######## design 1 ########
Fig. 1: design 1, the metal 2 layer
Scale bar: 20 um. Cells faint in the background.
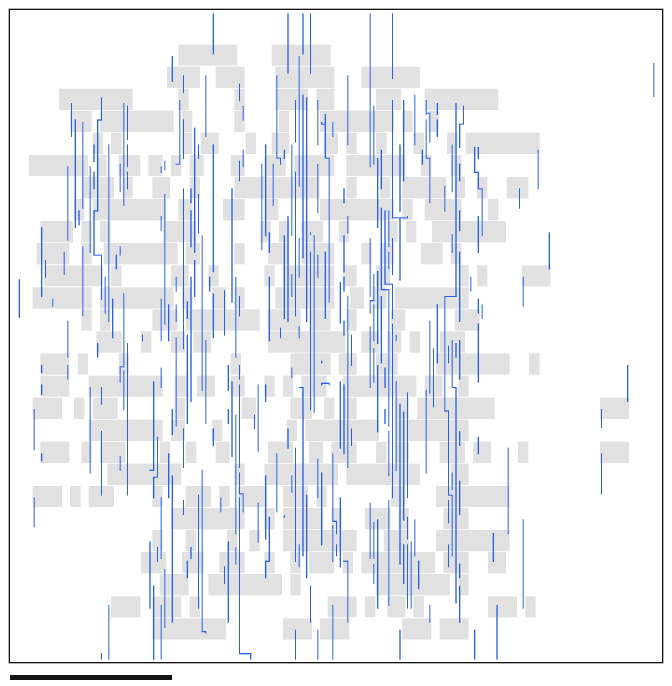

--- src/rtl/tns_chunk_sequencer_if.sv ---
// rtl/tns_chunk_sequencer_if.sv - word input, encoder and code output signals of the chunk sequencer
interface tns_chunk_sequencer_if #(
  parameter int CHUNK_W = 4,
  parameter int NCHUNK  = 4,
  parameter int CODE_W  = 6
);
  logic                        in_valid;
  logic                        in_ready;
  logic [CHUNK_W*NCHUNK-1:0]   in_data;
  logic [CHUNK_W-1:0]          enc_data;
  logic [CODE_W-1:0]           enc_code;
  logic                        out_valid;
  logic                        out_ready;
  logic [CODE_W-1:0]           out_code;
  logic                        out_last;
  logic                        busy;

  modport slave (
    input  in_valid, in_data, enc_code, out_ready,
    output in_ready, enc_data, out_valid, out_code, out_last, busy
  );

  modport master (
    output in_valid, in_data, enc_code, out_ready,
    input  in_ready, enc_data, out_valid, out_code, out_last, busy
  );
endinterface

--- src/rtl/tns_chunk_sequencer.sv ---
// rtl/tns_chunk_sequencer.sv - slices input words into chunks for a free-running TNS encoder
module tns_chunk_sequencer #(
  parameter int CHUNK_W  = 4,
  parameter int NCHUNK   = 4,
  parameter int CODE_W   = 6,
  parameter int INIT_CYC = 2
) (
  input  logic                  clock,
  input  logic                  rst_n,
  tns_chunk_sequencer_if.slave  bus
);
  localparam int IDX_W = $clog2(NCHUNK);
  localparam int CNT_W = (INIT_CYC > 1) ? $clog2(INIT_CYC) : 1;
  localparam logic [IDX_W-1:0] LAST_IDX = IDX_W'(NCHUNK - 1);
  localparam logic [CNT_W-1:0] LAST_CNT = CNT_W'(INIT_CYC - 1);

  typedef enum logic [1:0] {ST_INIT, ST_IDLE, ST_RUN} state_e;

  state_e                     state_q, state_d;
  logic [CNT_W-1:0]           init_cnt_q, init_cnt_d;
  logic [CHUNK_W-1:0]         held_q, held_d;
  logic [CHUNK_W*NCHUNK-1:0]  word_q, word_d;
  logic [IDX_W-1:0]           idx_q, idx_d;
  logic                       out_valid_q, out_valid_d;
  logic                       out_last_q, out_last_d;
  logic [CHUNK_W-1:0]         cur_chunk;
  logic [CHUNK_W-1:0]         enc_data_c;
  logic                       in_ready_c;
  logic                       issue;

  always_ff @(posedge clock or negedge rst_n) begin
    if (!rst_n) begin
      state_q     <= ST_INIT;
      init_cnt_q  <= '0;
      held_q      <= '0;
      word_q      <= '0;
      idx_q       <= '0;
      out_valid_q <= 1'b0;
      out_last_q  <= 1'b0;
    end else begin
      state_q     <= state_d;
      init_cnt_q  <= init_cnt_d;
      held_q      <= held_d;
      word_q      <= word_d;
      idx_q       <= idx_d;
      out_valid_q <= out_valid_d;
      out_last_q  <= out_last_d;
    end
  end

  always_comb begin
    cur_chunk = '0;
    for (int k = 0; k < NCHUNK; k++) begin
      if (idx_q == IDX_W'(k)) cur_chunk = word_q[k*CHUNK_W +: CHUNK_W];
    end
  end

  // Outside an issue cycle the encoder keeps seeing the last issued chunk, so its
  // registered code stays valid for as long as the consumer stalls.
  always_comb begin
    state_d     = state_q;
    init_cnt_d  = init_cnt_q;
    held_d      = held_q;
    word_d      = word_q;
    idx_d       = idx_q;
    out_valid_d = out_valid_q;
    out_last_d  = out_last_q;
    enc_data_c  = held_q;
    in_ready_c  = 1'b0;
    issue       = 1'b0;
    case (state_q)
      ST_INIT: begin
        enc_data_c = '0;
        init_cnt_d = init_cnt_q + 1'b1;
        if (init_cnt_q == LAST_CNT) state_d = ST_IDLE;
      end
      ST_IDLE: begin
        in_ready_c = 1'b1;
        if (out_valid_q && bus.out_ready) begin
          out_valid_d = 1'b0;
          out_last_d  = 1'b0;
        end
        if (bus.in_valid) begin
          word_d  = bus.in_data;
          idx_d   = '0;
          state_d = ST_RUN;
        end
      end
      ST_RUN: begin
        issue = !out_valid_q || bus.out_ready;
        if (issue) begin
          enc_data_c  = cur_chunk;
          held_d      = cur_chunk;
          out_valid_d = 1'b1;
          out_last_d  = (idx_q == LAST_IDX);
          idx_d       = idx_q + 1'b1;
          // Accepting alongside the last chunk keeps words back-to-back.
          if (idx_q == LAST_IDX) begin
            in_ready_c = 1'b1;
            if (bus.in_valid) begin
              word_d = bus.in_data;
              idx_d  = '0;
            end else begin
              state_d = ST_IDLE;
            end
          end
        end
      end
      default: state_d = ST_INIT;
    endcase
  end

  assign bus.in_ready  = in_ready_c;
  assign bus.enc_data  = enc_data_c;
  assign bus.out_valid = out_valid_q;
  assign bus.out_code  = bus.enc_code;
  assign bus.out_last  = out_last_q;
  assign bus.busy      = (state_q != ST_IDLE) || out_valid_q;
endmodule

--- src/flat_wrapper.sv ---
// flat-port wrapper written by rule: the top's interface ports become plain ports
module tns_chunk_sequencer_flat 
#(
  parameter int CHUNK_W  = 4,
  parameter int NCHUNK   = 4,
  parameter int CODE_W   = 6,
  parameter int INIT_CYC = 2
)
  (clock, rst_n, bus_in_valid, bus_in_data, bus_enc_code, bus_out_ready, bus_in_ready, bus_enc_data, bus_out_valid, bus_out_code, bus_out_last, bus_busy);
  tns_chunk_sequencer_if #(.CHUNK_W(CHUNK_W), .NCHUNK(NCHUNK), .CODE_W(CODE_W)) bus_i ();
  input  logic clock;
  input  logic rst_n;
  input wire logic [$bits(bus_i.in_valid)-1:0] bus_in_valid;
  input wire logic [$bits(bus_i.in_data)-1:0] bus_in_data;
  input wire logic [$bits(bus_i.enc_code)-1:0] bus_enc_code;
  input wire logic [$bits(bus_i.out_ready)-1:0] bus_out_ready;
  output wire logic [$bits(bus_i.in_ready)-1:0] bus_in_ready;
  output wire logic [$bits(bus_i.enc_data)-1:0] bus_enc_data;
  output wire logic [$bits(bus_i.out_valid)-1:0] bus_out_valid;
  output wire logic [$bits(bus_i.out_code)-1:0] bus_out_code;
  output wire logic [$bits(bus_i.out_last)-1:0] bus_out_last;
  output wire logic [$bits(bus_i.busy)-1:0] bus_busy;
  assign bus_i.in_valid = bus_in_valid;
  assign bus_i.in_data = bus_in_data;
  assign bus_i.enc_code = bus_enc_code;
  assign bus_i.out_ready = bus_out_ready;
  assign bus_in_ready = bus_i.in_ready;
  assign bus_enc_data = bus_i.enc_data;
  assign bus_out_valid = bus_i.out_valid;
  assign bus_out_code = bus_i.out_code;
  assign bus_out_last = bus_i.out_last;
  assign bus_busy = bus_i.busy;
  tns_chunk_sequencer #(.CHUNK_W(CHUNK_W), .NCHUNK(NCHUNK), .CODE_W(CODE_W), .INIT_CYC(INIT_CYC)) u_core (.clock(clock), .rst_n(rst_n), .bus(bus_i));
endmodule
--- config.mk ---
export PLATFORM = sky130hd
export DESIGN_NAME = tns_chunk_sequencer_flat
export DESIGN_NICKNAME = d
export VERILOG_FILES = /design/src/rtl/tns_chunk_sequencer_if.sv /design/src/rtl/tns_chunk_sequencer.sv /design/src/flat_wrapper.sv
export SDC_FILE = /design/constraint.sdc
export NUM_CORES = 1
export LEC_CHECK = 0
export ABC_AREA = 1
export CELL_PAD_IN_SITES_DETAIL_PLACEMENT = 1
export CELL_PAD_IN_SITES_GLOBAL_PLACEMENT = 2
export CORE_MARGIN = 2
export CORE_UTILIZATION = 28
export CTS_CLUSTER_SIZE = 8
export DETAILED_ROUTE_END_ITERATION = 10
export PLACE_DENSITY = 0.85
export SYNTH_ARGS = -nofsm -noshare
export SYNTH_HDL_FRONTEND = slang
export SYNTH_SLANG_ARGS = --single-unit
--- constraint.sdc ---
create_clock -name clock -period 1.8 [get_ports clock]
set_clock_uncertainty 0.05 [all_clocks]
set_input_delay 0.27 -clock clock [delete_from_list [all_inputs] [get_ports clock]]
set_output_delay 0.27 -clock clock [all_outputs]
set_load 0.1 [all_outputs]
######## design 2 ########
--- config.mk ---
export PLATFORM = sky130hd
export DESIGN_NAME = huffman_decoder
export DESIGN_NICKNAME = d
export VERILOG_FILES = /design/src/rtl/huffman_decoder.sv
export SDC_FILE = /design/constraint.sdc
export NUM_CORES = 1
export LEC_CHECK = 0
export CAP_MARGIN = 20
export CORE_MARGIN = 8
export CORE_UTILIZATION = 46
export DETAILED_ROUTE_END_ITERATION = 16
export PLACE_DENSITY = 0.73
export SLEW_MARGIN = 40
export SYNTH_ARGS = -nofsm -noshare
export SYNTH_HDL_FRONTEND = slang
export SYNTH_SLANG_ARGS = --single-unit
--- constraint.sdc ---
create_clock -name clk -period 1.5 [get_ports clk]
set_clock_uncertainty 0.15 [all_clocks]
set_input_delay 0.15 -clock clk [delete_from_list [all_inputs] [get_ports clk]]
set_output_delay 0.15 -clock clk [all_outputs]
set_load 0.05 [all_outputs]
--- src/rtl/huffman_decoder.sv ---
// Bit-serial decoder for the fixed prefix-free code {0,10,1100,1101+5b literal}; 111 is an invalid prefix.
// Optional feature macro HUF_ERR_OUT_EN adds the err_out strobe for invalid prefixes.
module huffman_decoder #(
    parameter int SYM_W = 5
) (
    input  logic             clk,
    input  logic             rst,
    input  logic             bit_in,
    output logic [SYM_W-1:0] symbol_out,
    output logic             valid_out,
`ifdef HUF_ERR_OUT_EN
    output logic             err_out,
`endif
    output logic [2:0]       state_dbg
);

    typedef enum logic [2:0] {
        ROOT = 3'd0,
        S1   = 3'd1,
        S11  = 3'd2,
        S110 = 3'd3,
        ESC  = 3'd4
    } state_t;

    state_t           state;
    logic [2:0]       cnt;
    logic [SYM_W-1:0] lit;

    assign state_dbg = state;

    // Handshake: valid_out is a one-cycle strobe with no ready; the consumer must take
    // symbol_out in the cycle valid_out is high. symbol_out holds between strobes.
    always_ff @(posedge clk or negedge rst) begin
        if (!rst) begin
            state      <= ROOT;
            cnt        <= '0;
            lit        <= '0;
            symbol_out <= '0;
            valid_out  <= 1'b0;
`ifdef HUF_ERR_OUT_EN
            err_out    <= 1'b0;
`endif
        end else begin
            valid_out <= 1'b0;
`ifdef HUF_ERR_OUT_EN
            err_out   <= 1'b0;
`endif
            case (state)
                ROOT: begin
                    if (bit_in) begin
                        state <= S1;
                    end else begin
                        symbol_out <= SYM_W'(1);
                        valid_out  <= 1'b1;
                    end
                end
                S1: begin
                    if (bit_in) begin
                        state <= S11;
                    end else begin
                        symbol_out <= SYM_W'(2);
                        valid_out  <= 1'b1;
                        state      <= ROOT;
                    end
                end
                S11: begin
                    if (bit_in) begin
                        // Invalid prefix 111: drop it and decode the next bit from ROOT.
`ifdef HUF_ERR_OUT_EN
                        err_out <= 1'b1;
`endif
                        state <= ROOT;
                    end else begin
                        state <= S110;
                    end
                end
                S110: begin
                    if (bit_in) begin
                        cnt   <= '0;
                        lit   <= '0;
                        state <= ESC;
                    end else begin
                        symbol_out <= SYM_W'(3);
                        valid_out  <= 1'b1;
                        state      <= ROOT;
                    end
                end
                ESC: begin
                    lit <= {lit[SYM_W-2:0], bit_in};
                    cnt <= cnt + 3'd1;
                    if (cnt == 3'(SYM_W - 1)) begin
                        symbol_out <= {lit[SYM_W-2:0], bit_in};
                        valid_out  <= 1'b1;
                        cnt        <= '0;
                        state      <= ROOT;
                    end
                end
                default: state <= ROOT;
            endcase
        end
    end

endmodule


==> gallery <==
M3 wires.
Scale bar: 20 um. Cells faint in the background.
image #1
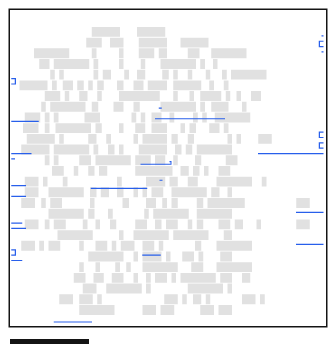
image #2
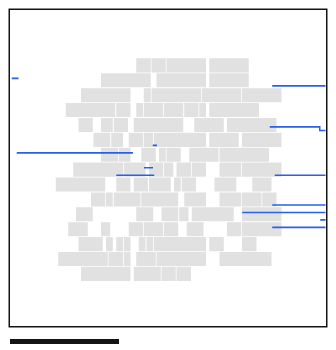
- largest die: image #1
design 1 -> image #1
design 2 -> image #2

Key to image #1:
wire length on this layer: 128 um
nets with wire on the layer: 21
share of all routed wire: 3.4%

Fig. 2: design 1, metal 1
Scale bar: 20 um.
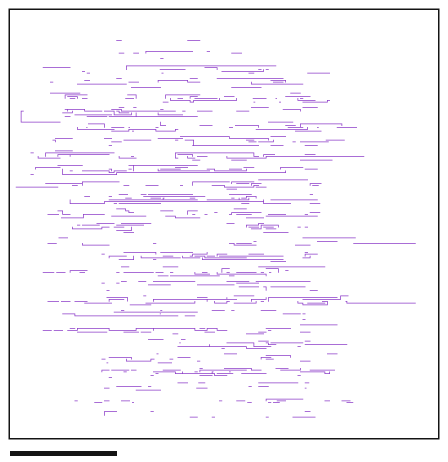
nets with wire on the layer: 229
main direction: horizontal
longest straight run: 31.7 um
global routing usage on met1: 16.8%
aggregate routed wire length: 3760 um
total number of vias: 1319

## Picture notes: Fig. 1
nets with wire on the layer: 206
main direction: vertical
share of all routed wire: 50%
longest straight run: 27.5 um
wire length on this layer: 1900 um
fraction of met2 tracks used by global routing: 22.6%

==> PnR_summary.wiki, design 1 <==
== Implementation results ==
{| class="wikitable"
! Metric !! Value
|-
| Result of the run || finished, violations left
|-
| Violations in the final reports || negative setup slack
|-
| First DRT Iteration DRCs || around 52
|-
| Fill cell instance count of the final layout || 647
|-
| R2r startpoint || u_core.state_q[0]
|-
| Area share of the largest cell type after synthesis || 41.4%
|-
| Sinks on the clock net || 27
|-
| Synth warnings || 0
|-
| Cells in synth_stat.txt || roughly 200
|-
| Minimum setup slack among reg-to-reg paths || approximately 0.18 ns
|-
| DR WL/cell || around 12 um
|-
| Number of multi-input combinational cells in the layout || 129
|-
| Path type of the worst min-delay path || in -> async
|-
| Buffer levels on the longest clock path || 2
|-
| Overall chip area || between 6000 and 7000 um2
|-
| Worst reg-to-reg path cell count || 9
|-
| Clock Power || around 0.36 mW
|-
| Worst setup path class || reg -> out
|-
| Final Worst Setup Slack || -0.226 ns
|-
| Critical path depth in cells || 9
|-
| Number of flip-flops and latches || 27
|-
| Share of cell area taken by muxes after synthesis || 0%
|-
| Total GRT Usage || 13.5%
|-
| CTS clock-pin slew for the worst setup and hold paths || around 0.10 ns
|-
| Clock tree root buffer cell || sky130_fd_sc_hd__clkbuf_8
|-
| Net Sw Power || between 2 and 2.5 mW
|-
| Launching instance or port of the critical path || u_core.idx_q[1]
|-
| Min Clock Period, post-route || about 2.0 ns
|-
| Number of setup violations in the final report || 5
|-
| Count of nets left with antenna violations after detail routing || 0
|-
| Leading post-synthesis cells by cell area || sky130_fd_sc_hd__dfrtp_1, sky130_fd_sc_hd__nand2_1, sky130_fd_sc_hd__o21ai_2
|-
| Worst slack on hold paths || roughly 0.31 ns
|-
| Combinational share of power || roughly 67%
|-
| Maximum clock frequency || 494 MHz
|-
| Static Leak || between 1 and 1.5 nW
|}
==> design 1: repair_timing <==
action / CTS / global route
pin swaps: 3 / 2
resized: 29 / 3
endpoints found under the hold margin: 0 / 0
hold buffers: 0 / 0
endpoints found under the setup margin: 5 / 5
buffers inserted: 3 / 0
==> design 1: sequential cells by signal, indices dropped and copies added, names as in the netlist <==
name	cells
u_core.init_cnt_q	1
u_core.bus.out_last	1
u_core.word_q	16
u_core.held_q	4
u_core.bus.out_valid	1
u_core.state_q	2
u_core.idx_q	2
Fig. 3: design 2, placement density heat map
The die is cut into 12 by 12 equal tiles; white is low, dark blue is high, 0 to 100% covered.
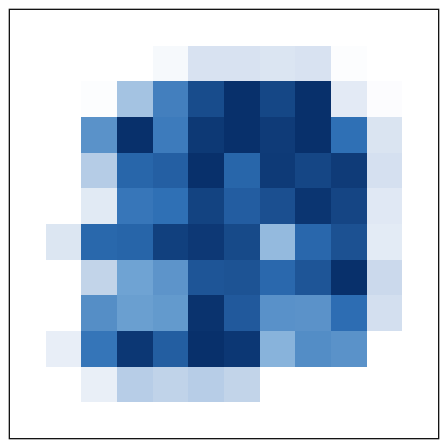
mean over tiles: 36%
nearly empty tiles: 44%
densest ninth of the die: middle
fullest tile: 100%
emptiest ninth of the die: top left
tiles over 75% full: 28%
Core Util at FP: 47.4%
area of the core: 1690 um2
Layout Utilization: 72.1%

Fig. 4: design 2, metal 1
Scale bar: 20 um.
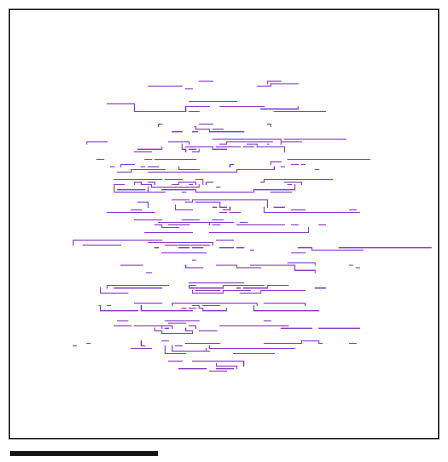
nets with wire on the layer: 88
longest straight run: 13.3 um
main direction: horizontal
share of all routed wire: 46%
wire length on this layer: 710 um
aggregate routed wire length: 1560 um
global routing usage on met1: 12.4%
total number of vias: 585

==> PnR_summary.wiki, design 2 <==
== Implementation results ==
{| class="wikitable"
! Metric !! Value
|-
| Final Worst Setup Slack || -0.129 ns
|-
| Number of setup violations in the final report || 5
|-
| Result of the run || finished, violations left
|-
| Largest incremental delay on the critical path || 0.39 ns
|-
| Final Wtd Congestion || 0.748
|-
| DR WL/cell || approximately 14 um
|-
| Worst reg-to-reg path cell count || 5
|-
| Path type of the worst min-delay path || in -> async
|-
| Vias per inst || between 5 and 6
|-
| Seq/total area || 33.2%
|-
| Worst setup path class || reg -> reg
|-
| Post-Syn Instances || around 65
|-
| Violations in the final reports || negative setup slack
|-
| Remaining global-route overflow || 0
|-
| TritonCTS clock tree || done
|-
| Count of TritonRoute iterations in the first routing pass || 4
|-
| Overall chip area || around 3300 um2
|-
| Ant. Diodes || 0
|-
| Post-synth net total || 70
|-
| Via count of the first global-routing pass || about 560
|-
| Power per standard cell area || 2010 nW/um2
|-
| Max Transition Viols Final || 0
|-
| Fill cell instance count of the final layout || roughly 120
|}
==> design 2: timing repair <==
item | CTS | global route
setup endpoints to repair | 6 | 10
setup buffers | 4 | 1
gates cloned | 0 | 1
gates resized | 4 | 5
pin swaps | 0 | 1
==> design 2: metal layers <==
metal	up-vias	GRT usage [%]	part of all wire [%]
li1	289	-	-
met1	280	12.4	46
met2	12	14.8	47
met3	4	3.75	6.0
met4	0	5.24	1.2
met5	-	0	0
==> design 2: sequential cells by signal, summed over array words and instances (netlist names) <==
name        count
lit             4
valid_out       1
state_dbg       3
cnt             3
symbol_out      5

######## design 3 ########
Fig. 5: design 3, the metal 2 layer
Scale bar: 20 um. Cells faint in the background.
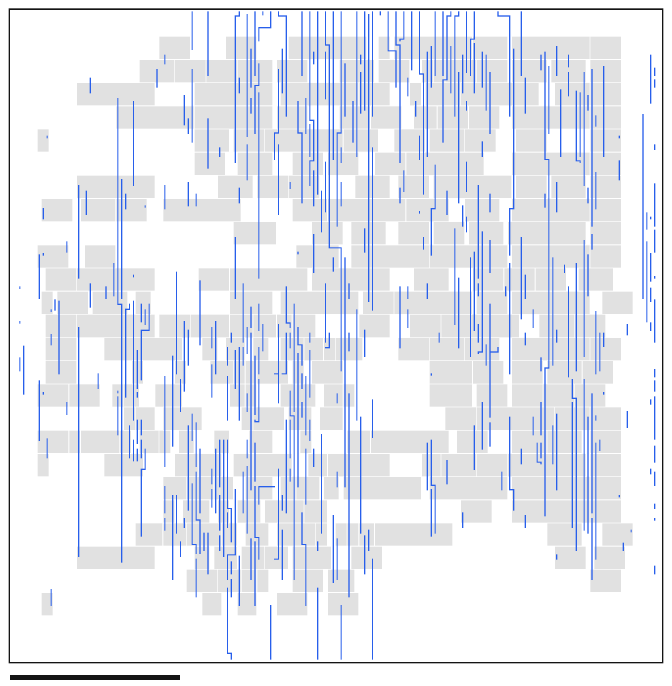

### src/rtl/dpram_rdq_reader.sv
`default_nettype none
// +--------------------------------------------------------------------------+
// | dpram_rdq_reader : read side of a 64-entry dual-port LUT-RAM queue with  |
// |                    a registered valid/ready output stage.                |
// | Optional level output enabled by defining RDQ_LEVEL_EN.                  |
// | Revision: 1.0                                                            |
// +--------------------------------------------------------------------------+
module dpram_rdq_reader #(
   parameter int WIDTH = 32
) (
   input  logic             CLK,
   input  logic             Reset,
   input  logic [6:0]       wptr,
   output logic [5:0]       ra,
   input  logic [WIDTH-1:0] rdata,
   output logic [6:0]       rptr,
   output logic [WIDTH-1:0] dout,
   output logic             dvalid,
   input  logic             dready,
   input  logic             flush,
   output logic             ovf,
   output logic [6:0]       level
);

   typedef enum logic [0:0] {
      ST_EMPTY = 1'b0,
      ST_FULL  = 1'b1
   } state_t;

   state_t     r_state;
   state_t     w_state_nxt;
   logic [6:0] w_rptr_nxt;
   logic [6:0] w_occ;
   logic       w_avail;
   logic       w_xfer;
   logic       w_load;

   assign w_avail = (wptr != rptr);
   assign w_occ   = wptr - rptr;
   assign w_xfer  = dvalid && dready;
   assign w_load  = w_avail && (!dvalid || dready) && !flush;
   assign dvalid  = (r_state == ST_FULL);
   assign ra      = rptr[5:0];

   // Flush wins over load and transfer; a slot is freed as soon as it loads.
   always_comb begin
      w_state_nxt = r_state;
      w_rptr_nxt  = rptr;
      if (flush) begin
         w_state_nxt = ST_EMPTY;
         w_rptr_nxt  = wptr;
      end else if (w_load) begin
         w_state_nxt = ST_FULL;
         w_rptr_nxt  = rptr + 7'd1;
      end else if (w_xfer) begin
         w_state_nxt = ST_EMPTY;
      end
   end

   always_ff @(posedge CLK or posedge Reset) begin
      if (Reset) begin
         r_state <= ST_EMPTY;
      end else begin
         r_state <= w_state_nxt;
      end
   end

   always_ff @(posedge CLK or posedge Reset) begin
      if (Reset) begin
         rptr <= 7'd0;
         dout <= '0;
         ovf  <= 1'b0;
      end else begin
         rptr <= w_rptr_nxt;
         if (w_load) begin
            dout <= rdata;
         end
         if (w_occ > 7'd64) begin
            ovf <= 1'b1;
         end
      end
   end

`ifdef RDQ_LEVEL_EN
   logic [6:0] w_level_nxt;

   // Entries still in RAM plus the one held in the output stage.
   assign w_level_nxt = (wptr - w_rptr_nxt) + {6'd0, (w_state_nxt == ST_FULL)};

   always_ff @(posedge CLK or posedge Reset) begin
      if (Reset) begin
         level <= 7'd0;
      end else begin
         level <= w_level_nxt;
      end
   end
`else
   assign level = 7'd0;
`endif

endmodule
`default_nettype wire

### config.mk
export PLATFORM = sky130hd
export DESIGN_NAME = dpram_rdq_reader
export DESIGN_NICKNAME = d
export VERILOG_FILES = /design/src/rtl/dpram_rdq_reader.sv
export SDC_FILE = /design/constraint.sdc
export NUM_CORES = 1
export LEC_CHECK = 0
export ABC_CLOCK_PERIOD_IN_PS = 2300
export CORE_MARGIN = 3
export CORE_UTILIZATION = 41
export CTS_CLUSTER_SIZE = 30
export DETAILED_ROUTE_END_ITERATION = 8
export PLACE_DENSITY = 0.85
export SYNTH_ARGS = -nofsm -noshare
export SYNTH_HDL_FRONTEND = slang
export SYNTH_SLANG_ARGS = --single-unit
### constraint.sdc
create_clock -name CLK -period 2.3 [get_ports CLK]
set_clock_uncertainty 0.05 [all_clocks]
set_input_delay 0.345 -clock CLK [delete_from_list [all_inputs] [get_ports CLK]]
set_output_delay 0.345 -clock CLK [all_outputs]
set_load 0.03 [all_outputs]
######## design 4 ########
===== src/rtl/rn_inject_arb.sv =====
// rn_inject_arb
//   Merges the AW, W and AR request channels of an RN wrapper onto the single
//   local injection port of a router. Single-flit AW/AR packets and
//   multi-flit W packets share one output register. A W packet is never
//   interleaved with other traffic once its head flit is accepted. W heads
//   are only admitted when an AW is outstanding.
//
//   state | meaning
//   ------+---------------------------------------------------------------
//   IDLE  | between packets; round-robin AW -> W -> AR over eligible heads
//   WLOCK | multi-flit W packet in flight; only W flits accepted until tail
//
// Ports
//   clk, rst                       clock, async active-low reset
//   aw_valid/aw_payload/aw_tgtid   AW single-flit request in
//   aw_ready                       AW accepted this cycle
//   w_valid/w_head/w_tail/
//   w_payload/w_tgtid              W flit in, with packet delimiters
//   w_ready                        W accepted this cycle
//   ar_valid/ar_payload/ar_tgtid   AR single-flit request in
//   ar_ready                       AR accepted this cycle
//   o_valid/o_head/o_tail/
//   o_payload/o_tgtid/o_chan       registered flit to router (chan 00 AW, 01 W, 10 AR)
//   o_ready                        router accepts the flit on o_*
//   err                            sticky W framing error
module rn_inject_arb #(
    parameter int PW = 82,
    parameter int TW = 2,
    parameter int CW = 4
) (
    input  logic          clk,
    input  logic          rst,
    input  logic          aw_valid,
    input  logic [PW-1:0] aw_payload,
    input  logic [TW-1:0] aw_tgtid,
    output logic          aw_ready,
    input  logic          w_valid,
    input  logic          w_head,
    input  logic          w_tail,
    input  logic [PW-1:0] w_payload,
    input  logic [TW-1:0] w_tgtid,
    output logic          w_ready,
    input  logic          ar_valid,
    input  logic [PW-1:0] ar_payload,
    input  logic [TW-1:0] ar_tgtid,
    output logic          ar_ready,
    output logic          o_valid,
    output logic          o_head,
    output logic          o_tail,
    output logic [PW-1:0] o_payload,
    output logic [TW-1:0] o_tgtid,
    output logic [1:0]    o_chan,
    input  logic          o_ready,
    output logic          err
);

    typedef enum logic {IDLE = 1'b0, WLOCK = 1'b1} state_t;

    localparam logic [1:0]    CH_AW   = 2'b00;
    localparam logic [1:0]    CH_W    = 2'b01;
    localparam logic [1:0]    CH_AR   = 2'b10;
    localparam logic [CW-1:0] CNT_MAX = '1;

    state_t        state;
    state_t        state_nxt;
    logic [1:0]    ptr;
    logic [CW-1:0] awcnt;
    logic          slot_free;
    logic          aw_elig;
    logic          w_elig;
    logic          ar_elig;
    logic [2:0]    gnt;          // {ar, w, aw}

    assign slot_free = !o_valid || o_ready;

    always_comb begin
        aw_elig = 1'b0;
        w_elig  = 1'b0;
        ar_elig = 1'b0;
        if (state == WLOCK) begin
            w_elig = w_valid;
        end else begin
            aw_elig = aw_valid && (awcnt != CNT_MAX);
            w_elig  = w_valid && w_head && (awcnt != '0);
            ar_elig = ar_valid;
        end
    end

    // Priority rotates with ptr; in WLOCK only w_elig can be set, so the
    // same search yields the W-only behaviour without a separate path.
    always_comb begin
        gnt = 3'b000;
        case (ptr)
            CH_AW: begin
                if (aw_elig)      gnt = 3'b001;
                else if (w_elig)  gnt = 3'b010;
                else if (ar_elig) gnt = 3'b100;
            end
            CH_W: begin
                if (w_elig)       gnt = 3'b010;
                else if (ar_elig) gnt = 3'b100;
                else if (aw_elig) gnt = 3'b001;
            end
            default: begin
                if (ar_elig)      gnt = 3'b100;
                else if (aw_elig) gnt = 3'b001;
                else if (w_elig)  gnt = 3'b010;
            end
        endcase
    end

    // FSM: state register
    always_ff @(posedge clk or negedge rst) begin
        if (!rst) begin
            state <= IDLE;
        end else begin
            state <= state_nxt;
        end
    end

    // FSM: next state
    always_comb begin
        state_nxt = state;
        case (state)
            IDLE:    if (w_ready && !w_tail) state_nxt = WLOCK;
            WLOCK:   if (w_ready && w_tail)  state_nxt = IDLE;
            default: state_nxt = IDLE;
        endcase
    end

    // FSM: outputs. rst gates the readies so nothing handshakes while the
    // block is held in reset.
    always_comb begin
        aw_ready = gnt[0] && slot_free && rst;
        w_ready  = gnt[1] && slot_free && rst;
        ar_ready = gnt[2] && slot_free && rst;
    end

    // Round-robin pointer, outstanding-AW counter and sticky error.
    always_ff @(posedge clk or negedge rst) begin
        if (!rst) begin
            ptr   <= CH_AW;
            awcnt <= '0;
            err   <= 1'b0;
        end else begin
            if (state == IDLE) begin
                if (aw_ready)      ptr <= CH_W;
                else if (w_ready)  ptr <= CH_AR;
                else if (ar_ready) ptr <= CH_AW;
            end
            if (aw_ready) begin
                awcnt <= awcnt + 1'b1;
            end else if (w_ready && state == IDLE) begin
                awcnt <= awcnt - 1'b1;
            end
            if ((state == IDLE && w_valid && !w_head) ||
                (state == WLOCK && w_ready && w_head)) begin
                err <= 1'b1;
            end
        end
    end

    // Single-entry output register.
    always_ff @(posedge clk or negedge rst) begin
        if (!rst) begin
            o_valid   <= 1'b0;
            o_head    <= 1'b0;
            o_tail    <= 1'b0;
            o_payload <= '0;
            o_tgtid   <= '0;
            o_chan    <= CH_AW;
        end else if (aw_ready) begin
            o_valid   <= 1'b1;
            o_head    <= 1'b1;
            o_tail    <= 1'b1;
            o_payload <= aw_payload;
            o_tgtid   <= aw_tgtid;
            o_chan    <= CH_AW;
        end else if (w_ready) begin
            o_valid   <= 1'b1;
            o_head    <= w_head;
            o_tail    <= w_tail;
            o_payload <= w_payload;
            o_tgtid   <= w_tgtid;
            o_chan    <= CH_W;
        end else if (ar_ready) begin
            o_valid   <= 1'b1;
            o_head    <= 1'b1;
            o_tail    <= 1'b1;
            o_payload <= ar_payload;
            o_tgtid   <= ar_tgtid;
            o_chan    <= CH_AR;
        end else if (o_ready) begin
            o_valid   <= 1'b0;
        end
    end

endmodule


===== config.mk =====
export PLATFORM = sky130hd
export DESIGN_NAME = rn_inject_arb
export DESIGN_NICKNAME = d
export VERILOG_FILES = /design/src/rtl/rn_inject_arb.sv
export SDC_FILE = /design/constraint.sdc
export NUM_CORES = 1
export LEC_CHECK = 0
export CAP_MARGIN = 20
export CORE_MARGIN = 5
export CORE_UTILIZATION = 33
export CTS_BUF_LIST = sky130_fd_sc_hd__clkbuf_4
export DETAILED_ROUTE_END_ITERATION = 16
export GPL_TIMING_DRIVEN = 0
export MAX_ROUTING_LAYER = met4
export PLACE_DENSITY = 0.76
export REMOVE_ABC_BUFFERS = 1
export SLEW_MARGIN = 20
export SYNTH_ARGS = -nofsm -noshare
export SYNTH_HDL_FRONTEND = slang
export SYNTH_SLANG_ARGS = --single-unit

===== constraint.sdc =====
create_clock -name clk -period 2.8 [get_ports clk]
set_clock_uncertainty 0.05 [all_clocks]
set_input_delay 0.42 -clock clk [delete_from_list [all_inputs] [get_ports clk]]
set_output_delay 0.42 -clock clk [all_outputs]
set_load 0.05 [all_outputs]

######## design 5 ########
## src/rtl/matvec8_requant.sv

```systemverilog
// Requantizes the matvec result stream: ReLU, round-half-up shift, saturate to OUT_W,
// tags each element with its vector position and reports the vector argmax on the last beat.
module matvec8_requant #(
  parameter int IN_W    = 28,
  parameter int OUT_W   = 14,
  parameter int VEC_LEN = 8,
  parameter int SHIFT   = 7,
  parameter bit RELU_EN = 1'b1
) (
  input  logic                       clk,
  input  logic                       reset,
  input  logic                       input_valid,
  output logic                       input_ready,
  input  logic signed [IN_W-1:0]     input_data,
  output logic                       output_valid,
  input  logic                       output_ready,
  output logic signed [OUT_W-1:0]    output_data,
  output logic [$clog2(VEC_LEN)-1:0] output_index,
  output logic                       output_last,
  output logic [$clog2(VEC_LEN)-1:0] output_argmax
);
  localparam int IDX_W = $clog2(VEC_LEN);
  localparam logic signed [IN_W:0] RND    = {{IN_W{1'b0}}, 1'b1} << (SHIFT - 1);
  localparam logic signed [IN_W:0] SAT_HI = {{(IN_W - OUT_W + 2){1'b0}}, {(OUT_W - 1){1'b1}}};
  localparam logic signed [IN_W:0] SAT_LO = ~SAT_HI;

  typedef struct packed {
    logic signed [OUT_W-1:0] data;
    logic [IDX_W-1:0]        idx;
    logic                    last;
    logic [IDX_W-1:0]        amax;
  } entry_t;

  logic                    s1_valid_q, s1_valid_d;
  entry_t                  s1_q, s1_d;
  entry_t                  mem_q [2];
  entry_t                  mem_d [2];
  logic                    rd_ptr_q, rd_ptr_d, wr_ptr_q, wr_ptr_d;
  logic [1:0]              count_q, count_d;
  logic [IDX_W-1:0]        cnt_q, cnt_d, amax_q, amax_d;
  logic signed [OUT_W-1:0] max_q, max_d;

  logic signed [IN_W:0]    v_ext, sum, shr;
  logic signed [OUT_W-1:0] qv;
  logic                    in_fire, push, pop, take, last_in;

  assign input_ready   = !s1_valid_q || (count_q < 2'd2);
  assign output_valid  = (count_q != 2'd0);
  assign output_data   = mem_q[rd_ptr_q].data;
  assign output_index  = mem_q[rd_ptr_q].idx;
  assign output_last   = mem_q[rd_ptr_q].last;
  assign output_argmax = mem_q[rd_ptr_q].amax;

  // Extra bit of headroom keeps the rounding add from wrapping at the top of the range.
  always_comb begin
    v_ext = (RELU_EN && input_data[IN_W-1]) ? '0 : {input_data[IN_W-1], input_data};
    sum   = v_ext + RND;
    shr   = sum >>> SHIFT;
    if (shr > SAT_HI)      qv = SAT_HI[OUT_W-1:0];
    else if (shr < SAT_LO) qv = SAT_LO[OUT_W-1:0];
    else                   qv = shr[OUT_W-1:0];
  end

  always_comb begin
    in_fire = input_valid && input_ready && !reset;
    pop     = output_valid && output_ready;
    push    = s1_valid_q && ((count_q < 2'd2) || pop);
    last_in = (cnt_q == IDX_W'(VEC_LEN - 1));
    // Index 0 restarts the tracker; strict compare keeps the lowest index on ties.
    take    = (cnt_q == '0) || (qv > max_q);

    cnt_d  = in_fire ? IDX_W'(cnt_q + 1'b1) : cnt_q;
    max_d  = (in_fire && take) ? qv : max_q;
    amax_d = (in_fire && take) ? cnt_q : amax_q;

    s1_d = s1_q;
    if (in_fire) begin
      s1_d.data = qv;
      s1_d.idx  = cnt_q;
      s1_d.last = last_in;
      s1_d.amax = last_in ? (take ? cnt_q : amax_q) : '0;
    end
    s1_valid_d = in_fire ? 1'b1 : (push ? 1'b0 : s1_valid_q);

    mem_d    = mem_q;
    wr_ptr_d = wr_ptr_q;
    rd_ptr_d = rd_ptr_q;
    if (push) begin
      mem_d[wr_ptr_q] = s1_q;
      wr_ptr_d        = !wr_ptr_q;
    end
    if (pop) rd_ptr_d = !rd_ptr_q;
    count_d = count_q + {1'b0, push} - {1'b0, pop};
  end

  always_ff @(posedge clk) begin
    if (reset) begin
      s1_valid_q <= 1'b0;
      s1_q       <= '0;
      mem_q[0]   <= '0;
      mem_q[1]   <= '0;
      rd_ptr_q   <= 1'b0;
      wr_ptr_q   <= 1'b0;
      count_q    <= 2'd0;
      cnt_q      <= '0;
      amax_q     <= '0;
      max_q      <= '0;
    end else begin
      s1_valid_q <= s1_valid_d;
      s1_q       <= s1_d;
      mem_q      <= mem_d;
      rd_ptr_q   <= rd_ptr_d;
      wr_ptr_q   <= wr_ptr_d;
      count_q    <= count_d;
      cnt_q      <= cnt_d;
      amax_q     <= amax_d;
      max_q      <= max_d;
    end
  end
endmodule

```

## config.mk

```make
export PLATFORM = sky130hd
export DESIGN_NAME = matvec8_requant
export DESIGN_NICKNAME = d
export VERILOG_FILES = /design/src/rtl/matvec8_requant.sv
export SDC_FILE = /design/constraint.sdc
export NUM_CORES = 1
export LEC_CHECK = 0
export CAP_MARGIN = 40
export CELL_PAD_IN_SITES_DETAIL_PLACEMENT = 1
export CELL_PAD_IN_SITES_GLOBAL_PLACEMENT = 1
export CORE_MARGIN = 1
export CORE_UTILIZATION = 43
export CTS_BUF_LIST = sky130_fd_sc_hd__clkbuf_8
export CTS_CLUSTER_DIAMETER = 200
export DETAILED_ROUTE_END_ITERATION = 10
export PLACE_DENSITY_LB_ADDON = 0.1
export SYNTH_ARGS = -nofsm -noshare
export SYNTH_HDL_FRONTEND = slang
export SYNTH_SLANG_ARGS = --single-unit
```

## constraint.sdc

```tcl
create_clock -name clk -period 6.2 [get_ports clk]
set_input_delay 0.62 -clock clk [delete_from_list [all_inputs] [get_ports clk]]
set_output_delay 0.62 -clock clk [all_outputs]
set_load 0.01 [all_outputs]
```

######## design 6 ########
[src/rtl/led_chase_sched.sv]
// led_chase_sched: five-channel LED chase scheduler.
// One channel at a time is selected for DWELL clocks. While a channel is
// selected, its LED toggles with that channel's half-period HPn. Modes are
// forward, reverse, ping-pong, and all-blink. i_stop lets the current dwell
// finish before the block returns to IDLE.
// Optional feature: define LED_CHASE_SCHED_PAUSE_EN to add the i_pause input,
// which freezes the running schedule while it is high.
// Ports:
//   i_clk, i_rst        clock, synchronous active-high reset
//   i_start, i_stop     start request / graceful stop request
//   i_pause             (LED_CHASE_SCHED_PAUSE_EN only) freeze while running
//   i_mode[1:0]         00 fwd, 01 rev, 10 ping-pong, 11 all-blink
//   o_led[4:0]          LED drive, bit n = channel n
//   o_ch[2:0]           selected channel index
//   o_busy              high in RUN and STOPPING
//   o_sweep             one-cycle pulse at end of each full sweep
module led_chase_sched #(
  parameter int unsigned HP0   = 50,
  parameter int unsigned HP1   = 25,
  parameter int unsigned HP2   = 17,
  parameter int unsigned HP3   = 10,
  parameter int unsigned HP4   = 5,
  parameter int unsigned DWELL = 1000
) (
  input  logic       i_clk,
  input  logic       i_rst,
  input  logic       i_start,
  input  logic       i_stop,
`ifdef LED_CHASE_SCHED_PAUSE_EN
  input  logic       i_pause,
`endif
  input  logic [1:0] i_mode,
  output logic [4:0] o_led,
  output logic [2:0] o_ch,
  output logic       o_busy,
  output logic       o_sweep
);

  localparam int unsigned TW = 16;
  localparam int unsigned DW = 20;
  localparam logic [DW-1:0] DWELL_LAST = DW'(DWELL - 1);

  localparam logic [1:0] M_FWD  = 2'b00;
  localparam logic [1:0] M_REV  = 2'b01;
  localparam logic [1:0] M_PING = 2'b10;
  localparam logic [1:0] M_ALL  = 2'b11;

  typedef enum logic [1:0] {IDLE, RUN, STOPPING} state_t;

  state_t        state, state_n;
  logic [1:0]    mode, mode_n;
  logic [2:0]    ch, ch_n, adv_ch;
  logic [4:0]    led, led_n;
  logic [TW-1:0] tog, tog_n;
  logic [DW-1:0] dwell, dwell_n;
  logic          dir_dn, dir_dn_n, adv_dir;
  logic          adv_sweep, sweep_n, busy_n;
  logic          pause;

`ifdef LED_CHASE_SCHED_PAUSE_EN
  assign pause = i_pause;
`else
  assign pause = 1'b0;
`endif

  // Last toggle-counter value for a channel (half-period minus one)
  function automatic logic [TW-1:0] hp_last(input logic [2:0] c);
    case (c)
      3'd0:    hp_last = TW'(HP0 - 1);
      3'd1:    hp_last = TW'(HP1 - 1);
      3'd2:    hp_last = TW'(HP2 - 1);
      3'd3:    hp_last = TW'(HP3 - 1);
      default: hp_last = TW'(HP4 - 1);
    endcase
  endfunction

  // LED pattern at the start of a dwell: all-blink lights every LED
  function automatic logic [4:0] led_init(input logic [1:0] m, input logic [2:0] c);
    led_init = (m == M_ALL) ? 5'h1f : (5'b00001 << c);
  endfunction

  // State and output registers
  always_ff @(posedge i_clk) begin
    if (i_rst) begin
      state   <= IDLE;
      mode    <= M_FWD;
      ch      <= '0;
      led     <= '0;
      tog     <= '0;
      dwell   <= '0;
      dir_dn  <= 1'b0;
      o_busy  <= 1'b0;
      o_sweep <= 1'b0;
    end else begin
      state   <= state_n;
      mode    <= mode_n;
      ch      <= ch_n;
      led     <= led_n;
      tog     <= tog_n;
      dwell   <= dwell_n;
      dir_dn  <= dir_dn_n;
      o_busy  <= busy_n;
      o_sweep <= sweep_n;
    end
  end

  assign o_led = led;
  assign o_ch  = ch;

  // Next-state, channel advance and LED toggle logic
  always_comb begin
    state_n   = state;
    mode_n    = mode;
    ch_n      = ch;
    led_n     = led;
    tog_n     = tog;
    dwell_n   = dwell;
    dir_dn_n  = dir_dn;
    sweep_n   = 1'b0;
    adv_ch    = ch;
    adv_dir   = dir_dn;
    adv_sweep = 1'b0;

    // Channel that follows the current one at dwell expiry
    case (mode)
      M_FWD: begin
        adv_ch    = (ch == 3'd4) ? 3'd0 : ch + 3'd1;
        adv_sweep = (ch == 3'd4);
      end
      M_REV: begin
        adv_ch    = (ch == 3'd0) ? 3'd4 : ch - 3'd1;
        adv_sweep = (ch == 3'd0);
      end
      M_PING: begin
        if (!dir_dn) begin
          if (ch == 3'd4) begin
            adv_ch  = 3'd3;
            adv_dir = 1'b1;
          end else begin
            adv_ch  = ch + 3'd1;
          end
        end else begin
          if (ch == 3'd0) begin
            adv_ch  = 3'd1;
            adv_dir = 1'b0;
          end else begin
            adv_ch  = ch - 3'd1;
          end
          adv_sweep = (ch == 3'd1);
        end
      end
      default: begin
        adv_ch    = 3'd0;
        adv_sweep = 1'b1;
      end
    endcase

    case (state)
      IDLE: begin
        led_n = '0;
        if (i_start && !i_stop) begin
          state_n  = RUN;
          mode_n   = i_mode;
          ch_n     = (i_mode == M_REV) ? 3'd4 : 3'd0;
          led_n    = led_init(i_mode, (i_mode == M_REV) ? 3'd4 : 3'd0);
          tog_n    = '0;
          dwell_n  = '0;
          dir_dn_n = 1'b0;
        end
      end
      default: begin
        if (!pause) begin
          if (dwell == DWELL_LAST) begin
            sweep_n = adv_sweep;
            tog_n   = '0;
            dwell_n = '0;
            if (state == STOPPING) begin
              // Stop lands on the advance edge; o_ch keeps the last channel
              state_n = IDLE;
              led_n   = '0;
            end else begin
              ch_n     = adv_ch;
              dir_dn_n = adv_dir;
              led_n    = led_init(mode, adv_ch);
            end
          end else begin
            dwell_n = dwell + DW'(1);
            // All-blink always sits on channel 0, so it toggles with HP0
            if (tog == hp_last(ch)) begin
              tog_n = '0;
              led_n = (mode == M_ALL) ? ~led : (led ^ (5'b00001 << ch));
            end else begin
              tog_n = tog + TW'(1);
            end
          end
        end
        if (state == RUN && i_stop) begin
          state_n = STOPPING;
        end
      end
    endcase

    busy_n = (state_n != IDLE);
  end

endmodule

[config.mk]
export PLATFORM = sky130hd
export DESIGN_NAME = led_chase_sched
export DESIGN_NICKNAME = d
export VERILOG_FILES = /design/src/rtl/led_chase_sched.sv
export SDC_FILE = /design/constraint.sdc
export NUM_CORES = 1
export LEC_CHECK = 0
export ABC_AREA = 1
export CORE_ASPECT_RATIO = 1.25
export CORE_UTILIZATION = 60
export DETAILED_ROUTE_END_ITERATION = 12
export GPL_TIMING_DRIVEN = 0
export PLACE_DENSITY = 0.79
export RECOVER_POWER = 25
export SLEW_MARGIN = 5
export SYNTH_ARGS = -nofsm -noshare
export SYNTH_HDL_FRONTEND = slang
export SYNTH_SLANG_ARGS = --single-unit
[constraint.sdc]
create_clock -name i_clk -period 2.55 [get_ports i_clk]
set_clock_uncertainty 0.05 [all_clocks]
set_input_delay 0.3825 -clock i_clk [delete_from_list [all_inputs] [get_ports i_clk]]
set_output_delay 0.3825 -clock i_clk [all_outputs]
set_load 0.05 [all_outputs]
######## design 7 ########
**src/rtl/jam_search.sv**
```systemverilog
// rtl/jam_search.sv - exhaustive job-assignment search over all N! permutations
module jam_search #(
    parameter int N      = 8,
    parameter int COST_W = 7,
    parameter int SUM_W  = 10,
    parameter int CNT_W  = 16
) (
    input  logic              CLK,
    input  logic              RST,
    input  logic              start,
    input  logic              mode,
    output logic [2:0]        W,
    output logic [2:0]        J,
    input  logic [COST_W-1:0] Cost,
    output logic              busy,
    output logic              Valid,
    output logic [SUM_W-1:0]  MinCost,
    output logic [CNT_W-1:0]  MatchCount,
    output logic [3*N-1:0]    BestPerm
);
    typedef enum logic [1:0] {IDLE, RUN, DONE} state_t;

    state_t           state, next_state;
    logic [2:0]       perm [8];
    logic [2:0]       c [8];
    logic [3:0]       hi;
    logic [2:0]       k;
    logic [SUM_W-1:0] acc;
    logic             first;
    logic             mode_r;

    logic             accept;
    logic             last_k;
    logic             i_in;
    logic             scan_step;
    logic             better;
    logic [2:0]       idx;
    logic [2:0]       c_i;
    logic [2:0]       swap_a;
    logic [SUM_W-1:0] sum;

    // Running sum, Heap index scan condition and swap partner for the current permutation
    always_comb begin
        accept    = start && (state != RUN);
        last_k    = (k == 3'(N - 1));
        sum       = acc + SUM_W'(Cost);
        i_in      = (hi < 4'(N));
        idx       = i_in ? hi[2:0] : 3'd0;
        c_i       = c[idx];
        scan_step = i_in && (c_i >= idx);
        swap_a    = idx[0] ? c_i : 3'd0;
        better    = mode_r ? (sum > MinCost) : (sum < MinCost);
    end

    // State register
    always_ff @(posedge CLK or posedge RST) begin
        if (RST) begin
            state <= IDLE;
        end else begin
            state <= next_state;
        end
    end

    // Next state and ROM address / handshake outputs
    always_comb begin
        next_state = state;
        busy       = 1'b0;
        Valid      = 1'b0;
        W          = 3'd0;
        J          = 3'd0;
        case (state)
            IDLE: begin
                if (start) begin
                    next_state = RUN;
                end
            end
            RUN: begin
                busy = 1'b1;
                W    = k;
                J    = perm[k];
                // Index scan has run past N by the last fetch: enumeration complete
                if (last_k && !i_in) begin
                    next_state = DONE;
                end
            end
            DONE: begin
                Valid      = 1'b1;
                next_state = start ? RUN : IDLE;
            end
            default: next_state = IDLE;
        endcase
    end

    // Fetch counter, accumulator, Heap state and result registers
    always_ff @(posedge CLK or posedge RST) begin
        if (RST) begin
            for (int q = 0; q < 8; q++) begin
                perm[q] <= 3'(q);
                c[q]    <= 3'd0;
            end
            hi         <= 4'd1;
            k          <= 3'd0;
            acc        <= '0;
            first      <= 1'b0;
            mode_r     <= 1'b0;
            MinCost    <= '1;
            MatchCount <= '0;
            for (int q = 0; q < N; q++) begin
                BestPerm[3*q +: 3] <= 3'(q);
            end
        end else if (accept) begin
            mode_r <= mode;
            for (int q = 0; q < 8; q++) begin
                perm[q] <= 3'(q);
                c[q]    <= 3'd0;
            end
            hi    <= 4'd1;
            k     <= 3'd0;
            acc   <= '0;
            first <= 1'b1;
        end else if (state == RUN) begin
            if (!last_k) begin
                acc <= sum;
                k   <= k + 3'd1;
                // One step of the Heap index scan per fetch cycle; N-1 steps always suffice
                if (scan_step) begin
                    c[idx] <= 3'd0;
                    hi     <= hi + 4'd1;
                end
            end else begin
                acc <= '0;
                k   <= 3'd0;
                if (first || better) begin
                    MinCost    <= sum;
                    MatchCount <= CNT_W'(1);
                    first      <= 1'b0;
                    for (int q = 0; q < N; q++) begin
                        BestPerm[3*q +: 3] <= perm[q];
                    end
                end else if ((sum == MinCost) && (MatchCount != '1)) begin
                    MatchCount <= MatchCount + CNT_W'(1);
                end
                // Swap for the next permutation commits with the last fetch, so no stall cycles
                if (i_in) begin
                    perm[swap_a] <= perm[idx];
                    perm[idx]    <= perm[swap_a];
                    c[idx]       <= c_i + 3'd1;
                    hi           <= 4'd1;
                end
            end
        end
    end
endmodule

```
**config.mk**
```make
export PLATFORM = sky130hd
export DESIGN_NAME = jam_search
export DESIGN_NICKNAME = d
export VERILOG_FILES = /design/src/rtl/jam_search.sv
export SDC_FILE = /design/constraint.sdc
export NUM_CORES = 1
export LEC_CHECK = 0
export ABC_AREA = 0
export CORE_UTILIZATION = 45
export CTS_BUF_LIST = sky130_fd_sc_hd__clkbuf_16
export CTS_CLUSTER_SIZE = 16
export DETAILED_ROUTE_END_ITERATION = 8
export PLACE_DENSITY_LB_ADDON = 0.05
export SYNTH_ARGS = -nofsm -noshare
export SYNTH_HDL_FRONTEND = slang
export SYNTH_SLANG_ARGS = --single-unit
```
**constraint.sdc**
```tcl
create_clock -name CLK -period 4.33 [get_ports CLK]
set_clock_uncertainty 0.05 [all_clocks]
set_input_delay 0.6495 -clock CLK [delete_from_list [all_inputs] [get_ports CLK]]
set_output_delay 0.6495 -clock CLK [all_outputs]
set_load 0.02 [all_outputs]
```
Fig. 6: design 3, placement density heat map
The die is cut into 8 by 8 equal tiles; white is low, dark blue is high, 0 to 100% covered.
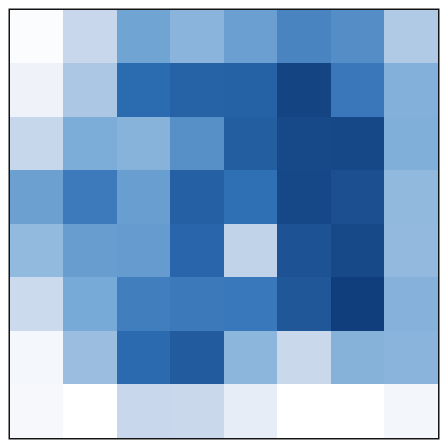
mean over tiles: 51%
fullest tile: 94%
nearly empty tiles: 6.2%
emptiest ninth of the die: bottom left
Core Util at FP: 42.9%
Layout Utilization: 65.0%
area of the core: 4750 um2

Notes on Fig. 5 above:
longest straight run: 33.7 um
main direction: vertical
nets with wire on the layer: 283
fraction of met2 tracks used by global routing: 28.5%
total number of vias: 1595
aggregate routed wire length: 4910 um

==> PnR_summary.wiki, design 3 <==
== Implementation results ==
{| class="wikitable"
! Metric !! Value
|-
| Static Leak || 1.31 nW
|-
| Instance area after placement || ~3000 um2
|-
| M1 WL || ~2300 um
|-
| Remaining global-route overflow || 0
|-
| Tapcell Cnt || approximately 67
|-
| Flops & latches, synth || 41
|-
| First DRT Iteration DRCs || 48
|-
| Vias per inst || roughly 4.8
|-
| Setup Buffers After CTS || 0
|-
| Fraction of power consumed by the clock network || a little over a fifth
|-
| Dominant kind of cell by area || flip-flops and latches
|-
| Share of cell area taken by muxes after synthesis || a little under a fifth
|-
| Internal power || approximately 1.5 mW
|-
| Switching part of the total || between 30 and 40%
|-
| Highest layer used for signal routing || met4
|-
| Result of the run || completed
|-
| Overall chip area || 5860 um2
|-
| Boundary pin count || around 97
|-
| Final Wtd Congestion || between 0.8 and 0.9
|-
| Critical path startpoint category || register
|-
| Number of setup violations in the final report || 0
|-
| Number of remaining DRC errors || 0
|-
| Count of maximum capacitance violations || 0
|-
| Synth warnings || 0
|-
| Maximum clock frequency || a little under 500 MHz
|-
| Count of nets left with antenna violations after detail routing || 0
|-
| CP max stage cell || sky130_fd_sc_hd__dfrtp_1
|-
| Crit path DRT || 2.42 ns
|-
| Ant. Diodes || 0
|-
| Data-path buffer share of cell area in the final layout || 32.4%
|-
| M3 GR Usage || ~5.2%
|-
| Critical-path cell list || inv_1 > ha_1 > nand4_1 > o31ai_2 > nor2_2 > buf_12 > mux2_1
|-
| Number of buffers inserted by hold repair at cts || 0
|-
| Power per standard cell area || between 700 and 800 nW/um2
|-
| Total met3 wirelength after detailed routing || between 200 and 300 um
|-
| Endpoint of the worst setup timing path || dout[25]
|-
| CP top delay family || flip-flops
|}
design 3: registers in the layout, summed over array words and instances, names as in the netlist:
signal	cells
dvalid	1
ovf	1
rptr	7
dout	32
design 3: power groups by stage:
stage / Sequential [mW] / Combinational [mW] / Clock, mW
final: 0.884 / 0.856 / 0.471
after detailed placement: 0.898 / 0.860 / 0
after global routing: 0.897 / 0.914 / 0.519
after CTS: 0.884 / 0.863 / 0.489
after floorplan: 1.09 / 0.307 / 0
after global placement: 0.895 / 0.846 / 0
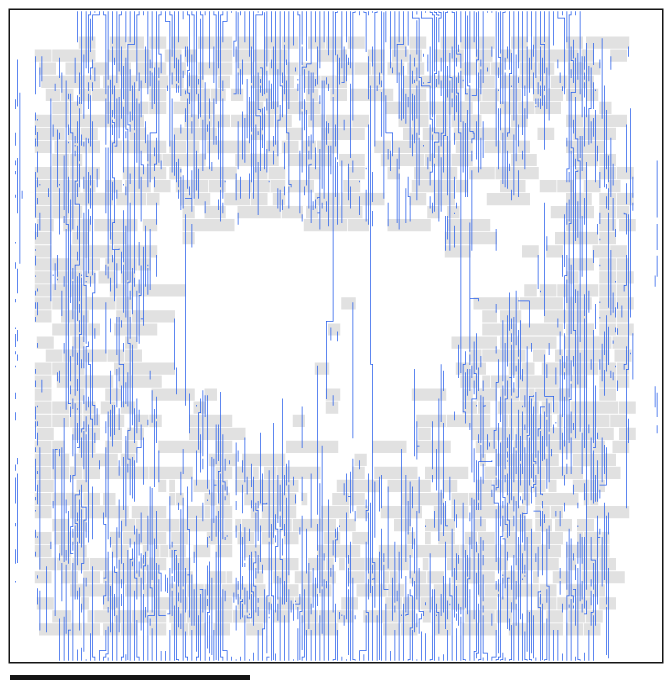
Fig. 7. The metal 2 layer (design 4).
Scale bar: 50 um. Cells faint in the background.
wire length on this layer: 12100 um
nets with wire on the layer: 969
longest straight run: 89.1 um
fraction of met2 tracks used by global routing: 42.4%
aggregate routed wire length: 23200 um
total number of vias: 5687

==> PnR_summary.wiki, design 4 <==
== Implementation results ==
{| class="wikitable"
! Metric !! Value
|-
| Highest fanout seen on the critical path || 23
|-
| Most used standard cells in the synthesized netlist || sky130_fd_sc_hd__dfrtp_1, sky130_fd_sc_hd__a22oi_1, sky130_fd_sc_hd__o211ai_1
|-
| CTS clock-pin slew for the worst setup and hold paths || between 0.15 and 0.2 ns
|-
| Worst slack on hold paths || 0.447 ns
|-
| Buffer levels on the longest clock path || 2
|-
| Input/output buffers || ~350
|-
| Minimum setup slack among reg-to-reg paths || ~0.18 ns
|-
| Leading post-synthesis cells by cell area || sky130_fd_sc_hd__dfrtp_1, sky130_fd_sc_hd__a22oi_1, sky130_fd_sc_hd__o211ai_1
|-
| R2r startpoint || awcnt[2]
|-
| Post-Syn Instances || about 460
|-
| Inverter count || 28
|-
| Clock tree root buffer cell || sky130_fd_sc_hd__clkbuf_4
|-
| Via count of the first global-routing pass || a little over 6000
|-
| Tapcell Cnt || between 200 and 250
|-
| Max Transition Viols Final || 0
|-
| Final Cell Area || around 9400 um2
|-
| Bufs w/o clock || 378
|-
| Number of antenna violations at the first check in global routing || 1
|-
| Layout Utilization || between 50 and 60%
|-
| Unrepaired setup endpoints after global routing || false
|-
| Worst setup path class || in -> out
|-
| Part of the cycle the worst path needs || 97.6%
|-
| Global routing usage on met1 || about 30%
|-
| Total GRT Usage || ~25%
|-
| Number of buffers inserted by hold repair at cts || 2
|-
| # H-tree levels || 3
|-
| Ant. Diodes || 1
|-
| Sinks on the clock net || a little under 100
|-
| Result of the run || completed
|-
| Net Sw Power || 5.21 mW
|-
| Vias per inst || around 5.6
|-
| Sum of net half-perimeters after detailed placement || 16000 um
|-
| Number of flip-flops and latches || 97
|}
design 4: power groups by stage:
stage / logic, mW / registers, mW / clock network (mW)
CTS: 7.07 / 2.63 / 0.893
global route: 7.39 / 2.72 / 0.952
finish: 7.08 / 2.63 / 0.874
detailed placement: 6.86 / 2.63 / 0
global placement: 6.73 / 2.60 / 0
floorplan: 2.12 / 4.88 / 0
design 4: metal layers:
layer / wire length [um] / part of all wire (%)
met1: 9140 / 39
met2: 12100 / 52
met3: 1280 / 5.5
met4: 683 / 2.9
met5: 0 / 0
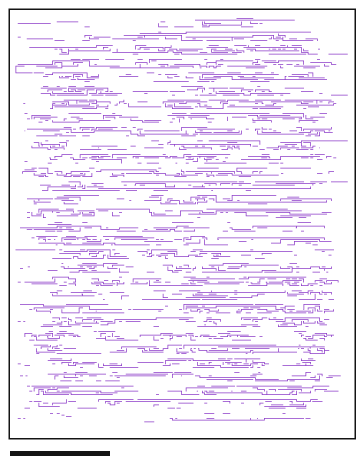
Fig. 8. Metal 1 (design 6).
Scale bar: 20 um.
wire length on this layer: 3880 um
share of all routed wire: 45%
longest straight run: 42.3 um
nets with wire on the layer: 541
main direction: horizontal
aggregate routed wire length: 8700 um
global routing usage on met1: 40.0%
total number of vias: 3551

==> PnR_summary.wiki, design 6 <==
== Implementation results ==
{| class="wikitable"
! Metric !! Value
|-
| Number of placement rows || 30
|-
| Combinational family with the most area after synthesis || simple AND/OR/NAND/NOR gates
|-
| Result of the run || completed
|-
| Largest net degree at the start of global routing || 18
|-
| Total GRT Usage || 31.6%
|-
| Vertical extent of the die || 85.5 um
|-
| Final-layout setup total negative slack || 0 ns
|-
| Worst relative slew slack || between 50% and 60%
|-
| Count of TritonRoute iterations in the first routing pass || 5
|-
| Arrival time at the worst endpoint || 2.50 ns
|-
| Max Transition Viols Final || 0
|-
| Inverter count || about 70
|-
| Power per standard cell area || 431 nW/um2
|-
| Clock latency on the worst-skew pair || ~0.31 ns
|-
| Most used standard cells in the synthesized netlist || sky130_fd_sc_hd__nand2_1, sky130_fd_sc_hd__inv_1, sky130_fd_sc_hd__nor2_1
|-
| Fraction of met2 tracks used by global routing || 55.1%
|-
| CTS clock-pin slew for the worst setup and hold paths || approximately 0.1 ns
|-
| Cells in synth_stat.txt || between 500 and 600
|-
| Basic Gates by Area || about 39%
|-
| CP max stage cell || sky130_fd_sc_hd__dfxtp_1
|-
| Highest fanout seen on the critical path || 7
|-
| Final Cell Area || 3650 um2
|-
| Top logic cell by instance count in the layout || sky130_fd_sc_hd__nand2_1
|-
| Area of the core || approximately 5400 um2
|}
==> design 6: worst min path at each step <==
| stage | startpoint | end | slack, ns |
|---|---|---|---|
| floorplan | dwell[1] | dwell[1] | 0.41 |
| global placement | dwell[1] | dwell[1] | 0.43 |
| detailed placement | dwell[1] | dwell[1] | 0.43 |
| CTS | dwell[1] | dwell[1] | 0.45 |
| global route | dwell[16] | dwell[16] | 0.48 |
| finish | dwell[1] | dwell[1] | 0.45 |
==> design 6: state kept, by name, indices dropped and copies added, names as in the netlist <==
signal	flops
o_busy	1
dir_dn	1
o_sweep	1
dwell	20
tog	16
mode	2
state	2
o_ch	3
o_led	5
Fig. 9: design 5, M3 wires
Scale bar: 20 um. Cells faint in the background.
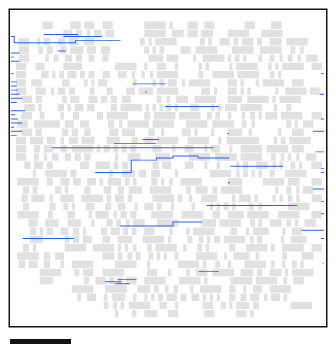
main direction: horizontal
longest straight run: 52.9 um
share of all routed wire: 3.4%
M3 GR Usage: 3.07%
total number of vias: 3860
aggregate routed wire length: 11300 um

Fig. 10: design 5, metal 1
Scale bar: 20 um.
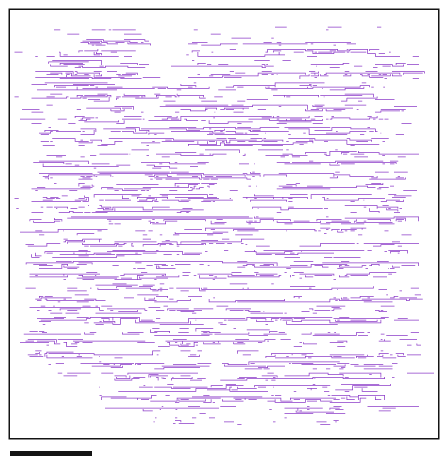
nets with wire on the layer: 585
share of all routed wire: 49%
longest straight run: 45.1 um
global routing usage on met1: 29.0%

==> PnR_summary.wiki, design 5 <==
== Implementation results ==
{| class="wikitable"
! Metric !! Value
|-
| Static Leak || just under 2 nW
|-
| Result of the run || completed
|-
| Buffer levels on the longest clock path || 2
|-
| Min Clock Period, post-route || roughly 5.2 ns
|-
| Instance area after placement || a little over 5000 um2
|-
| Post-Syn Instances || 545
|-
| Ant. Diodes || 0
|-
| Power per standard cell area || between 200 and 300 nW/um2
|-
| Number of antenna violations at the first check in global routing || 0
|-
| Top cell type by instance count after synthesis || sky130_fd_sc_hd__nand2_1
|-
| Share of cell area taken by muxes after synthesis || slightly below 6%
|-
| Fill cell instance count of the final layout || 1211
|-
| Number of enable flip-flop cells || 0
|-
| Highest fanout seen on the critical path || 27
|-
| Worst relative slew slack || 38.3%
|-
| Vertical extent of the die || 104 um
|-
| First DRT Iteration DRCs || 103
|-
| Fraction of layout cells with a size suffix above 1 || 12.3%
|-
| Minimum setup slack among reg-to-reg paths || between 3 and 4 ns
|-
| Maximum clock frequency || ~190 MHz
|-
| Slew of the pin with the lowest slew margin || just over 0.9 ns
|}
design 5: report_power, final:
part,total [mW],switching [mW],internal [mW]
registers,0.644,0.0318,0.612
clock network,0.397,0.210,0.186
logic,0.352,0.189,0.163
total,1.39,0.431,0.962
design 5: stage by stage:
step                      util, %  hold WS, ns
after floorplan                 -        0.429
after global placement       50.3        0.440
after detailed placement     51.0        0.445
after CTS                    52.9        0.459
after global routing         52.9        0.477
final                        52.9        0.457
design 5: tightest hold or removal path, delay by kind of cell, from the launching register on:
family | cells | cell delay (ns)
DFF | 1 | 0.32
and+or+nand+nor | 1 | 0.05
AOI/OAI and AO/OA | 1 | 0.05
Fig. 11: design 7, signal wires on met4
Scale bar: 50 um.
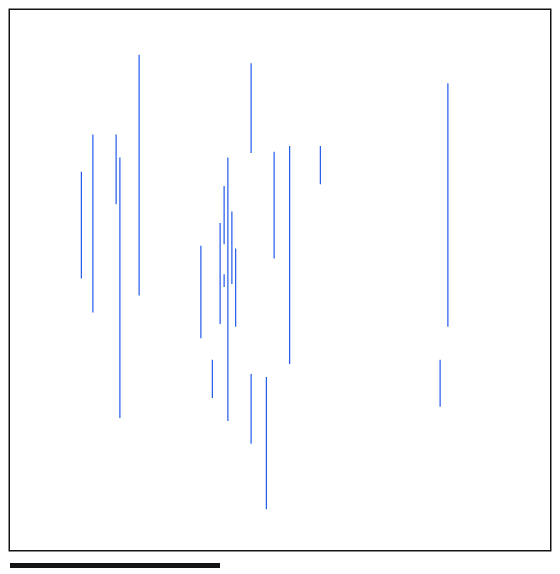
wire length on this layer: 594 um
nets with wire on the layer: 17
share of all routed wire: 2.8%
longest straight run: 62.6 um
main direction: vertical
aggregate routed wire length: 21000 um
total number of vias: 6354

==> PnR_summary.wiki, design 7 <==
== Implementation results ==
{| class="wikitable"
! Metric !! Value
|-
| Setup Buffers After CTS || 2
|-
| Clock latency on the worst-skew pair || ~0.42 ns
|-
| Worst reg-to-reg path cell count || 19
|-
| Result of the run || completed
|-
| M1 WL || 9170 um
|-
| Number of buffers and inverters on the critical path || 5
|-
| Final Cell Area || about 9300 um2
|-
| Flops & latches, synth || between 100 and 150
|-
| Path type of the worst min-delay path || reg -> reg
|-
| Critical path depth in cells || 18
|-
| Fraction of met2 tracks used by global routing || 43.3%
|-
| Number of enable flip-flop cells || 0
|-
| Power per standard cell area || around 890 nW/um2
|-
| Footprint of the multi-input gates || 4030 um2
|-
| Dominant register cell || sky130_fd_sc_hd__dfrtp_1
|-
| Slew of the pin with the lowest slew margin || between 0.9 and 1 ns
|}
==> design 7: kinds of logic (layout without fill, tap and decap cells) <==
family                     count (synthesis)  count (layout)
AOI/OAI and AO/OA                        177             177
xor gates and xnor gates                  14              14
adders and majority gates                 26              26
buffers and inverters                     78             198
DFF                                      119             119
muxes                                     77              77
and+or+nand+nor                          217             217

######## design 8 ########
**src/rtl/barrel_shifter_pipe_pkg.sv**
```systemverilog
// Shared shift-mode encoding for the pipelined barrel shifter and its stages.
package shift_pkg;

  typedef enum logic [1:0] {
    SH_LSR = 2'b00,
    SH_LSL = 2'b01,
    SH_ASR = 2'b10,
    SH_ROR = 2'b11
  } shift_mode_e;

endpackage

```
**src/rtl/barrel_shifter_pipe_if.sv**
```systemverilog
// Operand/result handshake bundle for barrel_shifter_pipe; slave is the shifter's view.
interface barrel_shifter_pipe_if #(
  parameter int N = 8
);
  localparam int S = $clog2(N);

  logic         in_valid;
  logic         in_ready;
  logic [N-1:0] in_data;
  logic [S-1:0] in_amt;
  logic [1:0]   in_mode;
  logic         out_valid;
  logic         out_ready;
  logic [N-1:0] out_data;
  logic         out_carry;

  modport master (
    output in_valid, in_data, in_amt, in_mode, out_ready,
    input  in_ready, out_valid, out_data, out_carry
  );

  modport slave (
    input  in_valid, in_data, in_amt, in_mode, out_ready,
    output in_ready, out_valid, out_data, out_carry
  );

endinterface

```
**src/rtl/barrel_shifter_pipe_stage.sv**
```systemverilog
// One log2 step of the barrel shifter: shift by 2^K when selected, else pass data and carry through.
module shift_stage
  import shift_pkg::*;
#(
  parameter int N = 8,
  parameter int K = 0
) (
  input  logic [N-1:0] i_data,
  input  shift_mode_e  i_mode,
  input  logic         i_sel,
  input  logic         i_carry,
  output logic [N-1:0] o_data,
  output logic         o_carry
);
  localparam int D = 1 << K;

  always_comb begin
    o_data  = i_data;
    o_carry = i_carry;
    if (i_sel) begin
      case (i_mode)
        SH_LSR: begin
          o_data  = {{D{1'b0}}, i_data[N-1:D]};
          o_carry = i_data[D-1];
        end
        SH_LSL: begin
          o_data  = {i_data[N-1-D:0], {D{1'b0}}};
          o_carry = i_data[N-D];
        end
        SH_ASR: begin
          o_data  = {{D{i_data[N-1]}}, i_data[N-1:D]};
          o_carry = i_data[D-1];
        end
        SH_ROR: begin
          o_data  = {i_data[D-1:0], i_data[N-1:D]};
          o_carry = i_data[D-1];
        end
      endcase
    end
  end

endmodule

```
**src/rtl/barrel_shifter_pipe.sv**
```systemverilog
// Pipelined barrel shifter: one shift_stage per register, elastic valid/ready with bubble collapse.
module barrel_shifter_pipe
  import shift_pkg::*;
#(
  parameter int N = 8
) (
  input  logic                  clk,
  input  logic                  rst,
  barrel_shifter_pipe_if.slave  bus
);
  localparam int S = $clog2(N);

  logic [S-1:0] r_v;
  logic [N-1:0] r_data  [S];
  shift_mode_e  r_mode  [S];
  logic [S-1:0] r_amt   [S];
  logic         r_carry [S];

  logic [S-1:0] w_en;
  logic         w_in_ready;
  logic [S-1:0] w_src_v;
  logic [N-1:0] w_src_data  [S];
  shift_mode_e  w_src_mode  [S];
  logic [S-1:0] w_src_amt   [S];
  logic         w_src_carry [S];
  logic [N-1:0] w_sh_data   [S];
  logic         w_sh_carry  [S];

  // Stage k may load when it or any stage downstream of it has room.
  always_comb begin
    logic w_acc;
    w_en  = '0;
    w_acc = bus.out_ready;
    for (int unsigned k = S; k > 0; k--) begin
      w_acc      = w_acc | ~r_v[k-1];
      w_en[k-1]  = w_acc;
    end
    w_in_ready = w_en[0] & ~rst;
  end

  always_comb begin
    w_src_v[0]     = bus.in_valid & w_in_ready;
    w_src_data[0]  = bus.in_data;
    w_src_mode[0]  = shift_mode_e'(bus.in_mode);
    w_src_amt[0]   = bus.in_amt;
    w_src_carry[0] = 1'b0;
    for (int unsigned k = 1; k < S; k++) begin
      w_src_v[k]     = r_v[k-1];
      w_src_data[k]  = r_data[k-1];
      w_src_mode[k]  = r_mode[k-1];
      w_src_amt[k]   = r_amt[k-1];
      w_src_carry[k] = r_carry[k-1];
    end
  end

  for (genvar g = 0; g < S; g++) begin : g_stage
    shift_stage #(
      .N (N),
      .K (g)
    ) u_stage (
      .i_data  (w_src_data[g]),
      .i_mode  (w_src_mode[g]),
      .i_sel   (w_src_amt[g][g]),
      .i_carry (w_src_carry[g]),
      .o_data  (w_sh_data[g]),
      .o_carry (w_sh_carry[g])
    );
  end

  always_ff @(posedge clk or posedge rst) begin
    if (rst) begin
      r_v <= '0;
      for (int unsigned k = 0; k < S; k++) begin
        r_data[k]  <= '0;
        r_mode[k]  <= SH_LSR;
        r_amt[k]   <= '0;
        r_carry[k] <= 1'b0;
      end
    end else begin
      for (int unsigned k = 0; k < S; k++) begin
        if (w_en[k]) begin
          r_v[k]     <= w_src_v[k];
          r_data[k]  <= w_sh_data[k];
          r_mode[k]  <= w_src_mode[k];
          r_amt[k]   <= w_src_amt[k];
          r_carry[k] <= w_sh_carry[k];
        end
      end
    end
  end

  always_comb begin
    bus.in_ready  = w_in_ready;
    bus.out_valid = r_v[S-1];
    bus.out_data  = r_data[S-1];
    bus.out_carry = r_carry[S-1];
  end

endmodule

```
**src/flat_wrapper.sv**
```systemverilog
// flat-port wrapper written by rule: the top's interface ports become plain ports
module barrel_shifter_pipe_flat import shift_pkg::*;
#(
  parameter int N = 8
)
  (clk, rst, bus_in_valid, bus_in_data, bus_in_amt, bus_in_mode, bus_out_ready, bus_in_ready, bus_out_valid, bus_out_data, bus_out_carry);
  barrel_shifter_pipe_if #(.N(N)) bus_i ();
  input  logic clk;
  input  logic rst;
  input wire logic [$bits(bus_i.in_valid)-1:0] bus_in_valid;
  input wire logic [$bits(bus_i.in_data)-1:0] bus_in_data;
  input wire logic [$bits(bus_i.in_amt)-1:0] bus_in_amt;
  input wire logic [$bits(bus_i.in_mode)-1:0] bus_in_mode;
  input wire logic [$bits(bus_i.out_ready)-1:0] bus_out_ready;
  output wire logic [$bits(bus_i.in_ready)-1:0] bus_in_ready;
  output wire logic [$bits(bus_i.out_valid)-1:0] bus_out_valid;
  output wire logic [$bits(bus_i.out_data)-1:0] bus_out_data;
  output wire logic [$bits(bus_i.out_carry)-1:0] bus_out_carry;
  assign bus_i.in_valid = bus_in_valid;
  assign bus_i.in_data = bus_in_data;
  assign bus_i.in_amt = bus_in_amt;
  assign bus_i.in_mode = bus_in_mode;
  assign bus_i.out_ready = bus_out_ready;
  assign bus_in_ready = bus_i.in_ready;
  assign bus_out_valid = bus_i.out_valid;
  assign bus_out_data = bus_i.out_data;
  assign bus_out_carry = bus_i.out_carry;
  barrel_shifter_pipe #(.N(N)) u_core (.clk(clk), .rst(rst), .bus(bus_i));
endmodule
```
**config.mk**
```make
export PLATFORM = sky130hd
export DESIGN_NAME = barrel_shifter_pipe_flat
export DESIGN_NICKNAME = d
export VERILOG_FILES = /design/src/rtl/barrel_shifter_pipe_pkg.sv /design/src/rtl/barrel_shifter_pipe_if.sv /design/src/rtl/barrel_shifter_pipe_stage.sv /design/src/rtl/barrel_shifter_pipe.sv /design/src/flat_wrapper.sv
export SDC_FILE = /design/constraint.sdc
export NUM_CORES = 1
export LEC_CHECK = 0
export ABC_AREA = 1
export CORE_MARGIN = 4
export CORE_UTILIZATION = 50
export DETAILED_ROUTE_END_ITERATION = 12
export GPL_TIMING_DRIVEN = 0
export PLACE_DENSITY = 0.74
export SLEW_MARGIN = 5
export SYNTH_ARGS = -nofsm -noshare
export SYNTH_HDL_FRONTEND = slang
export SYNTH_SLANG_ARGS = --single-unit
```
**constraint.sdc**
```tcl
create_clock -name clk -period 1.7 [get_ports clk]
set_clock_uncertainty 0.2 [all_clocks]
set_input_delay 0.17 -clock clk [delete_from_list [all_inputs] [get_ports clk]]
set_output_delay 0.17 -clock clk [all_outputs]
set_load 0.05 [all_outputs]
```
######## design 9 ########
### src/rtl/mux4_rr_arbiter_if.sv
// Request/grant bundle between four requesters and the round-robin arbiter
// that steers the 4:1 multiplexer select.
interface mux4_rr_arbiter_if;
  logic [3:0] req;
  logic [3:0] gnt;
  logic [1:0] sel;
  logic       busy;
  logic [7:0] hold_cnt;

  modport master (output req, input gnt, sel, busy, hold_cnt);
  modport slave  (input req, output gnt, sel, busy, hold_cnt);
endinterface

### src/rtl/mux4_rr_arbiter.sv
// Round-robin arbiter for a shared 4:1 mux: one-hot registered grant, sticky
// select, and a hold limit that forces rotation under contention.
module mux4_rr_arbiter #(
  parameter int unsigned MAX_HOLD = 8
) (
  input  logic             clk,
  input  logic             rst_n,
  mux4_rr_arbiter_if.slave bus
);
  localparam logic [7:0] MAXH = 8'(MAX_HOLD);

  typedef enum logic {S_IDLE, S_GRANT} state_t;

  state_t     r_state, w_state_nxt;
  logic [3:0] r_gnt, w_gnt_nxt;
  logic [1:0] r_sel, w_sel_nxt;
  logic [1:0] r_ptr, w_ptr_nxt;
  logic [7:0] r_hold, w_hold_nxt;
  logic       r_busy;

  logic [3:0] w_req;
  logic [3:0] w_others;
  logic       w_win_vld, w_rot_vld;
  logic [1:0] w_win_idx, w_rot_idx;
  logic       w_issue;
  logic [1:0] w_issue_idx;

  // First set bit scanning start, start+1, ... (mod 4); MSB of result = found.
  function automatic logic [2:0] pick(input logic [3:0] r, input logic [1:0] start);
    logic [1:0] idx;
    pick = 3'b000;
    for (int i = 3; i >= 0; i--) begin
      idx = start + 2'(i);
      if (r[idx]) pick = {1'b1, idx};
    end
  endfunction

  assign w_req    = bus.req;
  assign w_others = w_req & ~r_gnt;
  assign {w_win_vld, w_win_idx} = pick(w_req, r_ptr);
  // r_ptr is g+1 while granted and g is masked out, so the holder never re-wins.
  assign {w_rot_vld, w_rot_idx} = pick(w_others, r_ptr);

  always_comb begin
    w_state_nxt = r_state;
    w_gnt_nxt   = r_gnt;
    w_sel_nxt   = r_sel;
    w_ptr_nxt   = r_ptr;
    w_hold_nxt  = r_hold;
    w_issue     = 1'b0;
    w_issue_idx = w_win_idx;
    case (r_state)
      S_IDLE: begin
        if (w_win_vld) w_issue = 1'b1;
      end
      S_GRANT: begin
        if (!w_req[r_sel]) begin
          if (w_win_vld) begin
            w_issue = 1'b1;
          end else begin
            w_state_nxt = S_IDLE;
            w_gnt_nxt   = 4'b0000;
            w_hold_nxt  = 8'd0;
          end
        end else if (r_hold == MAXH && w_rot_vld) begin
          w_issue     = 1'b1;
          w_issue_idx = w_rot_idx;
        end else if (r_hold != MAXH) begin
          w_hold_nxt = r_hold + 8'd1;
        end
      end
      default: begin
        w_state_nxt = S_IDLE;
        w_gnt_nxt   = 4'b0000;
        w_hold_nxt  = 8'd0;
      end
    endcase
    if (w_issue) begin
      w_state_nxt = S_GRANT;
      w_gnt_nxt   = 4'b0001 << w_issue_idx;
      w_sel_nxt   = w_issue_idx;
      w_ptr_nxt   = w_issue_idx + 2'd1;
      w_hold_nxt  = 8'd1;
    end
  end

  always_ff @(posedge clk or negedge rst_n) begin
    if (!rst_n) begin
      r_state <= S_IDLE;
      r_gnt   <= 4'b0000;
      r_sel   <= 2'b00;
      r_ptr   <= 2'b00;
      r_hold  <= 8'd0;
      r_busy  <= 1'b0;
    end else begin
      r_state <= w_state_nxt;
      r_gnt   <= w_gnt_nxt;
      r_sel   <= w_sel_nxt;
      r_ptr   <= w_ptr_nxt;
      r_hold  <= w_hold_nxt;
      r_busy  <= |w_gnt_nxt;
    end
  end

  assign bus.gnt      = r_gnt;
  assign bus.sel      = r_sel;
  assign bus.busy     = r_busy;
  assign bus.hold_cnt = r_hold;
endmodule

### src/flat_wrapper.sv
// flat-port wrapper written by rule: the top's interface ports become plain ports
module mux4_rr_arbiter_flat 
#(
  parameter int unsigned MAX_HOLD = 8
)
  (clk, rst_n, bus_req, bus_gnt, bus_sel, bus_busy, bus_hold_cnt);
  mux4_rr_arbiter_if bus_i ();
  input  logic clk;
  input  logic rst_n;
  input wire logic [$bits(bus_i.req)-1:0] bus_req;
  output wire logic [$bits(bus_i.gnt)-1:0] bus_gnt;
  output wire logic [$bits(bus_i.sel)-1:0] bus_sel;
  output wire logic [$bits(bus_i.busy)-1:0] bus_busy;
  output wire logic [$bits(bus_i.hold_cnt)-1:0] bus_hold_cnt;
  assign bus_i.req = bus_req;
  assign bus_gnt = bus_i.gnt;
  assign bus_sel = bus_i.sel;
  assign bus_busy = bus_i.busy;
  assign bus_hold_cnt = bus_i.hold_cnt;
  mux4_rr_arbiter #(.MAX_HOLD(MAX_HOLD)) u_core (.clk(clk), .rst_n(rst_n), .bus(bus_i));
endmodule
### config.mk
export PLATFORM = sky130hd
export DESIGN_NAME = mux4_rr_arbiter_flat
export DESIGN_NICKNAME = d
export VERILOG_FILES = /design/src/rtl/mux4_rr_arbiter_if.sv /design/src/rtl/mux4_rr_arbiter.sv /design/src/flat_wrapper.sv
export SDC_FILE = /design/constraint.sdc
export NUM_CORES = 1
export LEC_CHECK = 0
export ABC_AREA = 1
export CAP_MARGIN = 20
export CORE_MARGIN = 4
export CORE_UTILIZATION = 45
export DETAILED_ROUTE_END_ITERATION = 7
export PLACE_DENSITY_LB_ADDON = 0.1
export SLEW_MARGIN = 0
export SYNTH_ARGS = -nofsm -noshare
export SYNTH_HDL_FRONTEND = slang
export SYNTH_SLANG_ARGS = --single-unit
### constraint.sdc
create_clock -name clk -period 2 [get_ports clk]
set_input_delay 0.3 -clock clk [delete_from_list [all_inputs] [get_ports clk]]
set_output_delay 0.3 -clock clk [all_outputs]
set_load 0.05 [all_outputs]
######## design 10 ########
## src/rtl/gf22_pad_input_conditioner.sv

```systemverilog
// Receive-side pad conditioner: synchronizes and debounces the raw pad receiver
// output and drives the pad receive controls (RXEN/SMT/PUEN/PDEN).
module gf22_pad_input_conditioner #(
  parameter int   SYNC_STAGES = 2,
  parameter int   CNT_W       = 16,
  parameter logic RESET_VAL   = 1'b0
) (
  input  logic             clk_i,
  input  logic             rst_i,
  input  logic             en_i,
  input  logic             pad_y_i,
  input  logic [CNT_W-1:0] debounce_cycles_i,
  input  logic             smt_en_i,
  input  logic [1:0]       pull_sel_i,
  input  logic [1:0]       edge_sel_i,
  input  logic             event_clr_i,
  output logic             rxen_o,
  output logic             smt_o,
  output logic             puen_o,
  output logic             pden_o,
  output logic             level_o,
  output logic             rise_o,
  output logic             fall_o,
  output logic             event_pending_o
);

  typedef enum logic [1:0] {
    ST_OFF     = 2'd0,
    ST_WARMUP  = 2'd1,
    ST_STABLE  = 2'd2,
    ST_QUALIFY = 2'd3
  } state_e;

  state_e                 state_q, state_d;
  logic [SYNC_STAGES-1:0] sync_q, sync_d;
  logic [CNT_W-1:0]       cnt_q, cnt_d;
  logic                   level_q, level_d;
  logic                   rise_q, rise_d;
  logic                   fall_q, fall_d;
  logic                   event_q, event_d;
  logic                   rxen_q, rxen_d;
  logic                   smt_q, smt_d;
  logic                   puen_q, puen_d;
  logic                   pden_q, pden_d;
  logic                   synced_s;
  logic                   event_set_s;
  logic [CNT_W:0]         cnt_inc_s;
  logic [CNT_W:0]         deb_ext_s;

  // One extra bit so cnt+1 can never wrap before the compare.
  assign synced_s  = sync_q[SYNC_STAGES-1];
  assign sync_d    = {sync_q[SYNC_STAGES-2:0], pad_y_i};
  assign cnt_inc_s = {1'b0, cnt_q} + {{CNT_W{1'b0}}, 1'b1};
  assign deb_ext_s = {1'b0, debounce_cycles_i};

  // Next-state, debounce counter and level/pulse generation.
  always_comb begin
    state_d = state_q;
    cnt_d   = cnt_q;
    level_d = level_q;
    rise_d  = 1'b0;
    fall_d  = 1'b0;
    if (!en_i) begin
      state_d = ST_OFF;
      cnt_d   = '0;
    end else begin
      case (state_q)
        ST_OFF: begin
          state_d = ST_WARMUP;
          cnt_d   = '0;
        end
        ST_WARMUP: begin
          if (cnt_q >= CNT_W'(SYNC_STAGES - 1)) begin
            level_d = synced_s;
            cnt_d   = '0;
            state_d = ST_STABLE;
          end else begin
            cnt_d = cnt_inc_s[CNT_W-1:0];
          end
        end
        ST_STABLE: begin
          if (synced_s != level_q) begin
            if (debounce_cycles_i <= CNT_W'(1)) begin
              level_d = synced_s;
              rise_d  = synced_s;
              fall_d  = ~synced_s;
            end else begin
              cnt_d   = CNT_W'(1);
              state_d = ST_QUALIFY;
            end
          end else begin
            cnt_d = '0;
          end
        end
        ST_QUALIFY: begin
          if (synced_s == level_q) begin
            cnt_d   = '0;
            state_d = ST_STABLE;
          end else if (cnt_inc_s >= deb_ext_s) begin
            level_d = synced_s;
            rise_d  = synced_s;
            fall_d  = ~synced_s;
            cnt_d   = '0;
            state_d = ST_STABLE;
          end else begin
            cnt_d = cnt_inc_s[CNT_W-1:0];
          end
        end
        default: begin
          state_d = ST_OFF;
          cnt_d   = '0;
        end
      endcase
    end
  end

  // Pad controls and sticky event flag; a set in the same cycle as a clear wins.
  always_comb begin
    rxen_d      = (state_d != ST_OFF);
    smt_d       = smt_en_i & rxen_d;
    puen_d      = (pull_sel_i == 2'b01);
    pden_d      = (pull_sel_i == 2'b10);
    event_set_s = (rise_d & edge_sel_i[0]) | (fall_d & edge_sel_i[1]);
    if (event_set_s) begin
      event_d = 1'b1;
    end else if (event_clr_i) begin
      event_d = 1'b0;
    end else begin
      event_d = event_q;
    end
  end

  // State and output registers with synchronous reset.
  always_ff @(posedge clk_i) begin
    if (rst_i) begin
      sync_q  <= {SYNC_STAGES{RESET_VAL}};
      state_q <= ST_OFF;
      cnt_q   <= '0;
      level_q <= RESET_VAL;
      rise_q  <= 1'b0;
      fall_q  <= 1'b0;
      event_q <= 1'b0;
      rxen_q  <= 1'b0;
      smt_q   <= 1'b0;
      puen_q  <= 1'b0;
      pden_q  <= 1'b0;
    end else begin
      sync_q  <= sync_d;
      state_q <= state_d;
      cnt_q   <= cnt_d;
      level_q <= level_d;
      rise_q  <= rise_d;
      fall_q  <= fall_d;
      event_q <= event_d;
      rxen_q  <= rxen_d;
      smt_q   <= smt_d;
      puen_q  <= puen_d;
      pden_q  <= pden_d;
    end
  end

  assign rxen_o          = rxen_q;
  assign smt_o           = smt_q;
  assign puen_o          = puen_q;
  assign pden_o          = pden_q;
  assign level_o         = level_q;
  assign rise_o          = rise_q;
  assign fall_o          = fall_q;
  assign event_pending_o = event_q;

endmodule

```

## config.mk

```make
export PLATFORM = sky130hd
export DESIGN_NAME = gf22_pad_input_conditioner
export DESIGN_NICKNAME = d
export VERILOG_FILES = /design/src/rtl/gf22_pad_input_conditioner.sv
export SDC_FILE = /design/constraint.sdc
export NUM_CORES = 1
export LEC_CHECK = 0
export CORE_ASPECT_RATIO = 2
export CORE_MARGIN = 5
export CORE_UTILIZATION = 44
export DETAILED_ROUTE_END_ITERATION = 10
export PLACE_DENSITY = 0.77
export SYNTH_ARGS = -nofsm -noshare
export SYNTH_HDL_FRONTEND = slang
export SYNTH_SLANG_ARGS = --single-unit
```

## constraint.sdc

```tcl
create_clock -name clk_i -period 3.9 [get_ports clk_i]
set_clock_uncertainty 0.1 [all_clocks]
set_input_delay 0.78 -clock clk_i [delete_from_list [all_inputs] [get_ports clk_i]]
set_output_delay 0.78 -clock clk_i [all_outputs]
set_load 0.02 [all_outputs]
```

######## design 11 ########
### src/rtl/cpu_run_controller.sv
// ---------------------------------------------------------------------------
// cpu_run_controller: halted / free-run / single-step sequencer driving the CPU clock enable.
// Rev 1.0
// ---------------------------------------------------------------------------
`default_nettype none

module cpu_run_controller #(
  parameter int ADDR_WIDTH = 16,
  parameter int STEP_BURST = 1,
  parameter int CNT_WIDTH  = 32
) (
  input  logic                  clk,
  input  logic                  reset,
  input  logic                  run_btn,
  input  logic                  step_btn,
  input  logic                  halt_btn,
  input  logic                  speed_sel,
  input  logic                  tick_in,
  output logic                  tick_enable,
  input  logic                  cpu_halt_req,
  input  logic [ADDR_WIDTH-1:0] pc,
  input  logic                  bp_enable,
  input  logic [ADDR_WIDTH-1:0] bp_addr,
  output logic                  cpu_en,
  output logic [1:0]            state,
  output logic [CNT_WIDTH-1:0]  cycle_count
);

  localparam int SW = (STEP_BURST < 2) ? 1 : $clog2(STEP_BURST + 1);

  typedef enum logic [1:0] {
    HALTED = 2'b00,
    RUN    = 2'b01,
    STEP   = 2'b10
  } state_t;

  state_t        cur;
  logic [SW-1:0] step_cnt;
  logic          resume;
  logic          run_prev;
  logic          step_prev;

  logic run_rise;
  logic step_rise;
  logic stop_req;
  logic paced_go;
  logic bp_hit;

  assign run_rise  = run_btn & ~run_prev;
  assign step_rise = step_btn & ~step_prev;
  assign stop_req  = halt_btn | cpu_halt_req;
  assign paced_go  = ~speed_sel | tick_in;
  // The resume flag lets execution leave a breakpoint address it stopped on.
  assign bp_hit    = bp_enable & (pc == bp_addr) & ~resume;
  assign state     = cur;

  always_ff @(posedge clk) begin
    if (reset) begin
      cur         <= HALTED;
      cpu_en      <= 1'b0;
      tick_enable <= 1'b0;
      cycle_count <= '0;
      step_cnt    <= '0;
      resume      <= 1'b0;
      run_prev    <= 1'b0;
      step_prev   <= 1'b0;
    end else begin
      run_prev    <= run_btn;
      step_prev   <= step_btn;
      cpu_en      <= 1'b0;
      tick_enable <= 1'b0;
      unique case (cur)
        HALTED: begin
          if (!stop_req) begin
            if (run_rise) begin
              cur         <= RUN;
              resume      <= 1'b1;
              tick_enable <= speed_sel;
            end else if (step_rise) begin
              cur      <= STEP;
              step_cnt <= SW'(STEP_BURST);
              resume   <= 1'b1;
            end
          end
        end
        RUN: begin
          if (stop_req || (paced_go && bp_hit)) begin
            cur <= HALTED;
          end else begin
            tick_enable <= speed_sel;
            if (paced_go) begin
              cpu_en      <= 1'b1;
              resume      <= 1'b0;
              cycle_count <= cycle_count + CNT_WIDTH'(1);
            end
          end
        end
        STEP: begin
          if (stop_req) begin
            cur      <= HALTED;
            step_cnt <= '0;
          end else begin
            // Final strobe is issued on the same edge that returns to HALTED.
            cpu_en      <= 1'b1;
            resume      <= 1'b0;
            cycle_count <= cycle_count + CNT_WIDTH'(1);
            step_cnt    <= step_cnt - SW'(1);
            if (step_cnt <= SW'(1)) cur <= HALTED;
          end
        end
        default: cur <= HALTED;
      endcase
    end
  end

endmodule

`default_nettype wire

### config.mk
export PLATFORM = sky130hd
export DESIGN_NAME = cpu_run_controller
export DESIGN_NICKNAME = d
export VERILOG_FILES = /design/src/rtl/cpu_run_controller.sv
export SDC_FILE = /design/constraint.sdc
export NUM_CORES = 1
export LEC_CHECK = 0
export CORE_AREA = 3 3 78 80
export CTS_CLUSTER_DIAMETER = 80
export DETAILED_ROUTE_END_ITERATION = 12
export DIE_AREA = 0 0 81 83
export GPL_ROUTABILITY_DRIVEN = 0
export PLACE_DENSITY = 0.75
export REMOVE_ABC_BUFFERS = 1
export SYNTH_ARGS = -nofsm -noshare
export SYNTH_HDL_FRONTEND = slang
export SYNTH_SLANG_ARGS = --single-unit
### constraint.sdc
create_clock -name clk -period 1.85 [get_ports clk]
set_input_delay 0.185 -clock clk [delete_from_list [all_inputs] [get_ports clk]]
set_output_delay 0.185 -clock clk [all_outputs]
set_load 0.02 [all_outputs]

==> screenshots <==
Placement density heat map.
shot_01.png
The die is cut into 7 by 7 equal tiles; white is low, dark blue is high, 0 to 100% covered.
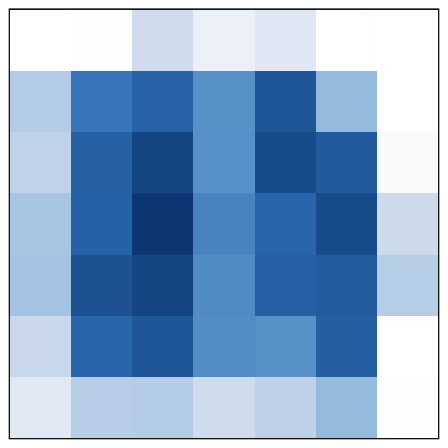
shot_02.png
The die is cut into 8 by 8 equal tiles; white is low, dark blue is high, 0 to 100% covered.
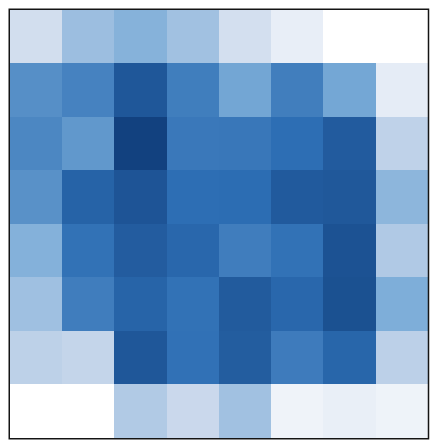
shot_03.png
The die is cut into 7 by 7 equal tiles; white is low, dark blue is high, 0 to 100% covered.
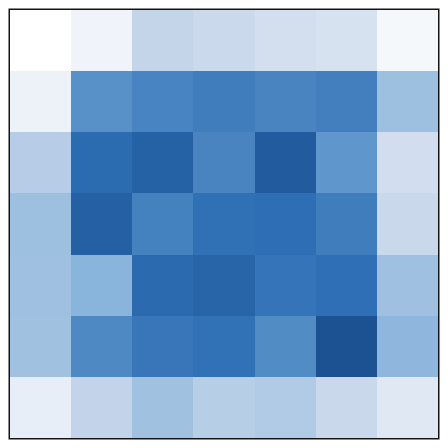
design 11 -> shot_02.png
design 9 -> shot_01.png
design 8 -> shot_03.png

Fig. 12: design 9, M3 wires
Scale bar: 20 um. Cells faint in the background.
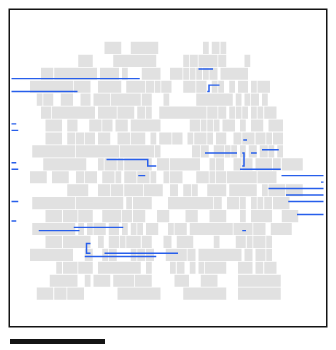
share of all routed wire: 4.2%
main direction: horizontal
longest straight run: 26.7 um
wire length on this layer: 179 um
nets with wire on the layer: 28
total number of vias: 1567
M3 GR Usage: 3.54%
aggregate routed wire length: 4290 um

==> PnR_summary.wiki, design 9 <==
== Implementation results ==
{| class="wikitable"
! Metric !! Value
|-
| Highest fanout seen on the critical path || 6
|-
| Result of the run || finished, violations left
|-
| CP max stage cell || sky130_fd_sc_hd__dfrtp_2
|-
| TritonCTS clock tree || done
|-
| Number of setup violations in the final report || 1
|-
| Final Worst Setup Slack || -0.00369 ns
|-
| Min Clock Period, post-route || about 2 ns
|-
| Post-Synth Adder-Cell Area || roughly 1.6%
|-
| M1 WL || 1920 um
|-
| Switching part of the total || between 50% and 60%
|-
| Violations in the final reports || negative setup slack
|-
| Critical path depth in cells || 13
|-
| Seq/total area || between 20% and 30%
|-
| Remaining global-route overflow || 0
|-
| Design Power || approximately 4.1 mW
|-
| Dominant kind of cell by area || logic gates
|-
| Global routing usage on met1 || between 20% and 30%
|-
| CP top delay family || simple AND/OR/NAND/NOR gates
|-
| Number of different library cells in the post-synthesis netlist || 33
|-
| Worst relative slew slack || 66.1%
|-
| Final Wtd Congestion || a little over 1
|-
| Critical path startpoint category || register
|-
| Leading area contributor after synthesis || sky130_fd_sc_hd__dfrtp_1
|}
## design 9: power groups by stage
stage	clock [mW]	combinational, mW	sequential [mW]
finish	0.235	3.21	0.625
global route	0.259	3.48	0.645
CTS	0.235	2.70	0.620
detailed placement	0	2.68	0.625
global placement	0	2.62	0.619
floorplan	0	1.63	0.822
## design 9: registers in the layout, summed over array words and instances (netlist names)
signal               flops
u_core.bus.busy          1
u_core.bus.gnt           4
u_core.r_state           1
u_core.bus.sel           2
u_core.r_ptr             2
u_core.bus.hold_cnt      8
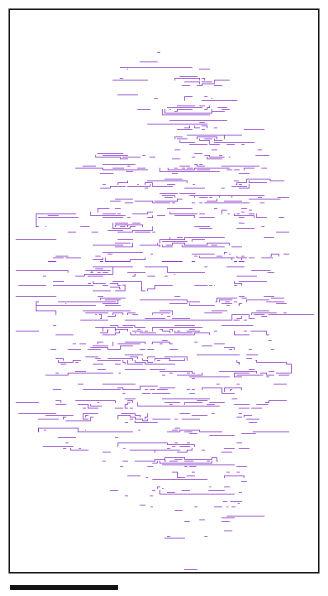
Fig. 13. Metal 1 (design 10).
Scale bar: 20 um.
wire length on this layer: 1700 um
nets with wire on the layer: 278
share of all routed wire: 35%
main direction: horizontal
total number of vias: 1807
aggregate routed wire length: 4910 um
global routing usage on met1: 15.8%

==> PnR_summary.wiki, design 10 <==
== Implementation results ==
{| class="wikitable"
! Metric !! Value
|-
| Result of the run || completed
|-
| Tapcell Cnt || around 54
|-
| Combinational power || slightly above 0.07 mW
|-
| Synth-to-Final Area Change || 23.1%
|-
| Inserted Clock Buffers || 3
|-
| Highest layer used for signal routing || met4
|-
| Buffer levels on the longest clock path || 2
|-
| CTS clock-pin slew for the worst setup and hold paths || approximately 0.1 ns
|-
| Combinational share of power || between 10% and 20%
|-
| Overall chip area || about 6000 um2
|-
| Number of buffers and inverters on the critical path || 0
|-
| Total GRT Usage || between 10% and 20%
|-
| Design Power || between 0.5 and 0.6 mW
|-
| Worst Hold Path EP || sync_q[1]
|-
| Area of the core || between 4000 and 5000 um2
|-
| Final-layout setup total negative slack || 0 ns
|-
| Share of cell area taken by muxes after synthesis || ~1.5%
|-
| Area fraction in compound gates || between 10% and 20%
|-
| Unrepaired setup endpoints after global routing || false
|-
| Dominant register cell || sky130_fd_sc_hd__dfxtp_1
|-
| Number of flip-flops under the largest register name || 16
|-
| Sum of net half-perimeters after detailed placement || 3950 um
|-
| Number of setup violations in the final report || 0
|-
| Minimum setup slack among reg-to-reg paths || about 0.28 ns
|-
| Leading area contributor after synthesis || sky130_fd_sc_hd__dfxtp_1
|}
-- design 10: worst max path at each step --
stage | from | endpoint | slack [ns] | cells after the start
final | cnt_q[0] | state_q[0] | 0.28 | 12
after global routing | cnt_q[0] | cnt_q[8] | 0.06 | 13
after CTS | cnt_q[0] | state_q[0] | 0.29 | 12
after detailed placement | cnt_q[0] | state_q[0] | 0.30 | 12
after global placement | cnt_q[0] | state_q[0] | 0.39 | 12
after floorplan | cnt_q[0] | state_q[0] | 0.52 | 13
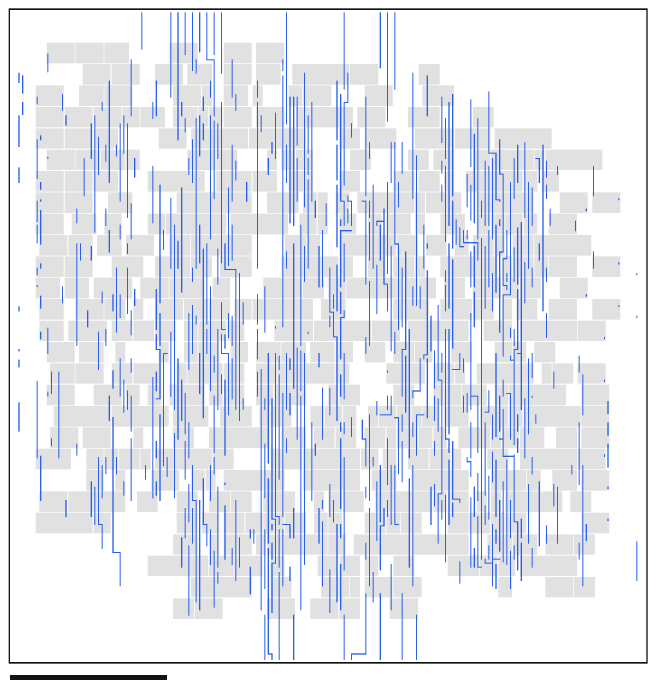
Fig. 14. The metal 2 layer (design 11).
Scale bar: 20 um. Cells faint in the background.
wire length on this layer: 3170 um
longest straight run: 40.8 um
aggregate routed wire length: 6170 um
fraction of met2 tracks used by global routing: 32.8%

==> PnR_summary.wiki, design 11 <==
== Implementation results ==
{| class="wikitable"
! Metric !! Value
|-
| Violations in the final reports || negative setup slack
|-
| Number of setup violations in the final report || 33
|-
| OpenROAD warning count || 29
|-
| Number of cells traversed by the worst hold path || 3
|-
| Net Sw Power || between 0.4 and 0.5 mW
|-
| Minimum setup slack among reg-to-reg paths || -0.29 ns
|-
| Proportion of cell area spent on the clock network || 2.19%
|-
| Unrepaired setup endpoints after global routing || true
|-
| Power in sequential cells || 0.863 mW
|-
| M3 GR Usage || 3.80%
|-
| Core Util at FP || 40.4%
|-
| Final-layout setup total negative slack || -5.98 ns
|-
| Area of the core || 5470 um2
|-
| Global routing usage on met1 || a little over a fifth
|-
| Switching part of the total || roughly 25%
|-
| Overall chip area || between 6000 and 7000 um2
|-
| Internal power || 1.31 mW
|-
| Part of the cycle the worst path needs || 115%
|-
| Routed length on met2 || between 3000 and 4000 um
|-
| Total GRT Usage || roughly 18%
|-
| Final Worst Setup Slack || -0.286 ns
|-
| Number of flip-flops and latches || 39
|-
| Per-instance average area after synthesis || 8.68 um2
|-
| Result of the run || finished, violations left
|-
| Count of endpoints failing hold in the final timing report || 0
|-
| Fraction of layout cells with a size suffix above 1 || a little under a third
|-
| Highest layer used for signal routing || met4
|-
| Count of maximum capacitance violations || 0
|-
| Synthesized-area fraction occupied by xor and xnor cells || just over 7%
|}
design 11: critical path: stages, from the launching register on:
cell,delay (ns)
sky130_fd_sc_hd__dfxtp_2,0.33
sky130_fd_sc_hd__or4b_4,0.54
sky130_fd_sc_hd__o311a_4,0.35
sky130_fd_sc_hd__o311ai_4,0.31
sky130_fd_sc_hd__buf_4,0.17
sky130_fd_sc_hd__nor4_2,0.04
sky130_fd_sc_hd__mux2_4,0.29
design 11: state kept, by name, summed over array words and instances (netlist names):
signal,count
cpu_en,1
cycle_count,32
resume,1
run_prev,1
state,2
step_prev,1
tick_enable,1
Fig. 15: design 8, the metal 2 layer
Scale bar: 20 um. Cells faint in the background.
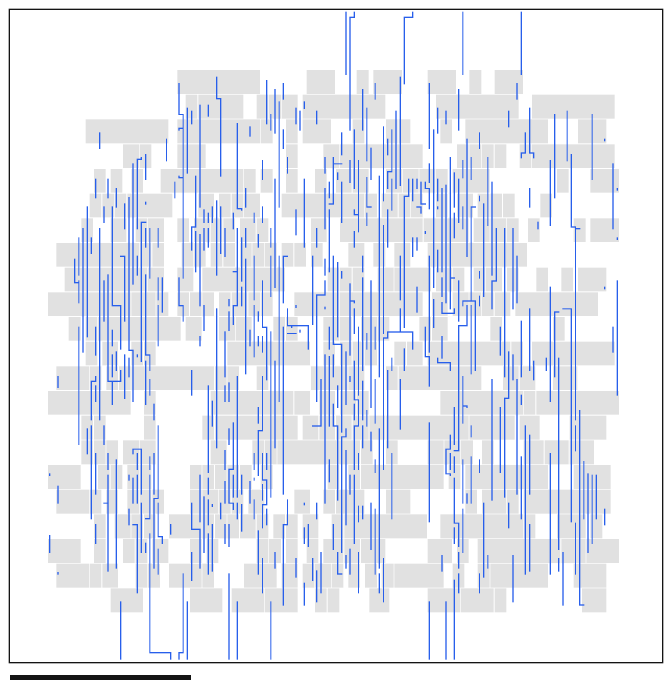
share of all routed wire: 48%
longest straight run: 23.5 um
nets with wire on the layer: 277
wire length on this layer: 2240 um
main direction: vertical
total number of vias: 1942
fraction of met2 tracks used by global routing: 31.5%
aggregate routed wire length: 4690 um

==> PnR_summary.wiki, design 8 <==
== Implementation results ==
{| class="wikitable"
! Metric !! Value
|-
| Number of flip-flops under the largest register name || 16
|-
| OpenROAD warning count || 28
|-
| Synth Seq Share || 45.4%
|-
| Post-Syn Instances || between 200 and 300
|-
| Input/output buffers || 27
|-
| Number of buffers inserted by hold repair at cts || 0
|-
| Global-route wire length before repair || 8150 um
|-
| Part of the cycle the worst path needs || 95.6%
|-
| Flops & latches, synth || 37
|-
| Area figure in the yosys stat output || 2040 um2
|-
| Result of the run || completed
|-
| Fraction of power consumed by the clock network || 29.3%
|-
| Core Util at FP || a little over half
|-
| Cells in synth_stat.txt || just under 300
|-
| Share of cell area taken by muxes after synthesis || 0%
|-
| Footprint of the multi-input gates || ~900 um2
|-
| Count of maximum capacitance violations || 0
|-
| Combinational family with the most area after synthesis || simple AND/OR/NAND/NOR gates
|-
| Setup Buffers After CTS || 3
|-
| Path type of the worst min-delay path || in -> async
|-
| Tally of clock buffers in the finished layout || 5
|-
| Fill cell instance count of the final layout || approximately 370
|-
| Final Wtd Congestion || around 0.86
|-
| Maximum resistive drop on vdd || 603 uV
|-
| Routed length on met2 || 2240 um
|-
| Post-Synth Adder-Cell Area || 0%
|-
| PostCTS Resize Cnt || 21
|-
| Overall chip area || 5160 um2
|-
| Most used standard cells in the synthesized netlist || sky130_fd_sc_hd__nand2_1, sky130_fd_sc_hd__inv_1, sky130_fd_sc_hd__dfrtp_1
|-
| Worst relative slew slack || 35.5%
|-
| Static Leak || approximately 1.4 nW
|-
| Largest incremental delay on the critical path || around 0.64 ns
|-
| Data-path buffer share of cell area in the final layout || between 10% and 20%
|-
| Seq/total area || between 30% and 40%
|}
## design 8: path summary, 6_finish.rpt
path / start / to / slack, ns / cells past startpoint
worst min-delay path: rst / u_core.r_data[17] / 0.20 / 2
min in group clk: bus_in_valid / u_core.r_v[0] / 0.20 / 3
worst max-delay path: rst / bus_in_ready / 0.08 / 5
worst max register to register: u_core.r_v[2] / u_core.bus.out_data[0] / 0.12 / 9
max in group asynchronous: rst / u_core.bus.out_carry / 0.46 / 2
worst min register to register: u_core.bus.out_data[6] / u_core.bus.out_data[6] / 0.29 / 2

######## design 12 ########
Fig. 16: design 12, congestion heat map
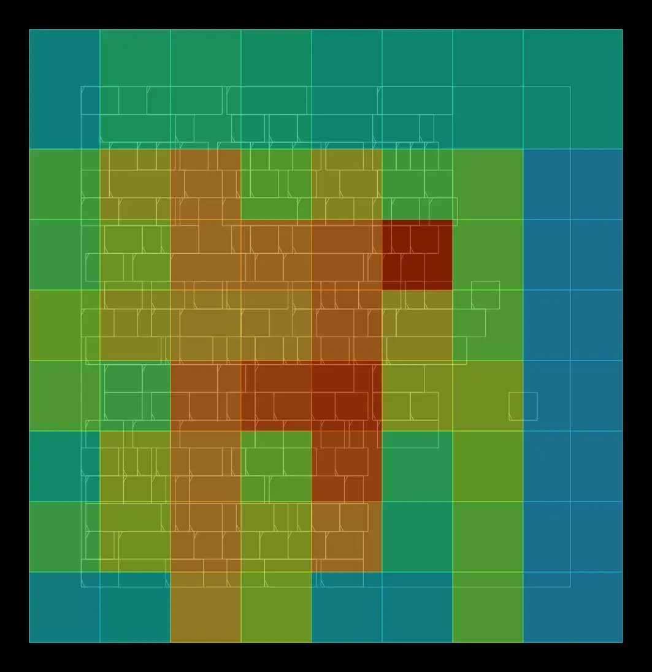

$ cat config.mk
export PLATFORM = sky130hd
export DESIGN_NAME = mux_2_1_arb_flat
export DESIGN_NICKNAME = d
export VERILOG_FILES = /design/src/rtl/mux_2_1_arb_if.sv /design/src/rtl/mux_2_1_arb.sv /design/src/flat_wrapper.sv
export SDC_FILE = /design/constraint.sdc
export NUM_CORES = 1
export LEC_CHECK = 0
export CORE_AREA = 5 5 53 55
export DETAILED_ROUTE_END_ITERATION = 6
export DIE_AREA = 0 0 58 60
export PLACE_DENSITY = 0.82
export SLEW_MARGIN = 20
export SYNTH_ARGS = -nofsm -noshare
export SYNTH_HDL_FRONTEND = slang
export SYNTH_SLANG_ARGS = --single-unit
$ cat constraint.sdc
create_clock -name clk_i -period 2 [get_ports clk_i]
set_clock_uncertainty 0.05 [all_clocks]
set_input_delay 0.6 -clock clk_i [delete_from_list [all_inputs] [get_ports clk_i]]
set_output_delay 0.6 -clock clk_i [all_outputs]
set_load 0.05 [all_outputs]
$ cat src/rtl/mux_2_1_arb_if.sv
// Valid/ready bundle between two byte sources, the arbiter and one downstream sink.
// Handshake: a beat moves on a rising edge where valid && ready; valid never waits on ready.
interface mux_2_1_arb_if #(
  parameter int WIDTH = 8
);
  logic [WIDTH-1:0] a_i;
  logic             a_valid_i;
  logic             a_ready_o;
  logic [WIDTH-1:0] b_i;
  logic             b_valid_i;
  logic             b_ready_o;
  logic [WIDTH-1:0] y_o;
  logic             y_valid_o;
  logic             y_ready_i;
  logic             sel_o;

  modport slave (
    input  a_i, a_valid_i, b_i, b_valid_i, y_ready_i,
    output a_ready_o, b_ready_o, y_o, y_valid_o, sel_o
  );

  modport master (
    output a_i, a_valid_i, b_i, b_valid_i, y_ready_i,
    input  a_ready_o, b_ready_o, y_o, y_valid_o, sel_o
  );
endinterface

$ cat src/rtl/mux_2_1_arb.sv
// Two-source round-robin stream arbiter with bounded bursts and a registered output beat.
// sel_o follows the mux_2_1 select convention: 0 = a, 1 = b.
module mux_2_1_arb #(
  parameter int WIDTH     = 8,
  parameter int MAX_BURST = 4
) (
  input  logic                clk_i,
  input  logic                rst_ni,
  mux_2_1_arb_if.slave        bus,
  output logic [1:0]          state_o
);

  localparam int CW = $clog2(MAX_BURST + 1);
  localparam logic [CW-1:0] MAX_CNT = CW'(MAX_BURST);

  typedef enum logic [1:0] {
    IDLE    = 2'd0,
    BURST_A = 2'd1,
    BURST_B = 2'd2
  } state_e;

  state_e            state_q, state_d;
  logic [CW-1:0]     cnt_q, cnt_d;
  logic              last_b_q, last_b_d;
  logic [WIDTH-1:0]  y_q, y_d;
  logic              y_valid_q, y_valid_d;
  logic              sel_q, sel_d;
  logic              out_free;
  logic              gnt_a, gnt_b;
  logic              same_burst;

  always_comb begin
    state_d    = state_q;
    cnt_d      = cnt_q;
    last_b_d   = last_b_q;
    y_d        = y_q;
    y_valid_d  = y_valid_q;
    sel_d      = sel_q;
    gnt_a      = 1'b0;
    gnt_b      = 1'b0;
    same_burst = 1'b0;
    out_free   = !y_valid_q || bus.y_ready_i;

    // Readies are gated by reset so nothing is consumed while the block is held.
    if (rst_ni && out_free) begin
      if (bus.a_valid_i && !bus.b_valid_i) begin
        gnt_a = 1'b1;
      end else if (bus.b_valid_i && !bus.a_valid_i) begin
        gnt_b = 1'b1;
      end else if (bus.a_valid_i && bus.b_valid_i) begin
        if (state_q == BURST_A && cnt_q < MAX_CNT) begin
          gnt_a = 1'b1;
        end else if (state_q == BURST_B && cnt_q < MAX_CNT) begin
          gnt_b = 1'b1;
        end else begin
          gnt_a = last_b_q;
          gnt_b = !last_b_q;
        end
      end

      if (gnt_a || gnt_b) begin
        y_valid_d  = 1'b1;
        y_d        = gnt_b ? bus.b_i : bus.a_i;
        sel_d      = gnt_b;
        same_burst = (gnt_a && state_q == BURST_A) || (gnt_b && state_q == BURST_B);
        if (same_burst) begin
          cnt_d = (cnt_q == MAX_CNT) ? cnt_q : cnt_q + CW'(1);
        end else begin
          cnt_d    = CW'(1);
          state_d  = gnt_b ? BURST_B : BURST_A;
          last_b_d = gnt_b;
        end
      end else begin
        y_valid_d = 1'b0;
        state_d   = IDLE;
        cnt_d     = '0;
      end
    end
  end

  always_ff @(posedge clk_i) begin
    if (!rst_ni) begin
      state_q   <= IDLE;
      cnt_q     <= '0;
      last_b_q  <= 1'b1;
      y_q       <= '0;
      y_valid_q <= 1'b0;
      sel_q     <= 1'b0;
    end else begin
      state_q   <= state_d;
      cnt_q     <= cnt_d;
      last_b_q  <= last_b_d;
      y_q       <= y_d;
      y_valid_q <= y_valid_d;
      sel_q     <= sel_d;
    end
  end

  assign bus.a_ready_o = gnt_a;
  assign bus.b_ready_o = gnt_b;
  assign bus.y_o       = y_q;
  assign bus.y_valid_o = y_valid_q;
  assign bus.sel_o     = sel_q;
  assign state_o       = state_q;

endmodule
$ cat src/flat_wrapper.sv
// flat-port wrapper written by rule: the top's interface ports become plain ports
module mux_2_1_arb_flat 
#(
  parameter int WIDTH     = 8,
  parameter int MAX_BURST = 4
)
  (clk_i, rst_ni, state_o, bus_a_i, bus_a_valid_i, bus_b_i, bus_b_valid_i, bus_y_ready_i, bus_a_ready_o, bus_b_ready_o, bus_y_o, bus_y_valid_o, bus_sel_o);
  mux_2_1_arb_if #(.WIDTH(WIDTH)) bus_i ();
  input  logic clk_i;
  input  logic rst_ni;
  output logic [1:0] state_o;
  input wire logic [$bits(bus_i.a_i)-1:0] bus_a_i;
  input wire logic [$bits(bus_i.a_valid_i)-1:0] bus_a_valid_i;
  input wire logic [$bits(bus_i.b_i)-1:0] bus_b_i;
  input wire logic [$bits(bus_i.b_valid_i)-1:0] bus_b_valid_i;
  input wire logic [$bits(bus_i.y_ready_i)-1:0] bus_y_ready_i;
  output wire logic [$bits(bus_i.a_ready_o)-1:0] bus_a_ready_o;
  output wire logic [$bits(bus_i.b_ready_o)-1:0] bus_b_ready_o;
  output wire logic [$bits(bus_i.y_o)-1:0] bus_y_o;
  output wire logic [$bits(bus_i.y_valid_o)-1:0] bus_y_valid_o;
  output wire logic [$bits(bus_i.sel_o)-1:0] bus_sel_o;
  assign bus_i.a_i = bus_a_i;
  assign bus_i.a_valid_i = bus_a_valid_i;
  assign bus_i.b_i = bus_b_i;
  assign bus_i.b_valid_i = bus_b_valid_i;
  assign bus_i.y_ready_i = bus_y_ready_i;
  assign bus_a_ready_o = bus_i.a_ready_o;
  assign bus_b_ready_o = bus_i.b_ready_o;
  assign bus_y_o = bus_i.y_o;
  assign bus_y_valid_o = bus_i.y_valid_o;
  assign bus_sel_o = bus_i.sel_o;
  mux_2_1_arb #(.WIDTH(WIDTH), .MAX_BURST(MAX_BURST)) u_core (.clk_i(clk_i), .rst_ni(rst_ni), .bus(bus_i), .state_o(state_o));
endmodule
######## design 13 ########
===== src/rtl/rng_sched.sv =====
// rng_sched: shares one `rng` range generator between N_REQ cfg requesters.
//
// A requester is granted in IDLE and holds the `rng` cfg port for a whole
// range, up to and including the eot element. The owner index tags every
// element passed downstream. There is one idle (arbitration) cycle between
// consecutive ranges.
//
// Build option:
//   RNG_SCHED_FIXED_PRIO_EN  defined   -> fixed priority, lowest index wins
//                            undefined -> round-robin after rr_ptr (default)
//
// Ports:
//   clk, rst            clock, asynchronous active-high reset
//   req_valid/ready     per-requester cfg handshake (N_REQ bits)
//   req_data            per-requester cfg, requester i at [i*W_CFG +: W_CFG]
//   cfg_valid/ready     cfg stream to the shared `rng`
//   cfg_data            cfg word of the current owner
//   rng_valid/ready     `rng` dout stream
//   rng_data            `rng` element, eot at MSB
//   dout_valid/ready    tagged output stream to the consumer
//   dout_data           element data, eot at MSB
//   dout_id             owner index of the current element
module rng_sched #(
  parameter int N_REQ  = 4,
  parameter int W_CFG  = 48,
  parameter int W_DOUT = 17,
  parameter int W_ID   = (N_REQ > 2) ? $clog2(N_REQ) : 1
) (
  input  logic                   clk,
  input  logic                   rst,
  input  logic [N_REQ-1:0]       req_valid,
  output logic [N_REQ-1:0]       req_ready,
  input  logic [N_REQ*W_CFG-1:0] req_data,
  output logic                   cfg_valid,
  input  logic                   cfg_ready,
  output logic [W_CFG-1:0]       cfg_data,
  input  logic                   rng_valid,
  output logic                   rng_ready,
  input  logic [W_DOUT-1:0]      rng_data,
  output logic                   dout_valid,
  input  logic                   dout_ready,
  output logic [W_DOUT-1:0]      dout_data,
  output logic [W_ID-1:0]        dout_id
);

  typedef enum logic {
    IDLE   = 1'b0,
    LOCKED = 1'b1
  } state_t;

  state_t          state_q, state_d;
  logic [W_ID-1:0] grant_q, grant_d;
  logic [W_ID-1:0] winner;
  logic            any_req;
  logic            eot_hs;

  assign any_req = |req_valid;

`ifdef RNG_SCHED_FIXED_PRIO_EN
  // Lowest requesting index wins; scanning downward lets the lowest overwrite.
  always_comb begin
    winner = '0;
    for (int i = N_REQ - 1; i >= 0; i--) begin
      if (req_valid[i]) winner = W_ID'(i);
    end
  end
`else
  logic [W_ID-1:0]    rr_ptr_q, rr_ptr_d;
  logic [2*N_REQ-1:0] req_dbl;
  logic [N_REQ-1:0]   req_rot;

  // Rotate the request vector so bit 0 is the requester right after rr_ptr;
  // the lowest set bit of the rotated vector is then the round-robin winner.
  always_comb begin
    req_dbl = {req_valid, req_valid};
    req_rot = N_REQ'(req_dbl >> (int'(rr_ptr_q) + 1));
    winner  = '0;
    for (int j = N_REQ - 1; j >= 0; j--) begin
      if (req_rot[j]) winner = W_ID'((int'(rr_ptr_q) + 1 + j) % N_REQ);
    end
  end
`endif

  always_comb begin
    state_d    = state_q;
    grant_d    = grant_q;
`ifndef RNG_SCHED_FIXED_PRIO_EN
    rr_ptr_d   = rr_ptr_q;
`endif
    req_ready  = '0;
    cfg_valid  = 1'b0;
    cfg_data   = '0;
    rng_ready  = 1'b0;
    dout_valid = 1'b0;
    dout_data  = '0;
    dout_id    = '0;
    eot_hs     = 1'b0;

    case (state_q)
      IDLE: begin
        if (any_req) begin
          grant_d = winner;
          state_d = LOCKED;
        end
      end
      LOCKED: begin
        // cfg path of the owner; `rng` only raises cfg_ready on its eot
        // handshake, so that handshake marks the end of the range.
        cfg_valid          = req_valid[grant_q];
        cfg_data           = req_data[grant_q*W_CFG +: W_CFG];
        req_ready[grant_q] = cfg_ready;
        // Element path is a zero-latency pass-through with the owner tag.
        dout_valid = rng_valid;
        rng_ready  = dout_ready;
        dout_data  = rng_data;
        dout_id    = grant_q;
        eot_hs     = req_valid[grant_q] & cfg_ready;
        if (eot_hs) begin
`ifndef RNG_SCHED_FIXED_PRIO_EN
          rr_ptr_d = grant_q;
`endif
          state_d = IDLE;
        end
      end
      default: state_d = IDLE;
    endcase
  end

  always_ff @(posedge clk or posedge rst) begin
    if (rst) begin
      state_q  <= IDLE;
      grant_q  <= '0;
`ifndef RNG_SCHED_FIXED_PRIO_EN
      // Start just below 0 so requester 0 wins the first arbitration.
      rr_ptr_q <= W_ID'(N_REQ - 1);
`endif
    end else begin
      state_q  <= state_d;
      grant_q  <= grant_d;
`ifndef RNG_SCHED_FIXED_PRIO_EN
      rr_ptr_q <= rr_ptr_d;
`endif
    end
  end

endmodule


===== config.mk =====
export PLATFORM = sky130hd
export DESIGN_NAME = rng_sched
export DESIGN_NICKNAME = d
export VERILOG_FILES = /design/src/rtl/rng_sched.sv
export SDC_FILE = /design/constraint.sdc
export NUM_CORES = 1
export LEC_CHECK = 0
export ABC_AREA = 1
export CELL_PAD_IN_SITES_DETAIL_PLACEMENT = 0
export CELL_PAD_IN_SITES_GLOBAL_PLACEMENT = 1
export CORE_ASPECT_RATIO = 1.1
export CORE_MARGIN = 5
export CORE_UTILIZATION = 15
export CTS_CLUSTER_DIAMETER = 100
export DETAILED_ROUTE_END_ITERATION = 6
export PLACE_DENSITY_LB_ADDON = 0.1
export SLEW_MARGIN = 20
export SYNTH_ARGS = -nofsm -noshare
export SYNTH_HDL_FRONTEND = slang
export SYNTH_SLANG_ARGS = --single-unit

===== constraint.sdc =====
create_clock -name clk -period 1.8 [get_ports clk]
set_clock_uncertainty 0.05 [all_clocks]
set_input_delay 0.18 -clock clk [delete_from_list [all_inputs] [get_ports clk]]
set_output_delay 0.18 -clock clk [all_outputs]
set_load 0.1 [all_outputs]

Fig. 17: design 12, M3 wires
Scale bar: 20 um. Cells faint in the background.
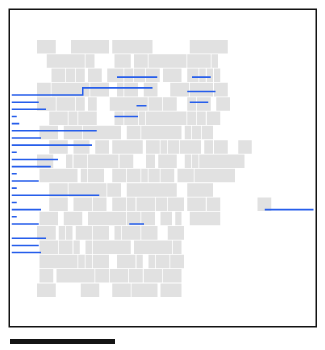
share of all routed wire: 6.8%
longest straight run: 16.3 um
wire length on this layer: 179 um
total number of vias: 969
M3 GR Usage: 3.67%
aggregate routed wire length: 2620 um

## Picture notes: Fig. 16
Layout Utilization: 62.3%
Total GRT Usage: 15.8%
layer with the highest usage: met2

==> PnR_summary.wiki, design 12 <==
== Implementation results ==
{| class="wikitable"
! Metric !! Value
|-
| Clock tree root buffer cell || sky130_fd_sc_hd__clkbuf_4
|-
| Ant. Diodes || 0
|-
| Result of the run || finished, violations left
|-
| Leading area contributor after synthesis || sky130_fd_sc_hd__dfxtp_1
|-
| Path type of the worst min-delay path || reg -> reg
|-
| Bufs w/o clock || about 50
|-
| Area figure in the yosys stat output || 896 um2
|-
| Number of setup violations in the final report || 2
|-
| Inverter count || 8
|-
| Worst Hold Path EP || u_core.bus.y_o[6]
|-
| Worst reg-to-reg path cell count || 6
|-
| Final-layout setup total negative slack || -0.152 ns
|-
| Worst slack on hold paths || between 0.4 and 0.5 ns
|-
| Commonest cells after routing, fill and taps aside || sky130_fd_sc_hd__buf_4, sky130_fd_sc_hd__clkdlybuf4s50_1, sky130_fd_sc_hd__dfxtp_1
|-
| Number of placement rows || 18
|-
| Final Worst Setup Slack || -0.103 ns
|-
| Synth Cell Area || ~900 um2
|-
| Violations in the final reports || negative setup slack
|-
| Most used standard cells in the synthesized netlist || sky130_fd_sc_hd__dfxtp_1, sky130_fd_sc_hd__nand2_1, sky130_fd_sc_hd__mux2i_1
|-
| Post-Syn Instances || slightly above 100
|-
| Setup Buffers After CTS || 2
|-
| Min Clock Period, post-route || between 2 and 2.5 ns
|}
design 12: routing by layer:
metal	vias up	routed length [um]	global-route usage, %
met1	458	1010	16.2
met3	2	179	3.67
met2	36	1410	30.8
met4	0	22	5.63
li1	473	-	-
met5	-	0	0
design 12: worst register-to-register path, cell delays in order (launching register included):
cell,delay (ns)
sky130_fd_sc_hd__dfxtp_2,0.34
sky130_fd_sc_hd__nor2b_2,0.17
sky130_fd_sc_hd__nor3_4,0.18
sky130_fd_sc_hd__buf_4,0.13
sky130_fd_sc_hd__buf_4,0.15
sky130_fd_sc_hd__a21bo_2,0.27
sky130_fd_sc_hd__o221ai_1,0.18
Fig. 18: design 13, the metal 2 layer
Scale bar: 50 um. Cells faint in the background.
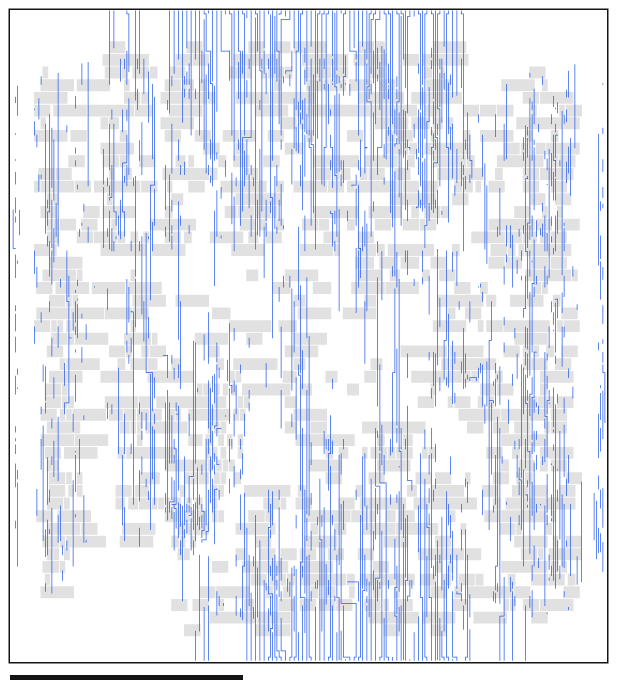
longest straight run: 51.2 um
nets with wire on the layer: 801
share of all routed wire: 52%
aggregate routed wire length: 17100 um
total number of vias: 4159

==> PnR_summary.wiki, design 13 <==
== Implementation results ==
{| class="wikitable"
! Metric !! Value
|-
| Result of the run || finished, violations left
|-
| Violations in the final reports || negative setup slack
|-
| Ant. Diodes || 1
|-
| Number of antenna violations at the first check in global routing || 1
|-
| Final Worst Setup Slack || -0.162 ns
|-
| R2r startpoint || grant_q[1]
|-
| PostCTS Resize Cnt || 13
|-
| Inserted Clock Buffers || 3
|-
| Count of nets left with antenna violations after detail routing || 0
|-
| Remaining global-route overflow || 0
|-
| CP most frequent cell || sky130_fd_sc_hd__buf_12
|-
| Number of different library cells in the post-synthesis netlist || 25
|-
| Proportion of cell area spent on the clock network || 1.06%
|-
| Unrepaired setup endpoints after global routing || true
|-
| Top logic cell by instance count in the layout || sky130_fd_sc_hd__clkdlybuf4s50_1
|-
| Vertical extent of the die || between 100 and 150 um
|-
| Number of flip-flops and latches || 5
|-
| Overall chip area || around 18000 um2
|-
| Commonest cells after routing, fill and taps aside || sky130_fd_sc_hd__clkdlybuf4s50_1, sky130_fd_sc_hd__nand2_1, sky130_fd_sc_hd__nand3_1
|-
| Number of setup violations in the final report || slightly below 50
|-
| Core Util at FP || 15.3%
|-
| DR WL/cell || 19.1 um
|-
| CP top delay family || buffers and inverters
|-
| Worst setup path class || reg -> out
|-
| Count of endpoints failing hold in the final timing report || 0
|-
| Path type of the worst min-delay path || in -> async
|}
==> design 13: routing by layer <==
metal	track usage, %	vias to the layer above
met1	20.3	1929
met5	0	-
met2	32.8	203
li1	-	2009
met4	3.24	0
met3	5.03	18
==> design 13: cell usage after synthesis, drive strengths merged (2+ instances only) <==
cell	instances	area (um2)
a41oi	48	571
nor2	10	47.6
and2	3	18.8
nor3	2	10.0
clkbuf	8	30.0
nand3	106	531
buf	33	219
inv	34	128
dfstp	2	52.6
dfrtp	3	75.1
nand2	151	567
==> design 13: flip-flops by register name (all words and copies together), names as in the netlist <==
name	count
grant_q	2
rr_ptr_q	2
state_q	1


==> notes/layouts.md <==
Pictures saved along the way, in no particular order.

Signal wires on met4.
(a)
Scale bar: 50 um.
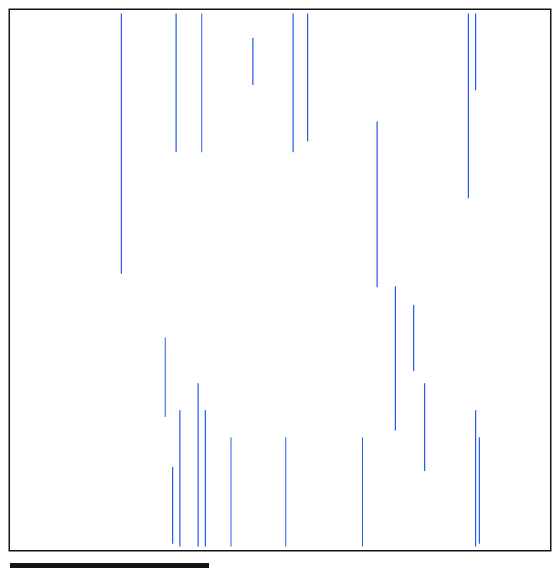
(b)
Scale bar: 20 um.
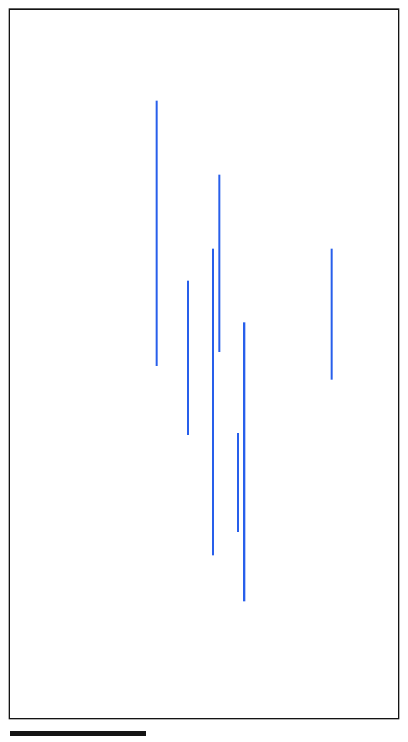
(c)
Scale bar: 50 um.
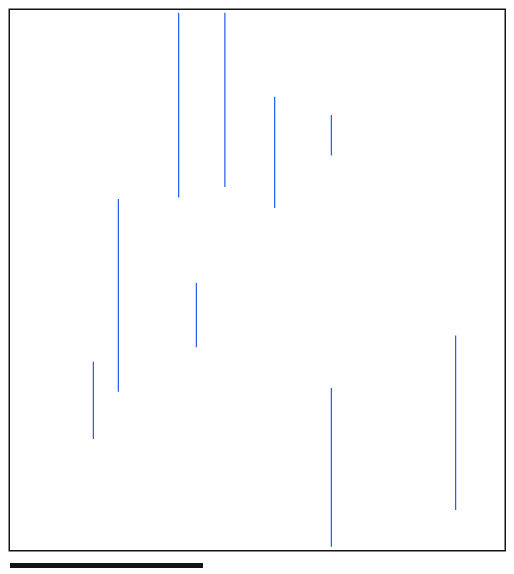
| picture | from |
|---|---|
| (c) | design 13 |
| (a) | design 4 |
| (b) | design 10 |
- smallest die: (b)


==> notes/layouts.md <==
Pictures saved along the way, in no particular order.

Placement density heat map.
panel A
The die is cut into 7 by 9 equal tiles; white is low, dark blue is high, 0 to 100% covered.
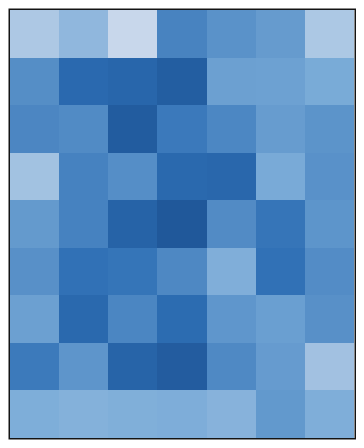
panel B
The die is cut into 12 by 12 equal tiles; white is low, dark blue is high, 0 to 100% covered.
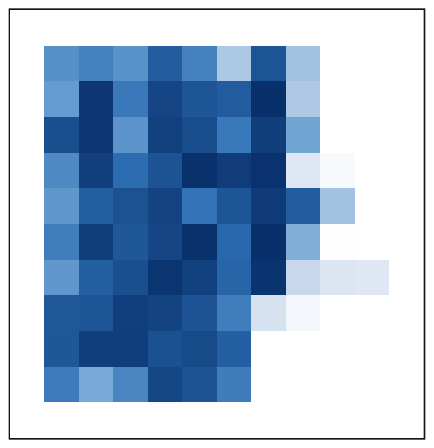
panel C
The die is cut into 8 by 8 equal tiles; white is low, dark blue is high, 0 to 100% covered.
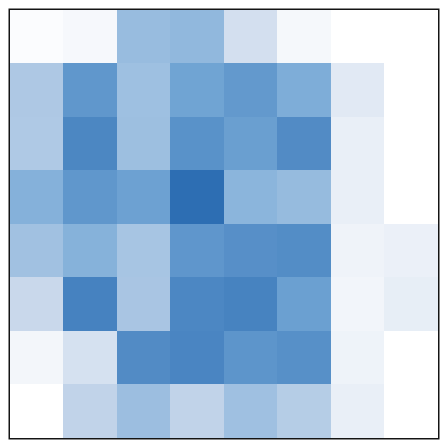
panel D
The die is cut into 10 by 10 equal tiles; white is low, dark blue is high, 0 to 100% covered.
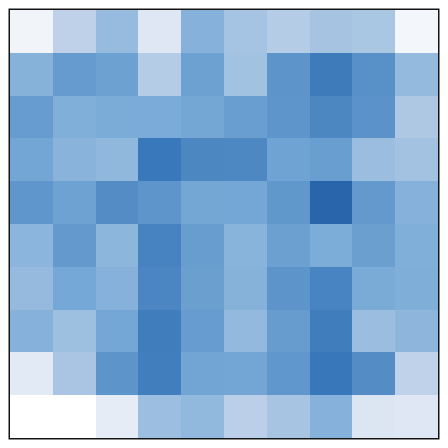
The one with the lowest utilization is panel C.
Panel A is design 6.
Panel D is design 5.
Panel C is design 1.
Panel B is design 12.

Power and IR drop assume default switching activity.
